# ---- multicycle_ctrl ----
Fig. 1: multicycle_ctrl, register map, names as in the netlist
Other sequential cells in the stronger gray, the rest of the logic in the fainter gray.
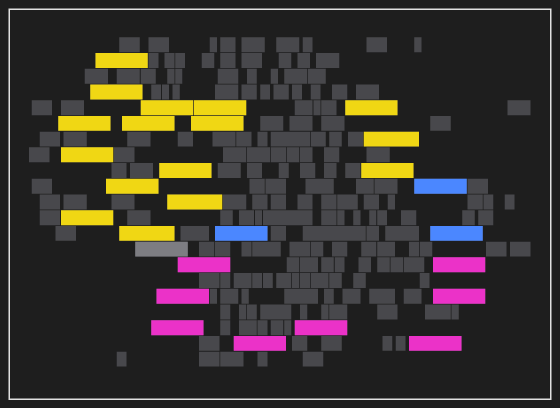

## src/rtl/multicycle_ctrl.sv

```systemverilog
// multicycle_ctrl: Moore-style control FSM for a multicycle RV32I datapath.
// Sequence: FETCH -> EXEC -> (MEM) -> WB -> FETCH, with HALT as a reset-only sink.
// Optional build macro: MULTICYCLE_CTRL_ILLEGAL_HALT_EN. When it is defined, an
// unsupported opcode sets illegal_instr and halts. When it is undefined, the
// opcode retires as a NOP and illegal_instr is tied low.
// Handshake: mem_ack is a completion strobe. It is only sampled on the rising
// edge that ends a MEM cycle. Mem_read/Mem_write stay high in every MEM cycle
// until that edge sees mem_ack high.
module multicycle_ctrl #(
  parameter int unsigned MEM_WAIT_MAX = 15
) (
  input  logic        clk,
  input  logic        reset_n,
  input  logic [31:0] instruction,
  input  logic        mem_ack,
  output logic        en_pc,
  output logic        RegWrite,
  output logic        AluSrc,
  output logic [3:0]  AluSel,
  output logic        Mem_read,
  output logic        Mem_write,
  output logic [1:0]  sel_data_to_reg,
  output logic        illegal_instr,
  output logic        mem_timeout,
  output logic [2:0]  state_dbg
);

  typedef enum logic [2:0] {
    S_FETCH = 3'd0,
    S_EXEC  = 3'd1,
    S_MEM   = 3'd2,
    S_WB    = 3'd3,
    S_HALT  = 3'd4
  } state_t;

  localparam logic [6:0] OPC_LOAD   = 7'b0000011;
  localparam logic [6:0] OPC_STORE  = 7'b0100011;
  localparam logic [6:0] OPC_OP     = 7'b0110011;
  localparam logic [6:0] OPC_OPIMM  = 7'b0010011;
  localparam logic [6:0] OPC_BRANCH = 7'b1100011;
  localparam logic [6:0] OPC_JAL    = 7'b1101111;
  localparam logic [6:0] OPC_JALR   = 7'b1100111;
  localparam logic [6:0] OPC_LUI    = 7'b0110111;
  localparam logic [6:0] OPC_AUIPC  = 7'b0010111;

  localparam logic [3:0] ALU_ADD  = 4'd0;
  localparam logic [3:0] ALU_SUB  = 4'd1;
  localparam logic [3:0] ALU_SLL  = 4'd2;
  localparam logic [3:0] ALU_SLT  = 4'd3;
  localparam logic [3:0] ALU_SLTU = 4'd4;
  localparam logic [3:0] ALU_XOR  = 4'd5;
  localparam logic [3:0] ALU_SRL  = 4'd6;
  localparam logic [3:0] ALU_SRA  = 4'd7;
  localparam logic [3:0] ALU_OR   = 4'd8;
  localparam logic [3:0] ALU_AND  = 4'd9;

  localparam logic [1:0] SEL_MEM   = 2'd0;
  localparam logic [1:0] SEL_ALU   = 2'd1;
  localparam logic [1:0] SEL_PC4   = 2'd2;
  localparam logic [1:0] SEL_UPPER = 2'd3;

  localparam logic [31:0] IR_NOP   = 32'h0000_0013;
  localparam logic [8:0]  WAIT_MAX = 9'(MEM_WAIT_MAX);

  state_t      state;
  state_t      state_nxt;
  logic [31:0] ir;
  logic [7:0]  wait_cnt;
  logic [7:0]  wait_cnt_nxt;
  logic [8:0]  wait_cnt_inc;
  logic        timeout_q;
  logic        timeout_set;

  // Decoded view of IR; it stays constant from EXEC through WB.
  logic        dec_legal;
  logic        dec_load;
  logic        dec_store;
  logic        dec_writes;
  logic        dec_alu_src;
  logic [3:0]  dec_alu_sel;
  logic [1:0]  dec_sel;

  // IR fields that the control path never looks at.
  logic        ir_unused;
  assign ir_unused = ^{ir[31], ir[29:15]};

  assign state_dbg    = state;
  assign mem_timeout  = timeout_q;
  assign wait_cnt_inc = {1'b0, wait_cnt} + 9'd1;

  // Maps funct3 to an ALU operation. alt selects SUB/SRA over ADD/SRL.
  function automatic logic [3:0] alu_from_funct(input logic [2:0] f3, input logic alt);
    case (f3)
      3'b000:  return alt ? ALU_SUB : ALU_ADD;
      3'b001:  return ALU_SLL;
      3'b010:  return ALU_SLT;
      3'b011:  return ALU_SLTU;
      3'b100:  return ALU_XOR;
      3'b101:  return alt ? ALU_SRA : ALU_SRL;
      3'b110:  return ALU_OR;
      default: return ALU_AND;
    endcase
  endfunction

  // Instruction decode from the latched IR only.
  always_comb begin
    dec_legal   = 1'b1;
    dec_load    = 1'b0;
    dec_store   = 1'b0;
    dec_writes  = 1'b0;
    dec_alu_src = 1'b0;
    dec_alu_sel = ALU_ADD;
    dec_sel     = SEL_ALU;
    case (ir[6:0])
      OPC_OP: begin
        dec_writes  = 1'b1;
        dec_alu_src = 1'b1;
        dec_alu_sel = alu_from_funct(ir[14:12], ir[30]);
      end
      OPC_OPIMM: begin
        // funct7[5] only matters for the shift-right-immediate pair.
        dec_writes  = 1'b1;
        dec_alu_sel = alu_from_funct(ir[14:12], (ir[14:12] == 3'b101) && ir[30]);
      end
      OPC_LOAD: begin
        dec_load   = 1'b1;
        dec_writes = 1'b1;
        dec_sel    = SEL_MEM;
      end
      OPC_STORE: begin
        dec_store = 1'b1;
      end
      OPC_BRANCH: begin
        dec_alu_src = 1'b1;
        dec_alu_sel = ALU_SUB;
      end
      OPC_JAL, OPC_JALR: begin
        dec_writes = 1'b1;
        dec_sel    = SEL_PC4;
      end
      OPC_LUI, OPC_AUIPC: begin
        dec_writes = 1'b1;
        dec_sel    = SEL_UPPER;
      end
      default: begin
        dec_legal = 1'b0;
      end
    endcase
  end

`ifdef MULTICYCLE_CTRL_ILLEGAL_HALT_EN
  logic illegal_q;
  logic illegal_set;
  assign illegal_instr = illegal_q;

  // Sticky illegal-opcode flag, cleared only by reset.
  always_ff @(posedge clk or negedge reset_n) begin
    if (!reset_n) begin
      illegal_q <= 1'b0;
    end else if (illegal_set) begin
      illegal_q <= 1'b1;
    end
  end
`else
  assign illegal_instr = 1'b0;
`endif

  // Next-state, wait-counter and sticky-flag set logic.
  always_comb begin
    state_nxt    = state;
    wait_cnt_nxt = wait_cnt;
    timeout_set  = 1'b0;
`ifdef MULTICYCLE_CTRL_ILLEGAL_HALT_EN
    illegal_set  = 1'b0;
`endif
    case (state)
      S_FETCH: begin
        state_nxt = S_EXEC;
      end
      S_EXEC: begin
        wait_cnt_nxt = '0;
        if (dec_load || dec_store) begin
          state_nxt = S_MEM;
`ifdef MULTICYCLE_CTRL_ILLEGAL_HALT_EN
        end else if (!dec_legal) begin
          state_nxt   = S_HALT;
          illegal_set = 1'b1;
`endif
        end else begin
          state_nxt = S_WB;
        end
      end
      S_MEM: begin
        // An ack on the last allowed cycle still completes the access.
        if (mem_ack) begin
          state_nxt = S_WB;
        end else if (wait_cnt_inc == WAIT_MAX) begin
          state_nxt   = S_HALT;
          timeout_set = 1'b1;
        end else begin
          wait_cnt_nxt = wait_cnt_inc[7:0];
        end
      end
      S_WB: begin
        state_nxt = S_FETCH;
      end
      S_HALT: begin
        state_nxt = S_HALT;
      end
      default: begin
        state_nxt = S_FETCH;
      end
    endcase
  end

  // State register, IR capture in FETCH, wait counter and timeout flag.
  always_ff @(posedge clk or negedge reset_n) begin
    if (!reset_n) begin
      state     <= S_FETCH;
      ir        <= IR_NOP;
      wait_cnt  <= '0;
      timeout_q <= 1'b0;
    end else begin
      state    <= state_nxt;
      wait_cnt <= wait_cnt_nxt;
      if (state == S_FETCH) begin
        ir <= instruction;
      end
      if (timeout_set) begin
        timeout_q <= 1'b1;
      end
    end
  end

  // Moore outputs. Decoded controls are held from EXEC to WB, and the
  // enables are qualified by state. While reset_n is low, every output is
  // forced to 0 without waiting for a clock, so a MEM access is dropped at once.
  always_comb begin
    en_pc           = 1'b0;
    RegWrite        = 1'b0;
    AluSrc          = 1'b0;
    AluSel          = ALU_ADD;
    Mem_read        = 1'b0;
    Mem_write       = 1'b0;
    sel_data_to_reg = SEL_ALU;
    case (state)
      S_EXEC: begin
        AluSrc          = dec_alu_src;
        AluSel          = dec_alu_sel;
        sel_data_to_reg = dec_sel;
      end
      S_MEM: begin
        AluSrc          = dec_alu_src;
        AluSel          = dec_alu_sel;
        sel_data_to_reg = dec_sel;
        Mem_read        = dec_load;
        Mem_write       = dec_store;
      end
      S_WB: begin
        AluSrc          = dec_alu_src;
        AluSel          = dec_alu_sel;
        sel_data_to_reg = dec_sel;
        en_pc           = 1'b1;
        RegWrite        = dec_writes && (ir[11:7] != 5'd0);
      end
      default: begin
        en_pc = 1'b0;
      end
    endcase
    if (!reset_n) begin
      en_pc           = 1'b0;
      RegWrite        = 1'b0;
      AluSrc          = 1'b0;
      AluSel          = 4'd0;
      Mem_read        = 1'b0;
      Mem_write       = 1'b0;
      sel_data_to_reg = 2'd0;
    end
  end

endmodule

```

## config.mk

```make
export PLATFORM = sky130hd
export DESIGN_NAME = multicycle_ctrl
export DESIGN_NICKNAME = d
export VERILOG_FILES = /design/src/rtl/multicycle_ctrl.sv
export SDC_FILE = /design/constraint.sdc
export NUM_CORES = 1
export LEC_CHECK = 0
export CAP_MARGIN = 20
export CORE_ASPECT_RATIO = 0.7
export CORE_MARGIN = 3
export CORE_UTILIZATION = 30
export CTS_CLUSTER_SIZE = 40
export DETAILED_ROUTE_END_ITERATION = 12
export SYNTH_ARGS = -nofsm -noshare
export SYNTH_HDL_FRONTEND = slang
export SYNTH_SLANG_ARGS = --single-unit
```

## constraint.sdc

```tcl
create_clock -name clk -period 2.65 [get_ports clk]
set_clock_uncertainty 0.15 [all_clocks]
set_input_delay 0.795 -clock clk [delete_from_list [all_inputs] [get_ports clk]]
set_output_delay 0.795 -clock clk [all_outputs]
set_load 0.02 [all_outputs]
```

# ---- uart_receiver ----
--- config.mk ---
export PLATFORM = sky130hd
export DESIGN_NAME = uart_receiver
export DESIGN_NICKNAME = d
export VERILOG_FILES = /design/src/rtl/scpu_uart_pkg.sv /design/src/rtl/sync2.sv /design/src/rtl/uart_receiver.sv
export SDC_FILE = /design/constraint.sdc
export NUM_CORES = 1
export LEC_CHECK = 0
export ABC_AREA = 1
export CORE_ASPECT_RATIO = 0.75
export CORE_MARGIN = 5
export CORE_UTILIZATION = 47
export CTS_BUF_LIST = sky130_fd_sc_hd__clkbuf_2 sky130_fd_sc_hd__clkbuf_4 sky130_fd_sc_hd__clkbuf_8
export DETAILED_ROUTE_END_ITERATION = 10
export PLACE_DENSITY = 0.8
export SETUP_SLACK_MARGIN = 0.5
export SYNTH_ARGS = -nofsm -noshare
export SYNTH_HDL_FRONTEND = slang
export SYNTH_SLANG_ARGS = --single-unit
--- constraint.sdc ---
create_clock -name clk -period 1.6 [get_ports clk]
set_input_delay 0.24 -clock clk [delete_from_list [all_inputs] [get_ports clk]]
set_output_delay 0.24 -clock clk [all_outputs]
set_load 0.05 [all_outputs]
--- src/rtl/scpu_uart_pkg.sv ---
// Shared UART definitions: receiver FSM encoding, default bit period and frame shape.
// Imported by the receiver and intended to be shared with the emitter.
package scpu_uart_pkg;

  // 27 MHz system clock / 115200 baud
  localparam int DEFAULT_CLKS_PER_BIT = 234;

  localparam int DATA_BITS = 8;
  localparam int STOP_BITS = 1;

  typedef enum logic [2:0] {
    ST_IDLE  = 3'd0,
    ST_START = 3'd1,
    ST_DATA  = 3'd2,
    ST_STOP  = 3'd3,
    ST_BREAK = 3'd4
  } rx_state_t;

  // Start bit is checked half a bit period in, so later samples land mid-bit.
  function automatic int half_period(input int clks_per_bit);
    return clks_per_bit / 2;
  endfunction

endpackage

--- src/rtl/sync2.sv ---
// Two-flop synchronizer for a single asynchronous input.
// RESET_VALUE lets idle-high lines such as a UART rx come out of reset idle.
module sync2 #(
  parameter logic RESET_VALUE = 1'b0
) (
  input  logic clk,
  input  logic rst,
  input  logic d,
  output logic q
);

  logic meta_reg;
  logic sync_reg;

  always_ff @(posedge clk or posedge rst) begin
    if (rst) begin
      meta_reg <= RESET_VALUE;
      sync_reg <= RESET_VALUE;
    end else begin
      meta_reg <= d;
      sync_reg <= meta_reg;
    end
  end

  assign q = sync_reg;

endmodule

--- src/rtl/uart_receiver.sv ---
// 8N1 UART receiver: deserialises rx into bytes held in a one-entry output register
// with a valid/ack handshake, plus sticky framing-error and overrun flags.
module uart_receiver
  import scpu_uart_pkg::*;
#(
  parameter int CLKS_PER_BIT = DEFAULT_CLKS_PER_BIT
) (
  input  logic                 clk,
  input  logic                 rst,
  input  logic                 rx,
  input  logic                 ack,
  input  logic                 clr,
  output logic [DATA_BITS-1:0] dataOut,
  output logic                 valid,
  output logic                 frameErr,
  output logic                 overrun,
  output logic                 busy
);

  localparam int CNT_W = $clog2(CLKS_PER_BIT);
  localparam int IDX_W = $clog2(DATA_BITS);
  localparam logic [CNT_W-1:0] HALF_LAST = CNT_W'(half_period(CLKS_PER_BIT) - 1);
  localparam logic [CNT_W-1:0] FULL_LAST = CNT_W'(CLKS_PER_BIT - 1);
  localparam logic [IDX_W-1:0] LAST_IDX  = IDX_W'(DATA_BITS - 1);

  logic rx_s;

  rx_state_t            state_reg, state_next;
  logic [CNT_W-1:0]     cnt_reg, cnt_next;
  logic [IDX_W-1:0]     idx_reg, idx_next;
  logic [DATA_BITS-1:0] shift_reg, shift_next;
  logic [DATA_BITS-1:0] data_reg, data_next;
  logic                 valid_reg, valid_next;
  logic                 frame_err_reg, frame_err_next;
  logic                 overrun_reg, overrun_next;
  logic                 deliver;
  logic                 stop_err;

  // Reset to idle-high so a reset never manufactures a start bit.
  sync2 #(
    .RESET_VALUE(1'b1)
  ) u_rx_sync (
    .clk(clk),
    .rst(rst),
    .d  (rx),
    .q  (rx_s)
  );

  always_ff @(posedge clk or posedge rst) begin
    if (rst) begin
      state_reg     <= ST_IDLE;
      cnt_reg       <= '0;
      idx_reg       <= '0;
      shift_reg     <= '0;
      data_reg      <= '0;
      valid_reg     <= 1'b0;
      frame_err_reg <= 1'b0;
      overrun_reg   <= 1'b0;
    end else begin
      state_reg     <= state_next;
      cnt_reg       <= cnt_next;
      idx_reg       <= idx_next;
      shift_reg     <= shift_next;
      data_reg      <= data_next;
      valid_reg     <= valid_next;
      frame_err_reg <= frame_err_next;
      overrun_reg   <= overrun_next;
    end
  end

  always_comb begin
    state_next = state_reg;
    cnt_next   = cnt_reg;
    idx_next   = idx_reg;
    shift_next = shift_reg;
    deliver    = 1'b0;
    stop_err   = 1'b0;

    case (state_reg)
      ST_IDLE: begin
        cnt_next = '0;
        if (!rx_s) begin
          state_next = ST_START;
        end
      end

      ST_START: begin
        if (cnt_reg == HALF_LAST) begin
          cnt_next = '0;
          if (rx_s) begin
            state_next = ST_IDLE;
          end else begin
            state_next = ST_DATA;
            idx_next   = '0;
          end
        end else begin
          cnt_next = cnt_reg + 1'b1;
        end
      end

      ST_DATA: begin
        if (cnt_reg == FULL_LAST) begin
          cnt_next   = '0;
          shift_next = {rx_s, shift_reg[DATA_BITS-1:1]};
          idx_next   = idx_reg + 1'b1;
          if (idx_reg == LAST_IDX) begin
            state_next = ST_STOP;
          end
        end else begin
          cnt_next = cnt_reg + 1'b1;
        end
      end

      ST_STOP: begin
        if (cnt_reg == FULL_LAST) begin
          cnt_next = '0;
          if (rx_s) begin
            deliver    = 1'b1;
            state_next = ST_IDLE;
          end else begin
            stop_err   = 1'b1;
            state_next = ST_BREAK;
          end
        end else begin
          cnt_next = cnt_reg + 1'b1;
        end
      end

      // A line held low must return high before another start is accepted.
      ST_BREAK: begin
        cnt_next = '0;
        if (rx_s) begin
          state_next = ST_IDLE;
        end
      end

      default: begin
        state_next = ST_IDLE;
        cnt_next   = '0;
      end
    endcase
  end

  // Output register: later assignments take priority, so flag sets beat clr.
  always_comb begin
    data_next      = data_reg;
    valid_next     = valid_reg;
    frame_err_next = frame_err_reg;
    overrun_next   = overrun_reg;

    if (clr) begin
      frame_err_next = 1'b0;
      overrun_next   = 1'b0;
    end

    if (ack && valid_reg) begin
      valid_next = 1'b0;
    end

    if (deliver) begin
      if (!valid_reg || ack) begin
        data_next  = shift_reg;
        valid_next = 1'b1;
      end else begin
        overrun_next = 1'b1;
      end
    end

    if (stop_err) begin
      frame_err_next = 1'b1;
    end
  end

  assign dataOut  = data_reg;
  assign valid    = valid_reg;
  assign frameErr = frame_err_reg;
  assign overrun  = overrun_reg;
  assign busy     = (state_reg != ST_IDLE);

endmodule


==> notes/layouts.md <==
Pictures saved along the way, in no particular order.

Signal wires on met1.
Supply wires on this layer in gray.
panel A
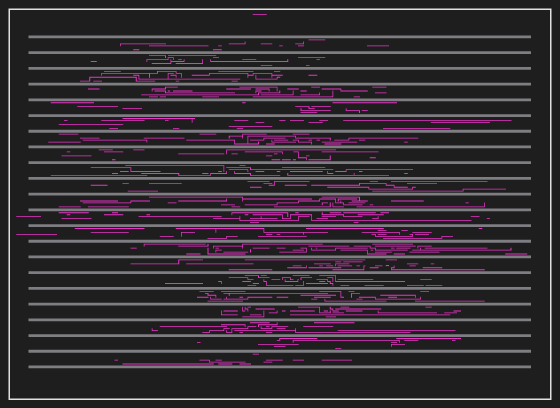
panel B
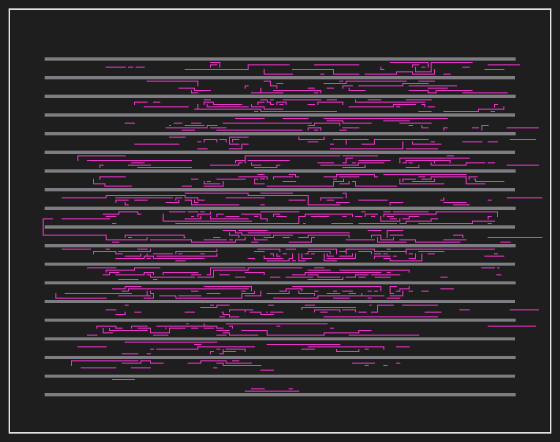
| from | picture |
|---|---|
| uart_receiver | panel B |
| multicycle_ctrl | panel A |

Fig. 2: uart_receiver, PDN straps and rails
Pins as bars on the die edge.
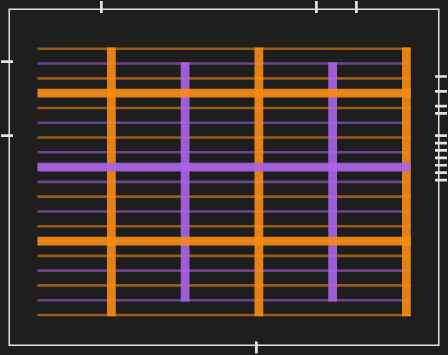
Key: VSS = orange; VDD = purple
19 met1 rails follow the rows. 5 straps on met4. 3 straps on met5.
largest vdd supply drop: 0.648 mV
core area: 3360 um^2
die height: 61.5 um
Die X-Extent: 78.7 um

==> metrics.log, uart_receiver <==
[metrics] run summary
[metrics] result of the run: complete, no violations
[metrics] routed length on met1: 1850 um
[metrics] Residual DRC: 0
[metrics] combinational gate area: 845 um^2
[metrics] residual antenna-violating net count after detailed routing: 0
[metrics] path type of the worst setup path: register to register
[metrics] number of distinct library cells after synthesis: 23
[metrics] Layout Nets: 257
[metrics] wire length reported by the detailed router: 4040 um
[metrics] Multiplexer share: 0%
[metrics] total number of tap cells: 40
[metrics] fraction of area in clock buffers and inverters: 4.64%
[metrics] met1 demand-to-capacity share in global routing: 21.5%
[metrics] remaining max-slew budget at the tightest pin: 78.7%
[metrics] Post-Synthesis Cell Area: 1660 um^2
[metrics] global-route congestion overflow total: 0
[metrics] gp weighted congestion: 0.868
[metrics] area overhead of the layout relative to synthesis: 45.9%
## uart_receiver: final timing paths
path | slack [ps] | from | endpoint | cells past startpoint
min in group clk | 350 | rx | u_rx_sync.meta_reg | 1
max | 150 | cnt_reg[1] | cnt_reg[5] | 10
max reg2reg | 150 | cnt_reg[1] | cnt_reg[5] | 10
min reg2reg | 360 | u_rx_sync.meta_reg | u_rx_sync.q | 0
min | 270 | rst | shift_reg[1] | 3
max in group asynchronous | 1060 | rst | u_rx_sync.meta_reg | 3
## uart_receiver: power by group through the flow
stage	Clock (W)	Sequential, W	Combinational (W)
2_1_floorplan	0	0.000907	0.0000180
3_3_place_gp	0	0.000908	0.0000392
3_5_place_dp	0	0.000908	0.0000395
4_1_cts	0.000805	0.000891	0.0000405
5_1_grt	0.000860	0.000890	0.0000449
6_report	0.000807	0.000891	0.0000393
## uart_receiver: stage by stage
stage,cells,total power [W],cell area (um^2),setup slack (ps),util (%)
finish,288,0.00174,2430,150,72.3
global route,288,0.00180,2430,57.6,72.3
CTS,277,0.00174,2280,178,67.9
detailed placement,252,0.000947,1910,123,56.8
global placement,252,0.000947,1910,159,56.8
floorplan,195,0.000925,1700,257,-
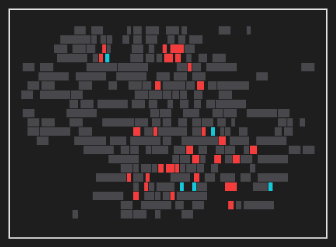
Fig. 3. Gate-type map (multicycle_ctrl).
Key: NAND gates = red [cells 29]; inverters = cyan [cells 5]
number of standard cells in the final layout excluding fillers: 281
Commonest Layout Cell: sky130_fd_sc_hd__buf_4
Comb/total area: 39.2%

About Fig. 1:
Key: ir = yellow [placed flops 16]; wait_cnt = magenta [placed flops 8]; state_dbg = blue [placed flops 3]
Another 1 sequential cells are not colored.
Seq/total area: 30.9%
end-of-flow core utilization: 45.9%
sequential standard cell area: 704 um^2

==> metrics.log, multicycle_ctrl <==
[metrics] run summary
[metrics] die height: 67.2 um
[metrics] result of the run: finished, violations left
[metrics] most used flip-flop cell: sky130_fd_sc_hd__dfrtp_1
[metrics] worst hold margin: 295 ps
[metrics] adder-cell share of the synthesized area: 1.56%
[metrics] Final setup viols: 7
[metrics] Multiplexer share: 11.1%
[metrics] ant diodes: 0
[metrics] Die X-Extent: 93.5 um
[metrics] mean cell area of the mapped netlist: 10.2 um^2
[metrics] Crit path depth: 7
[metrics] Layout Nets: 250
[metrics] Final Hold Violating Endpoints: 0
[metrics] global-route usage over all layers: 12.3%
[metrics] failing checks: setup timing
[metrics] setup slack on the worst flop-to-flop path: 550 ps
[metrics] final setup slack of the worst path: -93.1 ps
[metrics] Static Leakage: 0.953 nW
[metrics] shortest period the worst path allows: 2740 ps
[metrics] number of buffers on the longest clock path: 2
[metrics] Residual DRC: 0
[metrics] standard cell area after detailed placement: 2150 um^2
[metrics] cell area after layout: 2280 um^2
[metrics] library cell with the highest instance count after synthesis: sky130_fd_sc_hd__dfrtp_1
[metrics] number of buffers inserted during clock tree synthesis: 3
[metrics] core area: 4970 um^2
[metrics] yosys synthesis chip area: 1610 um^2
[multicycle_ctrl: cell type report]
| cell class | instances | area [um^2] |
|---|---|---|
| multi-input cells | 117 | 893 |
| well taps | 69 | 86.3 |
| repair buffers | 58 | 504 |
| fillers | 498 | 2690 |
| inverters | 5 | 18.8 |
| flip-flops and latches | 28 | 704 |
| clock buffers | 3 | 41.3 |
| clock inverters | 1 | 30.0 |
[multicycle_ctrl: layer usage]
metal	part of all wire (%)	routed length [um]	track usage, %	vias to the layer above
li1	-	-	-	681
met1	54	2070	18.9	653
met2	40	1530	17.1	33
met3	4.8	183	3.01	2
met4	0.50	19	2.74	0
met5	0	0	0	-
[multicycle_ctrl: power breakdown]
part / internal (W) / switching [W] / leakage [nW]
Sequential: 0.000595 / 0.000120 / 0.345
Clock: 0.000202 / 0.000139 / 0.0357
Combinational: 0.000517 / 0.000471 / 0.572
[multicycle_ctrl: state kept, by name, summed over array words and instances (netlist names)]
signal       flops
mem_timeout      1
state_dbg        3
wait_cnt         8
ir              16

# ---- uart_tx_frame ----
Fig. 4: uart_tx_frame, gate-type map
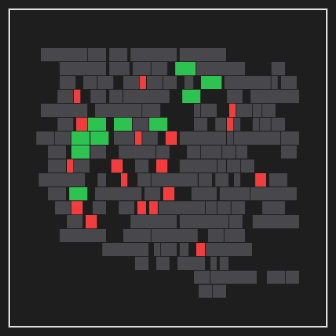

$ cat src/rtl/uart_tx_frame.sv
// uart_tx_frame
//
// UART transmitter running on an oversampled baud clock (OSR clk cycles per
// serial bit). A rising edge on wrsig while idle latches datain and sends one
// frame: start bit, 8 data bits LSB first, optional parity bit, then one or
// two stop bits. Requests that arrive mid-frame are dropped, not queued.
//
// Ports:
//   clk    - oversampled baud clock, rising-edge active
//   rst_n  - asynchronous active-low reset
//   datain - byte to send, sampled only on the accepting edge
//   wrsig  - write strobe; its rising edge is a transmit request
//   tx     - serial line, idles high
//   idle   - 1 when a new request can be accepted
//   done   - single-cycle pulse as the last stop bit finishes

module uart_tx_frame #(
    parameter int OSR        = 16,
    parameter int PARITY_EN  = 1,
    parameter int PARITY_ODD = 0,
    parameter int STOP_BITS  = 1
) (
    input  logic       clk,
    input  logic       rst_n,
    input  logic [7:0] datain,
    input  logic       wrsig,
    output logic       tx,
    output logic       idle,
    output logic       done
);

    localparam int            CW       = $clog2(OSR);
    localparam logic [CW-1:0] CNT_MAX  = CW'(OSR - 1);
    localparam logic          ODD_BIT  = (PARITY_ODD != 0);
    localparam bit            HAS_PAR  = (PARITY_EN != 0);
    localparam bit            TWO_STOP = (STOP_BITS == 2);

    typedef enum logic [2:0] {
        IDLE,
        START,
        DATA,
        PARITY,
        STOP
    } state_t;

    state_t        state, state_next;
    logic [CW-1:0] bit_cnt, bit_cnt_next;
    logic [2:0]    bit_idx, bit_idx_next;
    logic          stop_cnt, stop_cnt_next;
    logic [7:0]    shreg, shreg_next;
    logic          parity_bit, parity_next;
    logic          wrsig_d;
    logic          tx_next, idle_next, done_next;
    logic          request;
    logic          bit_wrap;

    assign request  = wrsig & ~wrsig_d;
    assign bit_wrap = (bit_cnt == CNT_MAX);

    // State and datapath registers. tx/idle/done are registered so the pin
    // never glitches; every next value comes from the combinational block.
    always_ff @(posedge clk or negedge rst_n) begin
        if (!rst_n) begin
            state      <= IDLE;
            bit_cnt    <= '0;
            bit_idx    <= '0;
            stop_cnt   <= 1'b0;
            shreg      <= '0;
            parity_bit <= 1'b0;
            wrsig_d    <= 1'b0;
            tx         <= 1'b1;
            idle       <= 1'b1;
            done       <= 1'b0;
        end else begin
            state      <= state_next;
            bit_cnt    <= bit_cnt_next;
            bit_idx    <= bit_idx_next;
            stop_cnt   <= stop_cnt_next;
            shreg      <= shreg_next;
            parity_bit <= parity_next;
            wrsig_d    <= wrsig;
            tx         <= tx_next;
            idle       <= idle_next;
            done       <= done_next;
        end
    end

    // Next-state and output logic. The next bit level is always decided at
    // the edge where the bit-cycle counter wraps, so each level lasts
    // exactly OSR cycles. The shift register moves right once per data bit,
    // so shreg[1] is the bit that follows the one currently on the line.
    always_comb begin
        state_next    = state;
        bit_cnt_next  = bit_wrap ? '0 : bit_cnt + 1'b1;
        bit_idx_next  = bit_idx;
        stop_cnt_next = stop_cnt;
        shreg_next    = shreg;
        parity_next   = parity_bit;
        tx_next       = tx;
        idle_next     = idle;
        done_next     = 1'b0;

        case (state)
            IDLE: begin
                bit_cnt_next = '0;
                if (request) begin
                    shreg_next    = datain;
                    parity_next   = (^datain) ^ ODD_BIT;
                    bit_idx_next  = '0;
                    stop_cnt_next = 1'b0;
                    state_next    = START;
                    tx_next       = 1'b0;
                    idle_next     = 1'b0;
                end
            end

            START: begin
                if (bit_wrap) begin
                    state_next = DATA;
                    tx_next    = shreg[0];
                end
            end

            DATA: begin
                if (bit_wrap) begin
                    if (bit_idx == 3'd7) begin
                        if (HAS_PAR) begin
                            state_next = PARITY;
                            tx_next    = parity_bit;
                        end else begin
                            state_next = STOP;
                            tx_next    = 1'b1;
                        end
                    end else begin
                        bit_idx_next = bit_idx + 3'd1;
                        shreg_next   = {1'b0, shreg[7:1]};
                        tx_next      = shreg[1];
                    end
                end
            end

            PARITY: begin
                if (bit_wrap) begin
                    state_next = STOP;
                    tx_next    = 1'b1;
                end
            end

            STOP: begin
                if (bit_wrap) begin
                    if (TWO_STOP && !stop_cnt) begin
                        stop_cnt_next = 1'b1;
                    end else begin
                        state_next = IDLE;
                        idle_next  = 1'b1;
                        done_next  = 1'b1;
                        tx_next    = 1'b1;
                    end
                end
            end

            default: begin
                state_next = IDLE;
                tx_next    = 1'b1;
                idle_next  = 1'b1;
            end
        endcase
    end

endmodule

$ cat config.mk
export PLATFORM = sky130hd
export DESIGN_NAME = uart_tx_frame
export DESIGN_NICKNAME = d
export VERILOG_FILES = /design/src/rtl/uart_tx_frame.sv
export SDC_FILE = /design/constraint.sdc
export NUM_CORES = 1
export LEC_CHECK = 0
export CAP_MARGIN = 10
export CORE_MARGIN = 5
export CORE_UTILIZATION = 45
export DETAILED_ROUTE_END_ITERATION = 8
export PLACE_DENSITY_LB_ADDON = 0.2
export REMOVE_ABC_BUFFERS = 1
export SLEW_MARGIN = 30
export SYNTH_ARGS = -nofsm -noshare
export SYNTH_HDL_FRONTEND = slang
export SYNTH_SLANG_ARGS = --single-unit
$ cat constraint.sdc
create_clock -name clk -period 1.8 [get_ports clk]
set_clock_uncertainty 0.2 [all_clocks]
set_input_delay 0.36 -clock clk [delete_from_list [all_inputs] [get_ports clk]]
set_output_delay 0.36 -clock clk [all_outputs]
set_load 0.005 [all_outputs]
# ---- drum_timing ----
$ cat src/rtl/drum_timing.sv
// drum_timing: drum bit-time / word-time generator with revolution sync.
// Prescaler or single-step strobes advance T (0..28) and WT (0..107).
module drum_timing #(
    parameter int unsigned CLK_DIV = 4
) (
    input  logic       CLOCK,
    input  logic       rst,
    input  logic       RUN,
    input  logic       BIT_STEP,
    input  logic       SYNC_REQ,
    output logic       BIT_CE,
    output logic [4:0] T,
    output logic       T0,
    output logic       T28,
    output logic [6:0] WT,
    output logic       CE,
    output logic [1:0] WT4,
    output logic       ORIGIN,
    output logic       SYNC_ACK
);

    localparam logic [7:0] PRE_LAST = 8'(CLK_DIV - 1);

    typedef enum logic [1:0] {
        IDLE,
        ARMED,
        ACK
    } sync_state_e;

    logic        rst_meta_q;
    logic        rst_sync_q;
    logic        rst_ni;

    logic [7:0]  pre_q, pre_d;
    logic        step_q, step_d;
    logic        step_dly_q, step_dly_d;
    logic        step_ce_q, step_ce_d;

    logic [4:0]  t_q, t_d;
    logic [6:0]  wt_q, wt_d;
    logic        t0_q, t0_d;
    logic        t28_q, t28_d;
    logic        ce_q, ce_d;
    logic [1:0]  wt4_q, wt4_d;
    logic        origin_q, origin_d;

    logic        bit_ce;
    logic        wrap;

    sync_state_e state_q;
    logic        sync_ack_q;

    // Reset asserts at once and releases two clocks after rst rises
    always_ff @(posedge CLOCK or negedge rst) begin
        if (!rst) begin
            rst_meta_q <= 1'b0;
            rst_sync_q <= 1'b0;
        end else begin
            rst_meta_q <= 1'b1;
            rst_sync_q <= rst_meta_q;
        end
    end

    assign rst_ni = rst_sync_q;

    // Prescaler runs only with RUN; single-step edge detect otherwise
    always_comb begin
        pre_d = '0;
        if (RUN) begin
            pre_d = (pre_q == PRE_LAST) ? 8'd0 : pre_q + 8'd1;
        end
        step_d     = BIT_STEP;
        step_dly_d = step_q;
        step_ce_d  = !RUN && step_q && !step_dly_q;
    end

    assign bit_ce = (pre_q == PRE_LAST) || step_ce_q;
    assign wrap   = bit_ce && (t_q == 5'd28) && (wt_q == 7'd107);

    // Bit/word time advance; decodes come from the next-state values
    always_comb begin
        t_d  = t_q;
        wt_d = wt_q;
        if (bit_ce) begin
            if (t_q == 5'd28) begin
                t_d  = 5'd0;
                wt_d = (wt_q == 7'd107) ? 7'd0 : wt_q + 7'd1;
            end else begin
                t_d = t_q + 5'd1;
            end
        end
        t0_d     = (t_d == 5'd0);
        t28_d    = (t_d == 5'd28);
        ce_d     = ~wt_d[0];
        wt4_d    = wt_d[1:0];
        origin_d = (t_d == 5'd0) && (wt_d == 7'd0);
    end

    // Timing state registers
    always_ff @(posedge CLOCK or negedge rst_ni) begin
        if (!rst_ni) begin
            pre_q      <= '0;
            step_q     <= 1'b0;
            step_dly_q <= 1'b0;
            step_ce_q  <= 1'b0;
            t_q        <= '0;
            wt_q       <= '0;
            t0_q       <= 1'b1;
            t28_q      <= 1'b0;
            ce_q       <= 1'b1;
            wt4_q      <= '0;
            origin_q   <= 1'b1;
        end else begin
            pre_q      <= pre_d;
            step_q     <= step_d;
            step_dly_q <= step_dly_d;
            step_ce_q  <= step_ce_d;
            t_q        <= t_d;
            wt_q       <= wt_d;
            t0_q       <= t0_d;
            t28_q      <= t28_d;
            ce_q       <= ce_d;
            wt4_q      <= wt4_d;
            origin_q   <= origin_d;
        end
    end

    // Sync FSM: arm on request, grant on the end-of-revolution strobe
    always_ff @(posedge CLOCK or negedge rst_ni) begin
        if (!rst_ni) begin
            state_q    <= IDLE;
            sync_ack_q <= 1'b0;
        end else begin
            sync_ack_q <= 1'b0;
            case (state_q)
                IDLE: begin
                    if (SYNC_REQ) state_q <= ARMED;
                end
                ARMED: begin
                    if (!SYNC_REQ) begin
                        state_q <= IDLE;
                    end else if (wrap) begin
                        state_q    <= ACK;
                        sync_ack_q <= 1'b1;
                    end
                end
                ACK: begin
                    if (!SYNC_REQ) state_q <= IDLE;
                end
                default: state_q <= IDLE;
            endcase
        end
    end

    assign BIT_CE   = bit_ce;
    assign T        = t_q;
    assign T0       = t0_q;
    assign T28      = t28_q;
    assign WT       = wt_q;
    assign CE       = ce_q;
    assign WT4      = wt4_q;
    assign ORIGIN   = origin_q;
    assign SYNC_ACK = sync_ack_q;

endmodule
$ cat config.mk
export PLATFORM = sky130hd
export DESIGN_NAME = drum_timing
export DESIGN_NICKNAME = d
export VERILOG_FILES = /design/src/rtl/drum_timing.sv
export SDC_FILE = /design/constraint.sdc
export NUM_CORES = 1
export LEC_CHECK = 0
export CAP_MARGIN = 10
export CORE_MARGIN = 10
export CORE_UTILIZATION = 50
export CTS_CLUSTER_SIZE = 8
export DETAILED_ROUTE_END_ITERATION = 6
export PLACE_DENSITY = 0.75
export SLEW_MARGIN = 10
export SYNTH_ARGS = -nofsm -noshare
export SYNTH_HDL_FRONTEND = slang
export SYNTH_SLANG_ARGS = --single-unit
$ cat constraint.sdc
create_clock -name CLOCK -period 2 [get_ports CLOCK]
set_input_delay 0.2 -clock CLOCK [delete_from_list [all_inputs] [get_ports CLOCK]]
set_output_delay 0.2 -clock CLOCK [all_outputs]
set_load 0.03 [all_outputs]
Fig. 5: uart_tx_frame, signal wires on met1
Supply wires on this layer in gray.
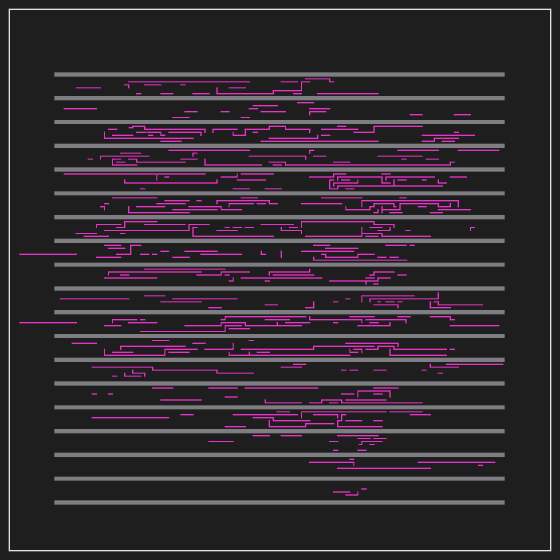
The longest straight run is 18.9 um. The layer carries 1110 um of wire. The wires run mostly horizontal. The layer holds 44% of the routed length. 139 nets have wire on it.
wire length reported by the detailed router: 2490 um
via count: 926
met1 demand-to-capacity share in global routing: 17.1%

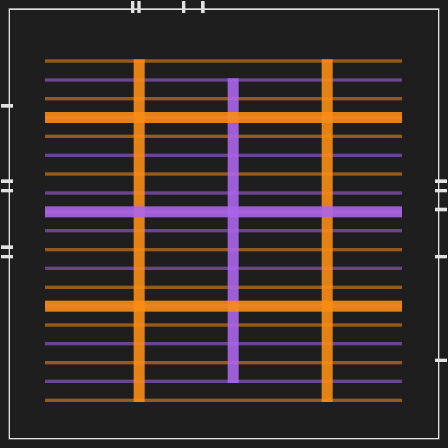
Fig. 6. PDN straps and rails (uart_tx_frame).
Pins as bars on the die edge.
Key: VDD = purple; VSS = orange
3 straps on met5. 19 met1 rails follow the rows. 14 signal pins sit on the boundary. The core has 18 rows.
largest vdd supply drop: 0.807 mV
die height: 61.8 um

## Picture notes: Fig. 4
Key: NAND gates = red [cells 18]; multiplexers = green [cells 10]

==> metrics.log, uart_tx_frame <==
[metrics] run summary
[metrics] Sinks on Clock Net: 23
[metrics] max_cap viols: 0
[metrics] met2 wirelength from detailed routing: 1250 um
[metrics] result of the run: complete, no violations
[metrics] flop and latch count out of synthesis: 23
[metrics] Worst-Skew Late Latency: 310 ps
[metrics] TritonCTS clock tree: built
[metrics] post-synthesis cell type with the largest combined area: sky130_fd_sc_hd__dfrtp_1
[metrics] post-synthesis share of cell area spent on and, or, nand and nor gates: 14.7%
[metrics] power drawn by the combinational cells: 0.000793 W
[metrics] site row count: 18
[metrics] number of enable-type register cells in the synthesized netlist: 0
[metrics] worst endpoint data arrival time: 1770 ps
[metrics] commonest cells after routing, fill and taps aside: sky130_fd_sc_hd__dfrtp_1, sky130_fd_sc_hd__buf_4, sky130_fd_sc_hd__clkdlybuf4s50_1
[metrics] global-route usage over all layers: 15.3%
[metrics] Post-Synthesis Cell Area: 1210 um^2
## uart_tx_frame: path summary, 6_finish.rpt
check | from | to | cells past startpoint | slack (ps)
max | bit_idx[1] | shreg[0] | 8 | 60
min | rst_n | bit_cnt[2] | 2 | 180
max reg2reg | bit_idx[1] | shreg[0] | 8 | 60
min reg2reg | bit_cnt[0] | bit_cnt[0] | 1 | 280
max in group asynchronous | rst_n | tx | 2 | 930
min in group clk | bit_cnt[0] | bit_cnt[0] | 1 | 280
## uart_tx_frame: what timing repair did
item / in CTS / in global routing
pin swaps: 1 / 3
gates cloned: 2 / 0
endpoints found under the setup margin: 3 / 9
gates resized: 13 / 10
buffers inserted: 7 / 4
## uart_tx_frame: critical path, cell delays in order (launching register included)
cell and delay, ps:
sky130_fd_sc_hd__dfrtp_1 400, sky130_fd_sc_hd__ha_2 200, sky130_fd_sc_hd__ha_4 160, sky130_fd_sc_hd__nor2b_4 120
sky130_fd_sc_hd__o221ai_4 150, sky130_fd_sc_hd__buf_12 170, sky130_fd_sc_hd__buf_6 120, sky130_fd_sc_hd__nand2_2 60
sky130_fd_sc_hd__o21ai_2 50
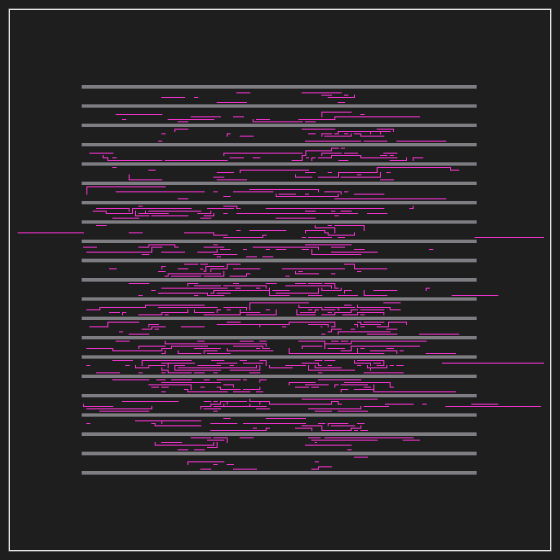
Fig. 7. Signal wires on met1 (drum_timing).
Supply wires on this layer in gray.
The layer carries 1530 um of wire. 177 nets have wire on it.
wire length reported by the detailed router: 3570 um
via count: 1279
met1 demand-to-capacity share in global routing: 14.5%

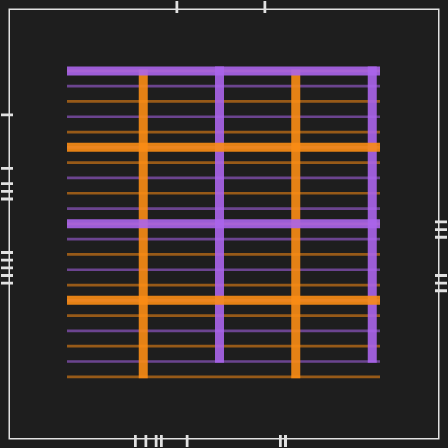
Fig. 8. PDN straps and rails (drum_timing).
Pins as bars on the die edge.
Key: VDD = purple; VSS = orange
25 signal pins sit on the boundary. 21 met1 rails follow the rows. The core has 20 rows.

==> metrics.log, drum_timing <==
[metrics] run summary
[metrics] flop and latch count out of synthesis: 32
[metrics] number of distinct library cells after synthesis: 47
[metrics] GR Util met2: 20.4%
[metrics] post-synthesis share of cell area spent on xor and xnor gates: 4.45%
[metrics] result of the run: complete, no violations
[metrics] post-synth top area share: 46.1%
[metrics] complex-gate fraction of the synthesized area: 12.8%
[metrics] commonest cells after routing, fill and taps aside: sky130_fd_sc_hd__dfrtp_1, sky130_fd_sc_hd__clkdlybuf4s50_1, sky130_fd_sc_hd__buf_4
[metrics] initial antenna violation count: 0
[metrics] Setup Skew: 5.05 ps
[metrics] number of buffers on the longest clock path: 2
[metrics] Multiplexer share: 1.35%
[metrics] fill cell count: 223
[metrics] Clock net power: 0.000485 W
[metrics] kind of launch point of the worst setup path: register
[metrics] Commonest Layout Cell: sky130_fd_sc_hd__dfrtp_1
[metrics] area overhead of the layout relative to synthesis: 31.2%
[metrics] gr busiest metal: met2
[drum_timing: registers in the layout, summed over array words and instances (netlist names)]
| register | cells |
|---|---|
| CE | 1 |
| ORIGIN | 1 |
| SYNC_ACK | 1 |
| T | 5 |
| T0 | 1 |
| T28 | 1 |
| WT | 6 |
| WT4 | 1 |
| pre_q | 8 |
| rst_meta_q | 1 |
| rst_ni | 1 |
| state_q | 2 |
| step_ce_q | 1 |
| step_dly_d | 1 |
| step_dly_q | 1 |
[drum_timing: worst max path at each step]
stage | start | cells after the start | endpoint | slack (ps)
after floorplan | T[1] | 8 | ORIGIN | 60
after global placement | pre_q[1] | 7 | ORIGIN | 120
after detailed placement | pre_q[1] | 7 | ORIGIN | 20
after CTS | pre_q[1] | 7 | ORIGIN | 30
after global routing | pre_q[1] | 7 | ORIGIN | -50
final | pre_q[1] | 7 | ORIGIN | 60
[drum_timing: layout make-up]
class | count | share of cell area [%]
flip-flops and latches | 32 | 39.0
repair buffers | 38 | 16.6
inverters | 6 | 1.09
clock buffers | 6 | 2.00
well taps | 44 | 2.67
clock inverters | 2 | 1.70
multi-input cells | 107 | 36.9

==> notes/layouts.md <==
Pictures saved along the way, in no particular order.

Register map, names as in the netlist.
Other sequential cells in the stronger gray, the rest of the logic in the fainter gray.
Plate I
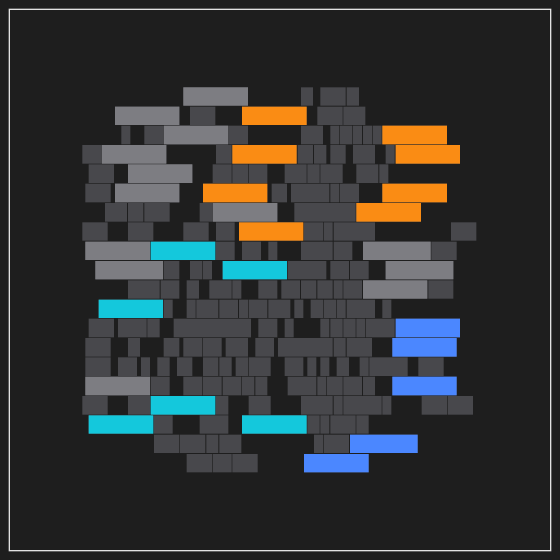
Plate II
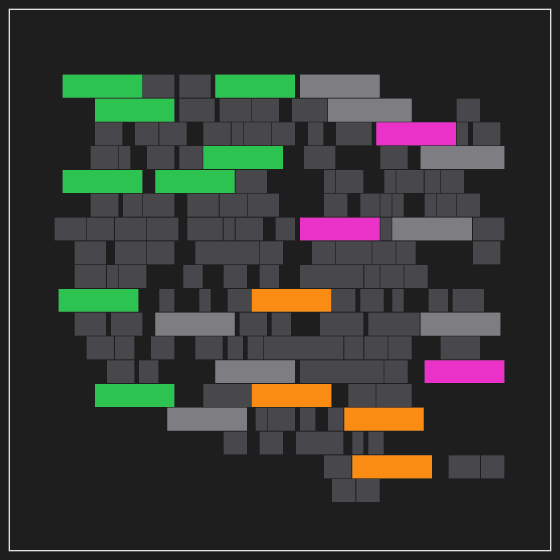
Plate II -> uart_tx_frame
Plate I -> drum_timing


# ---- delay_measure_sequencer ----
Fig. 9: delay_measure_sequencer, signal wires on met1
Supply wires on this layer in gray.
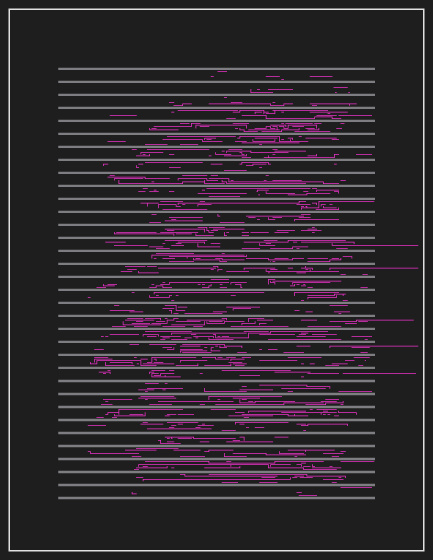

===== src/rtl/delay_line_pkg.sv =====
// delay_line_pkg: shared states and byte codes for the delay measurement sequencer
package delay_line_pkg;
    typedef enum logic [2:0] {
        S_IDLE, S_ARM, S_FIRE, S_WAIT_ECHO, S_TX_STATUS, S_TX_HI, S_TX_LO, S_TX_NAK
    } state_t;
    localparam logic [7:0] CMD_MEASURE = 8'h4D;
    localparam logic [7:0] NAK_BYTE    = 8'h3F;
    localparam logic [7:0] ST_OK       = 8'h00;
    localparam logic [7:0] ST_TIMEOUT  = 8'h01;
    localparam logic [7:0] ST_STUCK    = 8'h02;
endpackage


===== src/rtl/sync_2ff.sv =====
// sync_2ff: two-flop synchronizer for a single asynchronous bit
module sync_2ff (
    input  logic clk,
    input  logic reset,
    input  logic d,
    output logic q
);
    logic r_meta, r_sync;
    always_ff @(posedge clk or posedge reset)
        if (reset) {r_sync, r_meta} <= 2'b00;
        else       {r_sync, r_meta} <= {r_meta, d};
    assign q = r_sync;
endmodule


===== src/rtl/delay_measure_sequencer.sv =====
// delay_measure_sequencer: fires a pulse into a delay line on 'M' and reports the echo latency over UART bytes
module delay_measure_sequencer
    import delay_line_pkg::*;
#(
    parameter int          PULSE_LEN = 4,
    parameter logic [15:0] TIMEOUT   = 16'hFFFF
) (
    input  logic       clk,
    input  logic       reset,
    input  logic [7:0] rx_data,
    input  logic       rx_valid,
    output logic [7:0] tx_data,
    output logic       tx_valid,
    input  logic       tx_ready,
    output logic       pulse_out,
    input  logic       echo_in,
    output logic       busy
);
    localparam logic [15:0] PL_LAST = 16'(PULSE_LEN - 1);
    state_t      r_state, w_next;
    logic [15:0] r_cnt, w_cnt, r_count, w_count;
    logic [7:0]  r_status, w_status;
    logic        r_pulse, w_echo_s, w_accept;
    sync_2ff u_sync (.clk(clk), .reset(reset), .d(echo_in), .q(w_echo_s));
    assign w_accept = tx_valid && tx_ready;
    always_comb begin
        w_next   = r_state;
        w_cnt    = r_cnt;
        w_count  = r_count;
        w_status = r_status;
        case (r_state)
            S_IDLE: if (rx_valid) begin
                w_next = rx_data == CMD_MEASURE ? S_ARM : S_TX_NAK;
                w_cnt  = 16'd0;
            end
            S_ARM: if (!w_echo_s) begin
                w_next = S_FIRE;
                w_cnt  = 16'd0;
            end else if (r_cnt == TIMEOUT) begin
                w_next   = S_TX_STATUS;
                w_status = ST_STUCK;
                w_count  = TIMEOUT;
            end else w_cnt = r_cnt + 16'd1;
            S_FIRE, S_WAIT_ECHO: if (w_echo_s) begin
                w_next   = S_TX_STATUS;
                w_status = ST_OK;
                w_count  = r_cnt;
            end else if (r_cnt == TIMEOUT) begin
                w_next   = S_TX_STATUS;
                w_status = ST_TIMEOUT;
                w_count  = TIMEOUT;
            end else begin
                w_cnt  = r_cnt + 16'd1;
                w_next = r_state == S_FIRE && r_cnt == PL_LAST ? S_WAIT_ECHO : r_state;
            end
            S_TX_STATUS: w_next = w_accept ? S_TX_HI : S_TX_STATUS;
            S_TX_HI:     w_next = w_accept ? S_TX_LO : S_TX_HI;
            S_TX_LO:     w_next = w_accept ? S_IDLE : S_TX_LO;
            S_TX_NAK:    w_next = w_accept ? S_IDLE : S_TX_NAK;
            default:     w_next = S_IDLE;
        endcase
    end
    // pulse is registered from the next state so it is glitch-free and cleared by reset
    always_ff @(posedge clk or posedge reset)
        if (reset) begin
            r_state  <= S_IDLE;
            r_cnt    <= 16'd0;
            r_count  <= 16'd0;
            r_status <= 8'd0;
            r_pulse  <= 1'b0;
        end else begin
            r_state  <= w_next;
            r_cnt    <= w_cnt;
            r_count  <= w_count;
            r_status <= w_status;
            r_pulse  <= w_next == S_FIRE;
        end
    assign pulse_out = r_pulse;
    assign busy      = r_state != S_IDLE;
    assign tx_valid  = r_state == S_TX_STATUS || r_state == S_TX_HI ||
                       r_state == S_TX_LO || r_state == S_TX_NAK;
    assign tx_data   = r_state == S_TX_STATUS ? r_status :
                       r_state == S_TX_HI     ? r_count[15:8] :
                       r_state == S_TX_LO     ? r_count[7:0] :
                       r_state == S_TX_NAK    ? NAK_BYTE : 8'h00;
endmodule


===== config.mk =====
export PLATFORM = sky130hd
export DESIGN_NAME = delay_measure_sequencer
export DESIGN_NICKNAME = d
export VERILOG_FILES = /design/src/rtl/delay_line_pkg.sv /design/src/rtl/sync_2ff.sv /design/src/rtl/delay_measure_sequencer.sv
export SDC_FILE = /design/constraint.sdc
export NUM_CORES = 1
export LEC_CHECK = 0
export CELL_PAD_IN_SITES_DETAIL_PLACEMENT = 1
export CELL_PAD_IN_SITES_GLOBAL_PLACEMENT = 1
export CORE_ASPECT_RATIO = 1.4
export CORE_MARGIN = 10
export CORE_UTILIZATION = 35
export CTS_BUF_LIST = sky130_fd_sc_hd__clkbuf_8
export CTS_CLUSTER_DIAMETER = 200
export DETAILED_ROUTE_END_ITERATION = 10
export PLACE_DENSITY = 0.68
export REMOVE_ABC_BUFFERS = 1
export SYNTH_ARGS = -nofsm -noshare
export SYNTH_HDL_FRONTEND = slang
export SYNTH_HIERARCHICAL = 1
export SYNTH_SLANG_ARGS = --single-unit

===== constraint.sdc =====
create_clock -name clk -period 4.93 [get_ports clk]
set_input_delay 1.479 -clock clk [delete_from_list [all_inputs] [get_ports clk]]
set_output_delay 1.479 -clock clk [all_outputs]
set_load 0.02 [all_outputs]

# ---- traffic_light_monitor_flat ----
### config.mk
export PLATFORM = sky130hd
export DESIGN_NAME = traffic_light_monitor_flat
export DESIGN_NICKNAME = d
export VERILOG_FILES = /design/src/rtl/traffic_light_monitor_if.sv /design/src/rtl/traffic_light_monitor.sv /design/src/flat_wrapper.sv
export SDC_FILE = /design/constraint.sdc
export NUM_CORES = 1
export LEC_CHECK = 0
export ABC_AREA = 0
export CORE_MARGIN = 1
export CORE_UTILIZATION = 30
export CTS_CLUSTER_DIAMETER = 50
export DETAILED_ROUTE_END_ITERATION = 10
export PLACE_DENSITY = 0.55
export SLEW_MARGIN = 0
export SYNTH_ARGS = -nofsm -noshare
export SYNTH_HDL_FRONTEND = slang
export SYNTH_SLANG_ARGS = --single-unit
### constraint.sdc
create_clock -name clk_i -period 2.9 [get_ports clk_i]
set_input_delay 0.58 -clock clk_i [delete_from_list [all_inputs] [get_ports clk_i]]
set_output_delay 0.58 -clock clk_i [all_outputs]
set_load 0.03 [all_outputs]
### src/rtl/traffic_light_monitor_if.sv
// Observation bus between a traffic light controller and its passive monitor.
// The monitor samples the lamps and the error clear, and reports phase, timing and sticky flags.
interface traffic_light_monitor_if #(
  parameter int unsigned CNT_W = 8,
  parameter int unsigned CYC_W = 16
);
  logic [0:2]       leds;
  logic             err_clr;
  logic [1:0]       phase;
  logic             phase_done;
  logic [CNT_W-1:0] last_len;
  logic [CYC_W-1:0] cycles;
  logic [3:0]       err;

  modport master (
    output leds,
    output err_clr,
    input  phase,
    input  phase_done,
    input  last_len,
    input  cycles,
    input  err
  );

  modport slave (
    input  leds,
    input  err_clr,
    output phase,
    output phase_done,
    output last_len,
    output cycles,
    output err
  );
endinterface

### src/rtl/traffic_light_monitor.sv
// Passive checker for a green->yellow->red lamp sequence: measures phase lengths,
// flags illegal patterns, ordering and timing violations, and counts completed cycles.
module traffic_light_monitor #(
  parameter int unsigned CNT_W      = 8,
  parameter int unsigned CYC_W      = 16,
  parameter int unsigned GREEN_MIN  = 4,
  parameter int unsigned GREEN_MAX  = 80,
  parameter int unsigned YELLOW_MIN = 2,
  parameter int unsigned YELLOW_MAX = 16,
  parameter int unsigned RED_MIN    = 2,
  parameter int unsigned RED_MAX    = 16
) (
  input logic                      clk_i,
  input logic                      rst_ni,
  traffic_light_monitor_if.slave   mon
);

  localparam logic [CNT_W-1:0] GMin = CNT_W'(GREEN_MIN);
  localparam logic [CNT_W-1:0] GMax = CNT_W'(GREEN_MAX);
  localparam logic [CNT_W-1:0] YMin = CNT_W'(YELLOW_MIN);
  localparam logic [CNT_W-1:0] YMax = CNT_W'(YELLOW_MAX);
  localparam logic [CNT_W-1:0] RMin = CNT_W'(RED_MIN);
  localparam logic [CNT_W-1:0] RMax = CNT_W'(RED_MAX);

  typedef enum logic [2:0] {StDark, StGreen, StYellow, StRed, StBad} state_e;

  state_e           state_q, state_d, pat_st;
  logic [0:2]       leds_q, pat_q;
  logic [CNT_W-1:0] dur_q, dur_d;
  logic [CNT_W-1:0] lim_min, lim_max;
  logic [CNT_W-1:0] last_len_q;
  logic [CYC_W-1:0] cycles_q;
  logic [3:0]       err_q, err_set;
  logic             done_d, done_q, cyc_inc;
  logic             change, lit, legal;

  // pat_q is the pattern seen on the previous cycle; a difference marks a phase boundary.
  assign change = (leds_q != pat_q);
  assign lit    = (state_q == StGreen) || (state_q == StYellow) || (state_q == StRed);
  assign legal  = ((state_q == StDark)   && (pat_st == StGreen))  ||
                  ((state_q == StGreen)  && (pat_st == StYellow)) ||
                  ((state_q == StYellow) && (pat_st == StRed))    ||
                  ((state_q == StRed)    && (pat_st == StGreen));

  always_comb begin
    pat_st = StBad;
    unique case (leds_q)
      3'b000:  pat_st = StDark;
      3'b100:  pat_st = StGreen;
      3'b010:  pat_st = StYellow;
      3'b001:  pat_st = StRed;
      default: pat_st = StBad;
    endcase
  end

  always_comb begin
    lim_min = '0;
    lim_max = '0;
    unique case (state_q)
      StGreen:  begin lim_min = GMin; lim_max = GMax; end
      StYellow: begin lim_min = YMin; lim_max = YMax; end
      StRed:    begin lim_min = RMin; lim_max = RMax; end
      default:  begin lim_min = '0;   lim_max = '0;   end
    endcase
  end

  always_comb begin
    if (change)              dur_d = {{(CNT_W-1){1'b0}}, 1'b1};
    else if (dur_q != '1)    dur_d = dur_q + 1'b1;
    else                     dur_d = dur_q;
  end

  // Next state plus the events that accompany each transition.
  always_comb begin
    state_d = state_q;
    done_d  = 1'b0;
    cyc_inc = 1'b0;
    err_set = '0;
    if (change) begin
      state_d = pat_st;
      if (lit && (dur_q < lim_min)) err_set[2] = 1'b1;
      if (pat_st == StBad) begin
        err_set[0] = 1'b1;
      end else if (state_q == StBad) begin
        // Resync: the first clean pattern is accepted unchecked.
        err_set = '0;
      end else if (pat_st == StDark) begin
        if (lit) err_set[1] = 1'b1;
      end else if (legal) begin
        done_d  = lit;
        cyc_inc = (state_q == StRed);
      end else begin
        err_set[1] = 1'b1;
      end
    end else if (lit && (dur_q == lim_max)) begin
      err_set[3] = 1'b1;
    end
  end

  always_ff @(posedge clk_i or negedge rst_ni) begin
    if (!rst_ni) begin
      leds_q     <= '0;
      pat_q      <= '0;
      state_q    <= StDark;
      dur_q      <= '0;
      done_q     <= 1'b0;
      last_len_q <= '0;
      cycles_q   <= '0;
      err_q      <= '0;
    end else begin
      leds_q  <= mon.leds;
      pat_q   <= leds_q;
      state_q <= state_d;
      dur_q   <= dur_d;
      done_q  <= done_d;
      if (done_d) last_len_q <= dur_q;
      if (cyc_inc && (cycles_q != '1)) cycles_q <= cycles_q + 1'b1;
      err_q   <= (mon.err_clr ? 4'b0000 : err_q) | err_set;
    end
  end

  always_comb begin
    mon.phase = 2'd0;
    unique case (state_q)
      StGreen:  mon.phase = 2'd1;
      StYellow: mon.phase = 2'd2;
      StRed:    mon.phase = 2'd3;
      default:  mon.phase = 2'd0;
    endcase
    mon.phase_done = done_q;
    mon.last_len   = last_len_q;
    mon.cycles     = cycles_q;
    mon.err        = err_q;
  end

endmodule

### src/flat_wrapper.sv
// flat-port wrapper written by rule: the top's interface ports become plain ports
module traffic_light_monitor_flat 
#(
  parameter int unsigned CNT_W      = 8,
  parameter int unsigned CYC_W      = 16,
  parameter int unsigned GREEN_MIN  = 4,
  parameter int unsigned GREEN_MAX  = 80,
  parameter int unsigned YELLOW_MIN = 2,
  parameter int unsigned YELLOW_MAX = 16,
  parameter int unsigned RED_MIN    = 2,
  parameter int unsigned RED_MAX    = 16
)
  (clk_i, rst_ni, mon_leds, mon_err_clr, mon_phase, mon_phase_done, mon_last_len, mon_cycles, mon_err);
  traffic_light_monitor_if #(.CNT_W(CNT_W), .CYC_W(CYC_W)) mon_i ();
  input logic clk_i;
  input logic rst_ni;
  input wire logic [$bits(mon_i.leds)-1:0] mon_leds;
  input wire logic [$bits(mon_i.err_clr)-1:0] mon_err_clr;
  output wire logic [$bits(mon_i.phase)-1:0] mon_phase;
  output wire logic [$bits(mon_i.phase_done)-1:0] mon_phase_done;
  output wire logic [$bits(mon_i.last_len)-1:0] mon_last_len;
  output wire logic [$bits(mon_i.cycles)-1:0] mon_cycles;
  output wire logic [$bits(mon_i.err)-1:0] mon_err;
  assign mon_i.leds = mon_leds;
  assign mon_i.err_clr = mon_err_clr;
  assign mon_phase = mon_i.phase;
  assign mon_phase_done = mon_i.phase_done;
  assign mon_last_len = mon_i.last_len;
  assign mon_cycles = mon_i.cycles;
  assign mon_err = mon_i.err;
  traffic_light_monitor #(.CNT_W(CNT_W), .CYC_W(CYC_W), .GREEN_MIN(GREEN_MIN), .GREEN_MAX(GREEN_MAX), .YELLOW_MIN(YELLOW_MIN), .YELLOW_MAX(YELLOW_MAX), .RED_MIN(RED_MIN), .RED_MAX(RED_MAX)) u_core (.clk_i(clk_i), .rst_ni(rst_ni), .mon(mon_i));
endmodule
# ---- vga_sincronismo ----
`src/rtl/vga_pkg.sv`:
```
`default_nettype none
// ============================================================================
//  Module   : vga_pkg
//  Purpose  : Shared 640x480@60 Hz VGA timing constants and coordinate types,
//             used by the sync generator and by every drawing block.
//  Revision : 1.0 - initial release
// ============================================================================
package vga_pkg;

  // Coordinate width shared by the counters and all drawing blocks
  localparam int COORD_W = 10;
  typedef logic [COORD_W-1:0] coord_t;

  // Default 640x480@60 Hz geometry (pixels / lines)
  localparam int DEF_CLK_DIV = 2;
  localparam int DEF_H_ATIVO = 640;
  localparam int DEF_H_FP    = 16;
  localparam int DEF_H_SYNC  = 96;
  localparam int DEF_H_BP    = 48;
  localparam int DEF_V_ATIVO = 480;
  localparam int DEF_V_FP    = 10;
  localparam int DEF_V_SYNC  = 2;
  localparam int DEF_V_BP    = 33;

  // Derived frame constants for the default geometry
  localparam int H_TOTAL    = DEF_H_ATIVO + DEF_H_FP + DEF_H_SYNC + DEF_H_BP;
  localparam int V_TOTAL    = DEF_V_ATIVO + DEF_V_FP + DEF_V_SYNC + DEF_V_BP;
  localparam int H_SYNC_INI = DEF_H_ATIVO + DEF_H_FP;
  localparam int H_SYNC_FIM = H_SYNC_INI + DEF_H_SYNC;
  localparam int V_SYNC_INI = DEF_V_ATIVO + DEF_V_FP;
  localparam int V_SYNC_FIM = V_SYNC_INI + DEF_V_SYNC;

  // Registered output bundle of the sync generator
  typedef struct packed {
    coord_t coluna;
    coord_t linha;
    logic   area_ativa;
    logic   hsync;
    logic   vsync;
    logic   frame_start;
  } vga_saida_t;

  // True when ini <= valor < fim (unsigned, half-open interval)
  function automatic logic na_faixa(input coord_t valor,
                                    input int unsigned ini,
                                    input int unsigned fim);
    return (32'(valor) >= ini) && (32'(valor) < fim);
  endfunction

endpackage
`default_nettype wire

```
`src/rtl/vga_divisor_pixel.sv`:
```
`default_nettype none
// ============================================================================
//  Module   : vga_divisor_pixel
//  Purpose  : Divides the system clock into a one-clk pixel tick every
//             CLK_DIV clocks. avanca_o is the combinational strobe for the
//             edge that raises pixel_tick, so the counters can step on that
//             very same edge.
//  Revision : 1.0 - initial release
// ============================================================================
module vga_divisor_pixel #(
  parameter int CLK_DIV = 2
) (
  input  logic clk,
  input  logic rst_n,
  output logic pixel_tick,
  output logic avanca_o
);

  localparam int C_CNT_W = (CLK_DIV > 1) ? $clog2(CLK_DIV) : 1;
  localparam logic [C_CNT_W-1:0] C_ULTIMO = C_CNT_W'(CLK_DIV - 1);

  generate
    if (CLK_DIV < 1 || CLK_DIV > 16) begin : g_clk_div_invalido
      $error("vga_divisor_pixel: CLK_DIV must be within 1..16");
    end
  endgenerate

  logic [C_CNT_W-1:0] cont_q;
  logic [C_CNT_W-1:0] cont_d;
  logic               tick_q;

  // The divider wraps when the count reaches its last value
  assign avanca_o = (cont_q == C_ULTIMO);

  // Next divider count: wrap to zero, otherwise step by one
  always_comb begin
    cont_d = avanca_o ? '0 : cont_q + 1'b1;
  end

  // Count register and registered tick (high the clk after the wrap value)
  always_ff @(posedge clk or negedge rst_n) begin
    if (!rst_n) begin
      cont_q <= '0;
      tick_q <= 1'b0;
    end else begin
      cont_q <= cont_d;
      tick_q <= avanca_o;
    end
  end

  assign pixel_tick = tick_q;

endmodule
`default_nettype wire

```
`src/rtl/vga_sincronismo.sv`:
```
`default_nettype none
// ============================================================================
//  Module   : vga_sincronismo
//  Purpose  : VGA timing generator. Runs the horizontal/vertical pixel
//             counters on the pixel tick and registers hsync, vsync,
//             areaAtiva and frame_start from the next counter values, so
//             every output changes on the same edge as the counters.
//  Revision : 1.0 - initial release
// ============================================================================
module vga_sincronismo
  import vga_pkg::*;
#(
  parameter int CLK_DIV = DEF_CLK_DIV,
  parameter int H_ATIVO = DEF_H_ATIVO,
  parameter int H_FP    = DEF_H_FP,
  parameter int H_SYNC  = DEF_H_SYNC,
  parameter int H_BP    = DEF_H_BP,
  parameter int V_ATIVO = DEF_V_ATIVO,
  parameter int V_FP    = DEF_V_FP,
  parameter int V_SYNC  = DEF_V_SYNC,
  parameter int V_BP    = DEF_V_BP
) (
  input  logic               clk,
  input  logic               rst_n,
  output logic               pixel_tick,
  output logic [COORD_W-1:0] coluna,
  output logic [COORD_W-1:0] linha,
  output logic               areaAtiva,
  output logic               hsync,
  output logic               vsync,
  output logic               frame_start
);

  // Frame geometry derived from this instance's parameters
  localparam int unsigned C_H_TOTAL    = H_ATIVO + H_FP + H_SYNC + H_BP;
  localparam int unsigned C_V_TOTAL    = V_ATIVO + V_FP + V_SYNC + V_BP;
  localparam int unsigned C_H_ATIVO    = H_ATIVO;
  localparam int unsigned C_V_ATIVO    = V_ATIVO;
  localparam int unsigned C_H_SYNC_INI = H_ATIVO + H_FP;
  localparam int unsigned C_H_SYNC_FIM = C_H_SYNC_INI + H_SYNC;
  localparam int unsigned C_V_SYNC_INI = V_ATIVO + V_FP;
  localparam int unsigned C_V_SYNC_FIM = C_V_SYNC_INI + V_SYNC;
  localparam coord_t      C_H_ULTIMA   = coord_t'(C_H_TOTAL - 1);
  localparam coord_t      C_V_ULTIMA   = coord_t'(C_V_TOTAL - 1);

  // Reset parks the counters on the last pixel so the first tick lands on (0,0)
  localparam vga_saida_t C_SAIDA_RESET = '{
    coluna:      C_H_ULTIMA,
    linha:       C_V_ULTIMA,
    area_ativa:  1'b0,
    hsync:       1'b1,
    vsync:       1'b1,
    frame_start: 1'b0
  };

  generate
    if (C_H_TOTAL > (1 << COORD_W) || C_V_TOTAL > (1 << COORD_W)) begin : g_geometria_invalida
      $error("vga_sincronismo: frame geometry does not fit the coordinate width");
    end
  endgenerate

  logic       avanca;
  coord_t     coluna_d;
  coord_t     linha_d;
  vga_saida_t saida_q;
  vga_saida_t saida_d;

  vga_divisor_pixel #(
    .CLK_DIV (CLK_DIV)
  ) u_divisor (
    .clk        (clk),
    .rst_n      (rst_n),
    .pixel_tick (pixel_tick),
    .avanca_o   (avanca)
  );

  // Next counter position: step on a divider wrap, carrying into linha at end of line
  always_comb begin
    coluna_d = saida_q.coluna;
    linha_d  = saida_q.linha;
    if (avanca) begin
      if (saida_q.coluna == C_H_ULTIMA) begin
        coluna_d = '0;
        linha_d  = (saida_q.linha == C_V_ULTIMA) ? '0 : saida_q.linha + 1'b1;
      end else begin
        coluna_d = saida_q.coluna + 1'b1;
      end
    end
  end

  // Decode the next position; frame_start only on the edge that enters (0,0)
  always_comb begin
    saida_d.coluna      = coluna_d;
    saida_d.linha       = linha_d;
    saida_d.area_ativa  = (32'(coluna_d) < C_H_ATIVO) && (32'(linha_d) < C_V_ATIVO);
    saida_d.hsync       = !na_faixa(coluna_d, C_H_SYNC_INI, C_H_SYNC_FIM);
    saida_d.vsync       = !na_faixa(linha_d, C_V_SYNC_INI, C_V_SYNC_FIM);
    saida_d.frame_start = avanca && (coluna_d == '0) && (linha_d == '0);
  end

  // Counters and decoded outputs registered together so they always agree
  always_ff @(posedge clk or negedge rst_n) begin
    if (!rst_n) begin
      saida_q <= C_SAIDA_RESET;
    end else begin
      saida_q <= saida_d;
    end
  end

  assign coluna      = saida_q.coluna;
  assign linha       = saida_q.linha;
  assign areaAtiva   = saida_q.area_ativa;
  assign hsync       = saida_q.hsync;
  assign vsync       = saida_q.vsync;
  assign frame_start = saida_q.frame_start;

endmodule
`default_nettype wire

```
`config.mk`:
```
export PLATFORM = sky130hd
export DESIGN_NAME = vga_sincronismo
export DESIGN_NICKNAME = d
export VERILOG_FILES = /design/src/rtl/vga_pkg.sv /design/src/rtl/vga_divisor_pixel.sv /design/src/rtl/vga_sincronismo.sv
export SDC_FILE = /design/constraint.sdc
export NUM_CORES = 1
export LEC_CHECK = 0
export CAP_MARGIN = 10
export CORE_MARGIN = 2
export CORE_UTILIZATION = 50
export CTS_BUF_LIST = sky130_fd_sc_hd__clkbuf_16
export CTS_CLUSTER_SIZE = 14
export DETAILED_ROUTE_END_ITERATION = 8
export PLACE_DENSITY = 0.75
export SYNTH_ARGS = -nofsm -noshare
export SYNTH_HDL_FRONTEND = slang
export SYNTH_SLANG_ARGS = --single-unit
```
`constraint.sdc`:
```
create_clock -name clk -period 4.7 [get_ports clk]
set_input_delay 0.705 -clock clk [delete_from_list [all_inputs] [get_ports clk]]
set_output_delay 0.705 -clock clk [all_outputs]
set_load 0.02 [all_outputs]
```
# ---- sat_engine_unloader ----
[src/rtl/sat_pkg.sv]
// Shared definitions for the sat_engine read-back path: entry types written
// to the bin store, the unloader FSM states and the literal encoding.
package sat_pkg;

    localparam logic [1:0] WR_TYPE_CLAUSE = 2'd0;
    localparam logic [1:0] WR_TYPE_VAR    = 2'd1;
    localparam logic [1:0] WR_TYPE_LVL    = 2'd2;

    typedef enum logic [2:0] {
        IDLE,
        RD_C,
        WAIT_C,
        WR_C,
        WR_V,
        WR_L,
        DONE
    } unload_state_t;

    // Two-bit literal encoding used inside a clause word.
    localparam logic [1:0] LIT_NONE = 2'd0;
    localparam logic [1:0] LIT_NEG  = 2'd1;
    localparam logic [1:0] LIT_POS  = 2'd2;

endpackage

[src/rtl/sat_engine_unloader.sv]
// Reads one sat_engine bin back after the core finishes: strobes every clause
// slot, snapshots variable and level state, and streams all entries to the
// bin store over a registered valid/ready write channel.
module sat_engine_unloader
    import sat_pkg::*;
#(
    parameter int NUM_CLAUSES      = 8,
    parameter int NUM_VARS         = 8,
    parameter int NUM_LVLS         = 8,
    parameter int WIDTH_BIN_ID     = 10,
    parameter int WIDTH_VAR_STATES = 19,
    parameter int WIDTH_LVL_STATES = 11,
    parameter int RD_LATENCY       = 1,
    parameter int WIDTH_DATA       = 19
) (
    input  logic                                 clk,
    input  logic                                 rst,
    input  logic                                 start_i,
    input  logic [WIDTH_BIN_ID-1:0]              bin_id_i,
    output logic                                 busy_o,
    output logic                                 done_o,
    output logic [NUM_CLAUSES-1:0]               rd_carray_o,
    input  logic [NUM_VARS*2-1:0]                clause_i,
    input  logic [WIDTH_VAR_STATES*NUM_VARS-1:0] vars_states_i,
    input  logic [WIDTH_LVL_STATES*NUM_LVLS-1:0] lvl_states_i,
    output logic                                 wr_valid_o,
    input  logic                                 wr_ready_i,
    output logic [1:0]                           wr_type_o,
    output logic [WIDTH_BIN_ID-1:0]              wr_bin_o,
    output logic [3:0]                           wr_idx_o,
    output logic [WIDTH_DATA-1:0]                wr_data_o,
    output logic [3:0]                           nz_clause_cnt_o
);

    unload_state_t                        state_q;
    logic [WIDTH_BIN_ID-1:0]              bin_q;
    logic [WIDTH_VAR_STATES*NUM_VARS-1:0] vars_q;
    logic [WIDTH_LVL_STATES*NUM_LVLS-1:0] lvl_q;
    logic [NUM_VARS*2-1:0]                hold_q;
    logic [3:0]                           idx_q;
    logic [1:0]                           wait_q;
    logic [3:0]                           nz_q;
    logic [3:0]                           nz_cnt_q;
    logic                                 busy_q;
    logic                                 done_q;
    logic [NUM_CLAUSES-1:0]               rd_q;
    logic                                 valid_q;
    logic [1:0]                           type_q;
    logic [WIDTH_DATA-1:0]                data_q;

    function automatic logic [NUM_CLAUSES-1:0] strobe(input logic [3:0] i);
        return NUM_CLAUSES'(1) << i;
    endfunction

    function automatic logic [WIDTH_DATA-1:0] var_slice(input logic [3:0] i);
        return WIDTH_DATA'(vars_q[i*WIDTH_VAR_STATES +: WIDTH_VAR_STATES]);
    endfunction

    function automatic logic [WIDTH_DATA-1:0] lvl_slice(input logic [3:0] i);
        return WIDTH_DATA'(lvl_q[i*WIDTH_LVL_STATES +: WIDTH_LVL_STATES]);
    endfunction

    // Unload sequencer; every output is a register updated on state transitions.
    always_ff @(posedge clk or posedge rst) begin
        if (rst) begin
            state_q  <= IDLE;
            bin_q    <= '0;
            vars_q   <= '0;
            lvl_q    <= '0;
            hold_q   <= '0;
            idx_q    <= '0;
            wait_q   <= '0;
            nz_q     <= '0;
            nz_cnt_q <= '0;
            busy_q   <= 1'b0;
            done_q   <= 1'b0;
            rd_q     <= '0;
            valid_q  <= 1'b0;
            type_q   <= WR_TYPE_CLAUSE;
            data_q   <= '0;
        end else begin
            // Strobe and done are single-cycle pulses unless re-armed below.
            done_q <= 1'b0;
            rd_q   <= '0;
            case (state_q)
                IDLE: begin
                    if (start_i) begin
                        bin_q   <= bin_id_i;
                        vars_q  <= vars_states_i;
                        lvl_q   <= lvl_states_i;
                        idx_q   <= '0;
                        nz_q    <= '0;
                        busy_q  <= 1'b1;
                        rd_q    <= strobe(4'd0);
                        state_q <= RD_C;
                    end
                end
                RD_C: begin
                    wait_q  <= '0;
                    state_q <= WAIT_C;
                end
                WAIT_C: begin
                    if (wait_q == 2'(RD_LATENCY - 1)) begin
                        hold_q  <= clause_i;
                        data_q  <= WIDTH_DATA'(clause_i);
                        type_q  <= WR_TYPE_CLAUSE;
                        valid_q <= 1'b1;
                        state_q <= WR_C;
                    end else begin
                        wait_q <= wait_q + 2'd1;
                    end
                end
                WR_C: begin
                    if (wr_ready_i) begin
                        if (hold_q != '0) begin
                            nz_q <= nz_q + 4'd1;
                        end
                        if (idx_q == 4'(NUM_CLAUSES - 1)) begin
                            idx_q   <= '0;
                            type_q  <= WR_TYPE_VAR;
                            data_q  <= var_slice(4'd0);
                            state_q <= WR_V;
                        end else begin
                            idx_q   <= idx_q + 4'd1;
                            valid_q <= 1'b0;
                            rd_q    <= strobe(idx_q + 4'd1);
                            state_q <= RD_C;
                        end
                    end
                end
                WR_V: begin
                    if (wr_ready_i) begin
                        if (idx_q == 4'(NUM_VARS - 1)) begin
                            idx_q   <= '0;
                            type_q  <= WR_TYPE_LVL;
                            data_q  <= lvl_slice(4'd0);
                            state_q <= WR_L;
                        end else begin
                            idx_q  <= idx_q + 4'd1;
                            data_q <= var_slice(idx_q + 4'd1);
                        end
                    end
                end
                WR_L: begin
                    if (wr_ready_i) begin
                        if (idx_q == 4'(NUM_LVLS - 1)) begin
                            idx_q    <= '0;
                            valid_q  <= 1'b0;
                            busy_q   <= 1'b0;
                            done_q   <= 1'b1;
                            nz_cnt_q <= nz_q;
                            state_q  <= DONE;
                        end else begin
                            idx_q  <= idx_q + 4'd1;
                            data_q <= lvl_slice(idx_q + 4'd1);
                        end
                    end
                end
                DONE: begin
                    state_q <= IDLE;
                end
                default: begin
                    state_q <= IDLE;
                end
            endcase
        end
    end

    assign busy_o          = busy_q;
    assign done_o          = done_q;
    assign rd_carray_o     = rd_q;
    assign wr_valid_o      = valid_q;
    assign wr_type_o       = type_q;
    assign wr_bin_o        = bin_q;
    assign wr_idx_o        = idx_q;
    assign wr_data_o       = data_q;
    assign nz_clause_cnt_o = nz_cnt_q;

endmodule

[config.mk]
export PLATFORM = sky130hd
export DESIGN_NAME = sat_engine_unloader
export DESIGN_NICKNAME = d
export VERILOG_FILES = /design/src/rtl/sat_pkg.sv /design/src/rtl/sat_engine_unloader.sv
export SDC_FILE = /design/constraint.sdc
export NUM_CORES = 1
export LEC_CHECK = 0
export ABC_AREA = 1
export CAP_MARGIN = 20
export CORE_UTILIZATION = 47
export CTS_CLUSTER_DIAMETER = 30
export DETAILED_ROUTE_END_ITERATION = 7
export PLACE_DENSITY = 0.85
export SLEW_MARGIN = 30
export SYNTH_ARGS = -nofsm -noshare
export SYNTH_HDL_FRONTEND = slang
export SYNTH_SLANG_ARGS = --single-unit
[constraint.sdc]
create_clock -name clk -period 12.2 [get_ports clk]
set_input_delay 3.66 -clock clk [delete_from_list [all_inputs] [get_ports clk]]
set_output_delay 3.66 -clock clk [all_outputs]
set_load 0.02 [all_outputs]
Fig. 10: delay_measure_sequencer, gate-type map
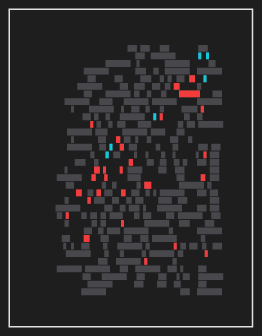
Key: inverters = cyan [cells 6]; NAND gates = red [cells 27]
Commonest Layout Cell: sky130_fd_sc_hd__dfrtp_1
Comb/total area: 42.1%
number of standard cells in the final layout excluding fillers: 304

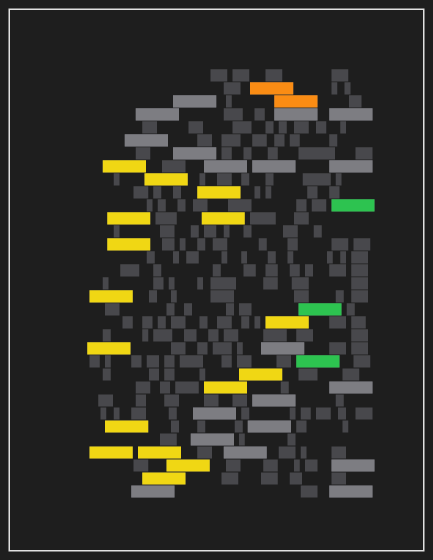
Fig. 11. Register map, names as in the netlist (delay_measure_sequencer).
Other sequential cells in the stronger gray, the rest of the logic in the fainter gray.
Key: r_status = orange [placed flops 2]; r_state = green [placed flops 3]; r_cnt = yellow [placed flops 16]
Another 19 sequential cells are not colored.
sequential standard cell area: 1000 um^2
end-of-flow core utilization: 42.1%
reported sequential group power: 0.000547 W
Seq/total area: 40.0%

## Picture notes: Fig. 9
The longest straight run is 30.8 um. The layer carries 2620 um of wire.
met1 demand-to-capacity share in global routing: 14.9%
via count: 1797
wire length reported by the detailed router: 5980 um

==> metrics.log, delay_measure_sequencer <==
[metrics] run summary
[metrics] hold wc startpoint: u_sync/r_meta
[metrics] commonest cells in the synthesized netlist: sky130_fd_sc_hd__dfrtp_1, sky130_fd_sc_hd__a21oi_1, sky130_fd_sc_hd__nor2_1
[metrics] number of buffers on the longest clock path: 2
[metrics] startpoint of the worst register-to-register path: r_state[1]
[metrics] worst endpoint data arrival time: 2340 ps
[metrics] largest registers: r_cnt (16), r_count (16), r_state (3)
[metrics] placed instance count: 296
[metrics] Power Dens Cells: 514 nW/um^2
[metrics] standard cell area after detailed placement: 2410 um^2
[metrics] setup repair after global routing missed its margin: false
[metrics] clock buffers: 6
[metrics] sequential share of power: 42.6%
[metrics] number of non-clock buffers in the layout: 25
[metrics] detailed-router iteration count before antenna repair: 4
[metrics] top layer in use: met4
[metrics] # Cells Yosys: 218
[metrics] clock tree root buffer cell: sky130_fd_sc_hd__clkbuf_8
[metrics] Final Max-Slew Violation Tally: 0
[metrics] required time of the critical path: 3450 ps
[metrics] CTS clock-pin slew for the worst setup and hold paths: 80 ps
[metrics] CTS-repair resized insts: 0
[metrics] result of the run: complete, no violations
[metrics] WL met3: 209 um
[metrics] async set-or-reset flop fraction in the synthesized netlist: 100%
[metrics] kind of launch point of the worst setup path: register
[metrics] Worst-Skew Late Latency: 290 ps
[metrics] remaining max-slew budget at the tightest pin: 34.7%
[metrics] gr busiest metal: met2
==> delay_measure_sequencer: cells by family (layout without fill, tap and decap cells) <==
group | count (synthesis) | after routing | synth area share (%)
DFF | 40 | 40 | 46.3
buffers and inverters | 23 | 39 | 4.98
adders and majority gates | 1 | 1 | 0.579
and+or+nand+nor | 72 | 72 | 19.2
AOI/OAI and AO/OA | 69 | 69 | 23.3
xor gates and xnor gates | 9 | 9 | 3.65
muxes | 4 | 4 | 2.03
==> delay_measure_sequencer: layout by cell type, fill, tap and decap left out, drive strengths merged, types with 2 or more instances in the layout <==
cell	netlist	final
a211oi	4	4
a21oi	18	18
a22oi	2	2
a2bb2oi	2	2
a311oi	3	3
a31oi	6	6
and2	4	4
and3	3	3
and4	7	7
and4b	2	2
buf	8	2
clkbuf	9	6
clkdlybuf4s50	0	23
clkinv	0	2
dfrtp	40	40
inv	6	6
mux2	3	3
nand2	13	13
nand2b	2	2
nand3	7	7
nand4	4	4
nor2	16	16
nor2b	3	3
nor3	5	5
nor4	3	3
o21ai	9	9
o22a	15	15
o31a	2	2
xnor2	5	5
xor2	4	4
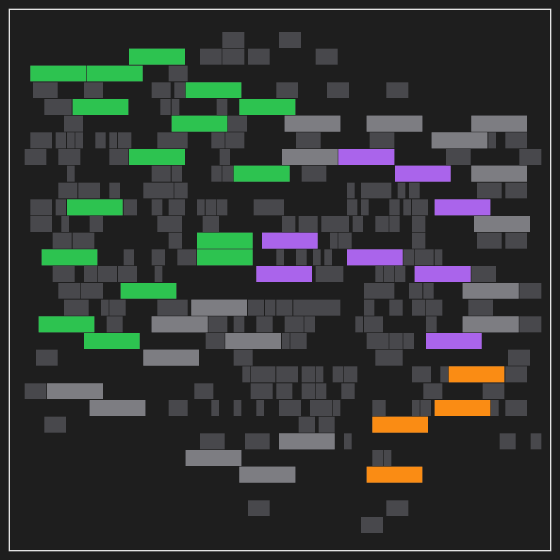
Fig. 12. Register map, names as in the netlist (traffic_light_monitor_flat).
Other sequential cells in the stronger gray, the rest of the logic in the fainter gray.
Key: u_core.mon.cycles = green [placed flops 16]; u_core.mon.err = orange [placed flops 4, where lower right]; u_core.dur_q = purple [placed flops 8]
Another 18 sequential cells are not colored.

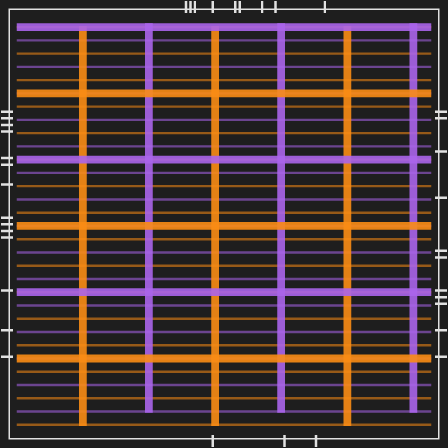
Fig. 13. PDN straps and rails (traffic_light_monitor_flat).
Pins as bars on the die edge.
Key: VDD = purple; VSS = orange
6 straps on met4. 31 met1 rails follow the rows.
die height: 87.8 um
largest vdd supply drop: 0.199 mV
Die X-Extent: 87.8 um
core area: 6940 um^2

==> metrics.log, traffic_light_monitor_flat <==
[metrics] run summary
[metrics] setup repair after global routing missed its margin: false
[metrics] commonest cells in the synthesized netlist: sky130_fd_sc_hd__dfrtp_1, sky130_fd_sc_hd__nand3_1, sky130_fd_sc_hd__nor2_1
[metrics] post-synthesis cell type with the largest combined area: sky130_fd_sc_hd__dfrtp_1
[metrics] clock tree root buffer cell: sky130_fd_sc_hd__clkbuf_8
[metrics] # Cells Yosys: 202
[metrics] result of the run: complete, no violations
[metrics] Power Dens Cells: 468 nW/um^2
[metrics] first-pass GRT wire length: 7380 um
[metrics] Worst-Margin Slew: 618 ps
[metrics] DIE AREA: 7720 um^2
[metrics] Worst Path Max Fanout: 10
[metrics] CP top delay family: buffers and inverters
[metrics] largest net degree at the start of global routing: 47
[metrics] power drawn by the combinational cells: 0.000170 W
[metrics] final HPWL from detailed placement: 2940 um
[metrics] number of warnings issued by yosys: 0
[metrics] Clock net power: 0.000408 W
[metrics] Final period util: 80.8%
[metrics] per-cell via count in the routed design: 4.82
[metrics] post-synthesis instance total: 202
[metrics] Critical-path top delay cell: sky130_fd_sc_hd__clkdlybuf4s50_1
[metrics] required time of the critical path: 2320 ps
[metrics] Static Leakage: 1.17 nW
[metrics] Layout Nets: 249
[metrics] library cell with the highest instance count after synthesis: sky130_fd_sc_hd__dfrtp_1
[metrics] Crit path depth: 2
[metrics] post-synthesis share of cell area spent on and, or, nand and nor gates: 19.1%
[metrics] number of buffers inserted during clock tree synthesis: 5
[metrics] number of enable-type register cells in the synthesized netlist: 0
[metrics] post-synth top area share: 52.1%
## traffic_light_monitor_flat: final cells by class
cell class              count  area (um^2)  share of cell area (%)
inverters                  11         41.3                    1.51
clock buffers               7         86.3                    3.15
well taps                  96          120                    4.38
flip-flops and latches     46         1150                    42.0
repair buffers             37          363                    13.2
clock inverters             1         5.00                   0.183
multi-input cells         138          973                    35.5
## traffic_light_monitor_flat: how the worst max path moves through the flow
stage | start | to | slack (ps)
after floorplan | u_core.leds_q[0] | u_core.mon.last_len[0] | 940
after global placement | u_core.leds_q[0] | u_core.mon.last_len[4] | 850
after detailed placement | u_core.leds_q[0] | u_core.mon.last_len[1] | 830
after CTS | u_core.state_q[1] | mon_phase[1] | 530
after global routing | u_core.state_q[1] | mon_phase[1] | 420
final | u_core.state_q[1] | mon_phase[1] | 560
## traffic_light_monitor_flat: registers in the layout, indices dropped and copies added, names as in the netlist
name	cells
u_core.mon.last_len	8
u_core.mon.phase_done	1
u_core.leds_q	3
u_core.dur_q	8
u_core.pat_q	3
u_core.state_q	3
u_core.mon.cycles	16
u_core.mon.err	4
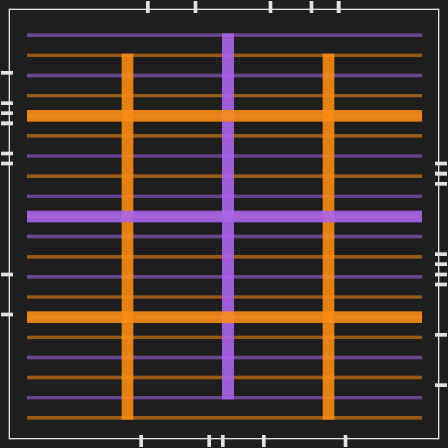
Fig. 14. PDN straps and rails (vga_sincronismo).
Pins as bars on the die edge.
Key: VDD = purple; VSS = orange
3 straps on met5. 3 straps on met4. 20 met1 rails follow the rows.

==> metrics.log, vga_sincronismo <==
[metrics] run summary
[metrics] result of the run: complete, no violations
[metrics] total power after layout: 0.000422 W
[metrics] Static Leakage: 0.782 nW
[metrics] number of standard cells in the final layout excluding fillers: 201
[metrics] final setup slack of the worst path: 1890 ps
[metrics] number of levels in the clock H-tree: 1
[metrics] post-placement setup slack: 1950 ps
[metrics] clock tree root buffer cell: sky130_fd_sc_hd__clkbuf_16
[metrics] wire length reported by the detailed router: 3280 um
[metrics] CP Cell Sequence: ha_1, and3_1, and3_1, nand3_1, xor2_1, and4bb_1, nor3_1
[metrics] commonest cells in the synthesized netlist: sky130_fd_sc_hd__dfrtp_1, sky130_fd_sc_hd__dfstp_2, sky130_fd_sc_hd__inv_1
[metrics] combinational share of power: 1.3%
[metrics] worst hold margin: 550 ps
[metrics] average wire per cell in the routed design: 16.3 um
[metrics] CTS clock-pin slew for the worst setup and hold paths: 70 ps
[metrics] Setup TNS: 0 ps
[metrics] Clock net power: 0.000192 W
[metrics] number of buffers inserted during clock tree synthesis: 3
[metrics] CTS-repair resized insts: 0
-- vga_sincronismo: final cells by class --
cell class / count / area share (%)
clock buffers: 3 / 4.17
clock inverters: 1 / 0.208
inverters: 11 / 2.29
multi-input cells: 102 / 39.4
flip-flops and latches: 26 / 36.9
well taps: 31 / 2.15
repair buffers: 27 / 14.9
-- vga_sincronismo: path summary, 6_finish.rpt --
path,slack [ps],start,to,cells past startpoint
max,1890,coluna[0],areaAtiva,7
min in group asynchronous,800,rst_n,coluna[6],2
min reg2reg,550,coluna[2],coluna[2],1
max in group asynchronous,3600,rst_n,coluna[4],2
min,550,coluna[2],coluna[2],1
max reg2reg,1890,coluna[0],areaAtiva,7
-- vga_sincronismo: metal layers --
metal / vias up / global-route usage, % / share of wire, %
met4: 0 / 7.97 / 1.3
met3: 5 / 4.91 / 5.8
met1: 603 / 32.0 / 48
met2: 48 / 32.6 / 45
met5: - / 0 / 0
li1: 575 / - / -
-- vga_sincronismo: state kept, by name, indices dropped and copies added, names as in the netlist --
signal / count
hsync: 1
frame_start: 1
u_divisor.pixel_tick: 1
areaAtiva: 1
u_divisor.avanca_o: 1
coluna: 10
linha: 10
vsync: 1
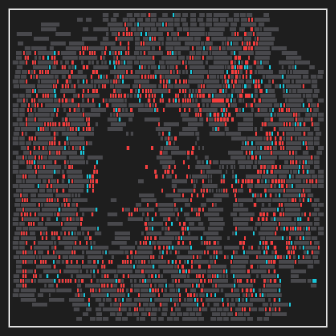
Fig. 15. Gate-type map (sat_engine_unloader).
Key: inverters = cyan [cells 212, where spread over the die]; NAND gates = red [cells 867, where spread over the die]
Comb/total area: 28.3%
Commonest Layout Cell: sky130_fd_sc_hd__nand2_1
number of standard cells in the final layout excluding fillers: 2663

==> metrics.log, sat_engine_unloader <==
[metrics] run summary
[metrics] result of the run: complete, no violations
[metrics] Power Dens Cells: 259 nW/um^2
[metrics] combinational share of power: 34.1%
[metrics] flop and latch count out of synthesis: 315
[metrics] global routing usage on met3: 5.36%
[metrics] Crit path depth: 8
[metrics] CP Cell Sequence: clkdlybuf4s50_1, inv_1, nor2_4, buf_4, buf_4, buf_4, nand2_1, nand2_1
[metrics] shortest period the worst path allows: 6510 ps
[metrics] Min-Delay Path Depth: 2
[metrics] main combinational cell family by area after synthesis: simple AND/OR/NAND/NOR gates
[metrics] wire length reported by the detailed router: 47100 um
[metrics] setup repair after global routing missed its margin: false
[metrics] Post-Synthesis Cell Area: 15100 um^2
[metrics] clock tree root buffer cell: sky130_fd_sc_hd__clkbuf_16
[metrics] commonest cells after routing, fill and taps aside: sky130_fd_sc_hd__nand2_1, sky130_fd_sc_hd__clkdlybuf4s50_1, sky130_fd_sc_hd__dfrtp_1
[metrics] Synth area leaders: sky130_fd_sc_hd__dfrtp_1, sky130_fd_sc_hd__nand2_1, sky130_fd_sc_hd__o21ai_0
[metrics] boundary pin count: 320
[metrics] Worst-Margin Slew: 940 ps
[metrics] Final period util: 53.3%
[sat_engine_unloader: power by group through the flow]
stage | Clock, W | Sequential, W | Combinational [W]
after floorplan | 0 | 0.00174 | 0.00120
after global placement | 0 | 0.00171 | 0.00172
after detailed placement | 0 | 0.00173 | 0.00179
after CTS | 0.00182 | 0.00173 | 0.00183
after global routing | 0.00188 | 0.00178 | 0.00206
final | 0.00181 | 0.00173 | 0.00183
[sat_engine_unloader: layout make-up]
type,count,area share (%)
antenna,6,0.0724
clock buffer,84,8.93
clock inverter,35,2.08
inverter,212,3.86
multi-input combinational,1275,28.3
sequential,315,38.0
tap,402,2.43
timing repair buffer,334,16.3
[sat_engine_unloader: stage by stage]
stage | power, W | util, %
floorplan | 0.00294 | -
global placement | 0.00343 | 58.2
detailed placement | 0.00353 | 58.3
CTS | 0.00538 | 65.5
global route | 0.00572 | 65.7
finish | 0.00537 | 65.7


==> layout pictures side by side <==
Signal wires on met1.
Supply wires on this layer in gray.
(a)
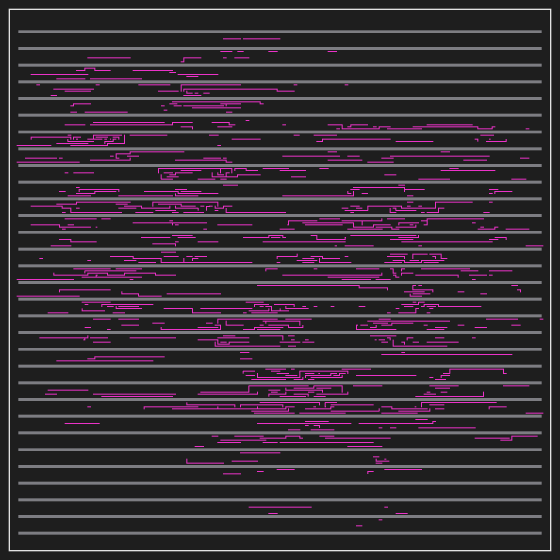
(b)
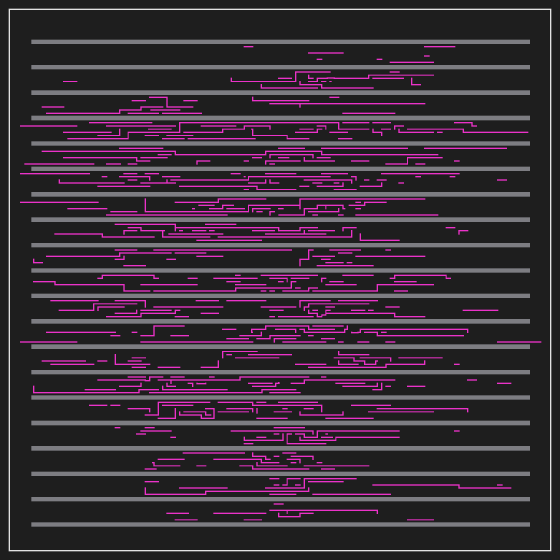
(c)
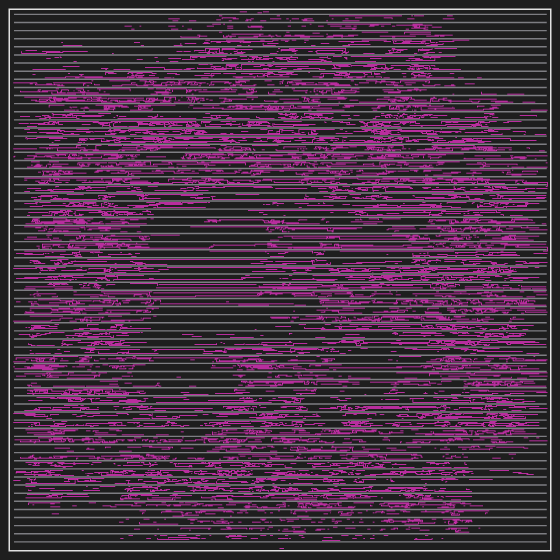
sat_engine_unloader -> (c)
traffic_light_monitor_flat -> (a)
vga_sincronismo -> (b)

Key to (b):
The longest straight run is 17.0 um. The layer carries 1560 um of wire. 147 nets have wire on it. The wires run mostly horizontal.


==> screenshots <==
Clock wiring as the flow saved it.
picture 1
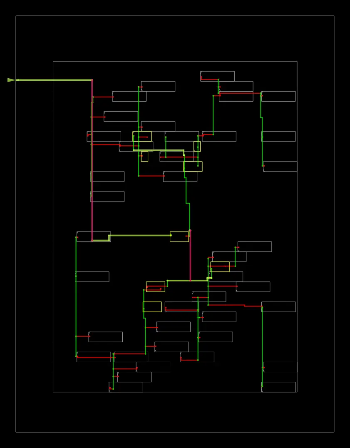
picture 2
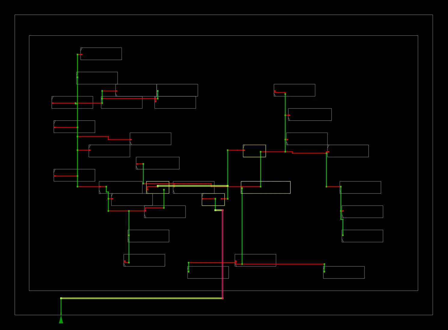
picture 3
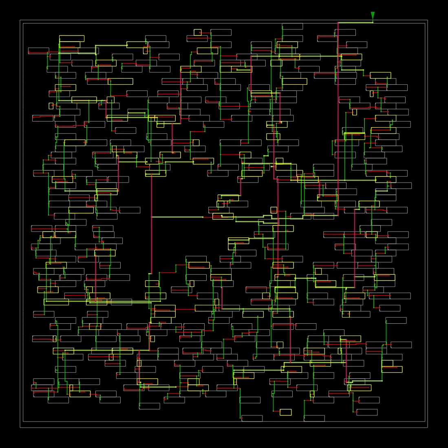
picture 4
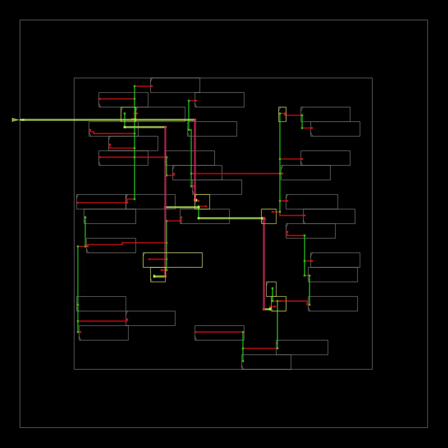
picture 5
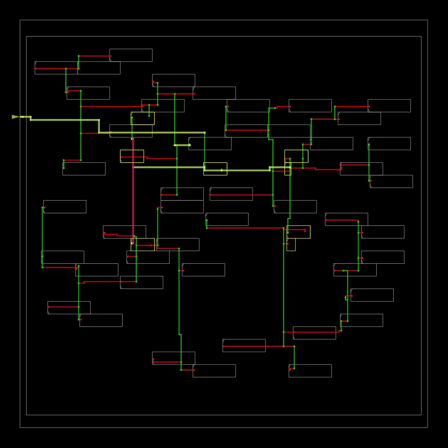
picture 6
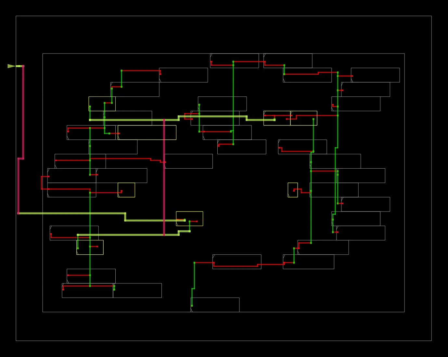
- most clock buffers: picture 3
- most sequential cells: picture 3
multicycle_ctrl: picture 2
uart_receiver: picture 6
traffic_light_monitor_flat: picture 5
drum_timing: picture 4
delay_measure_sequencer: picture 1
sat_engine_unloader: picture 3

No activity file was given, so power comes from the tool's default toggle rates.
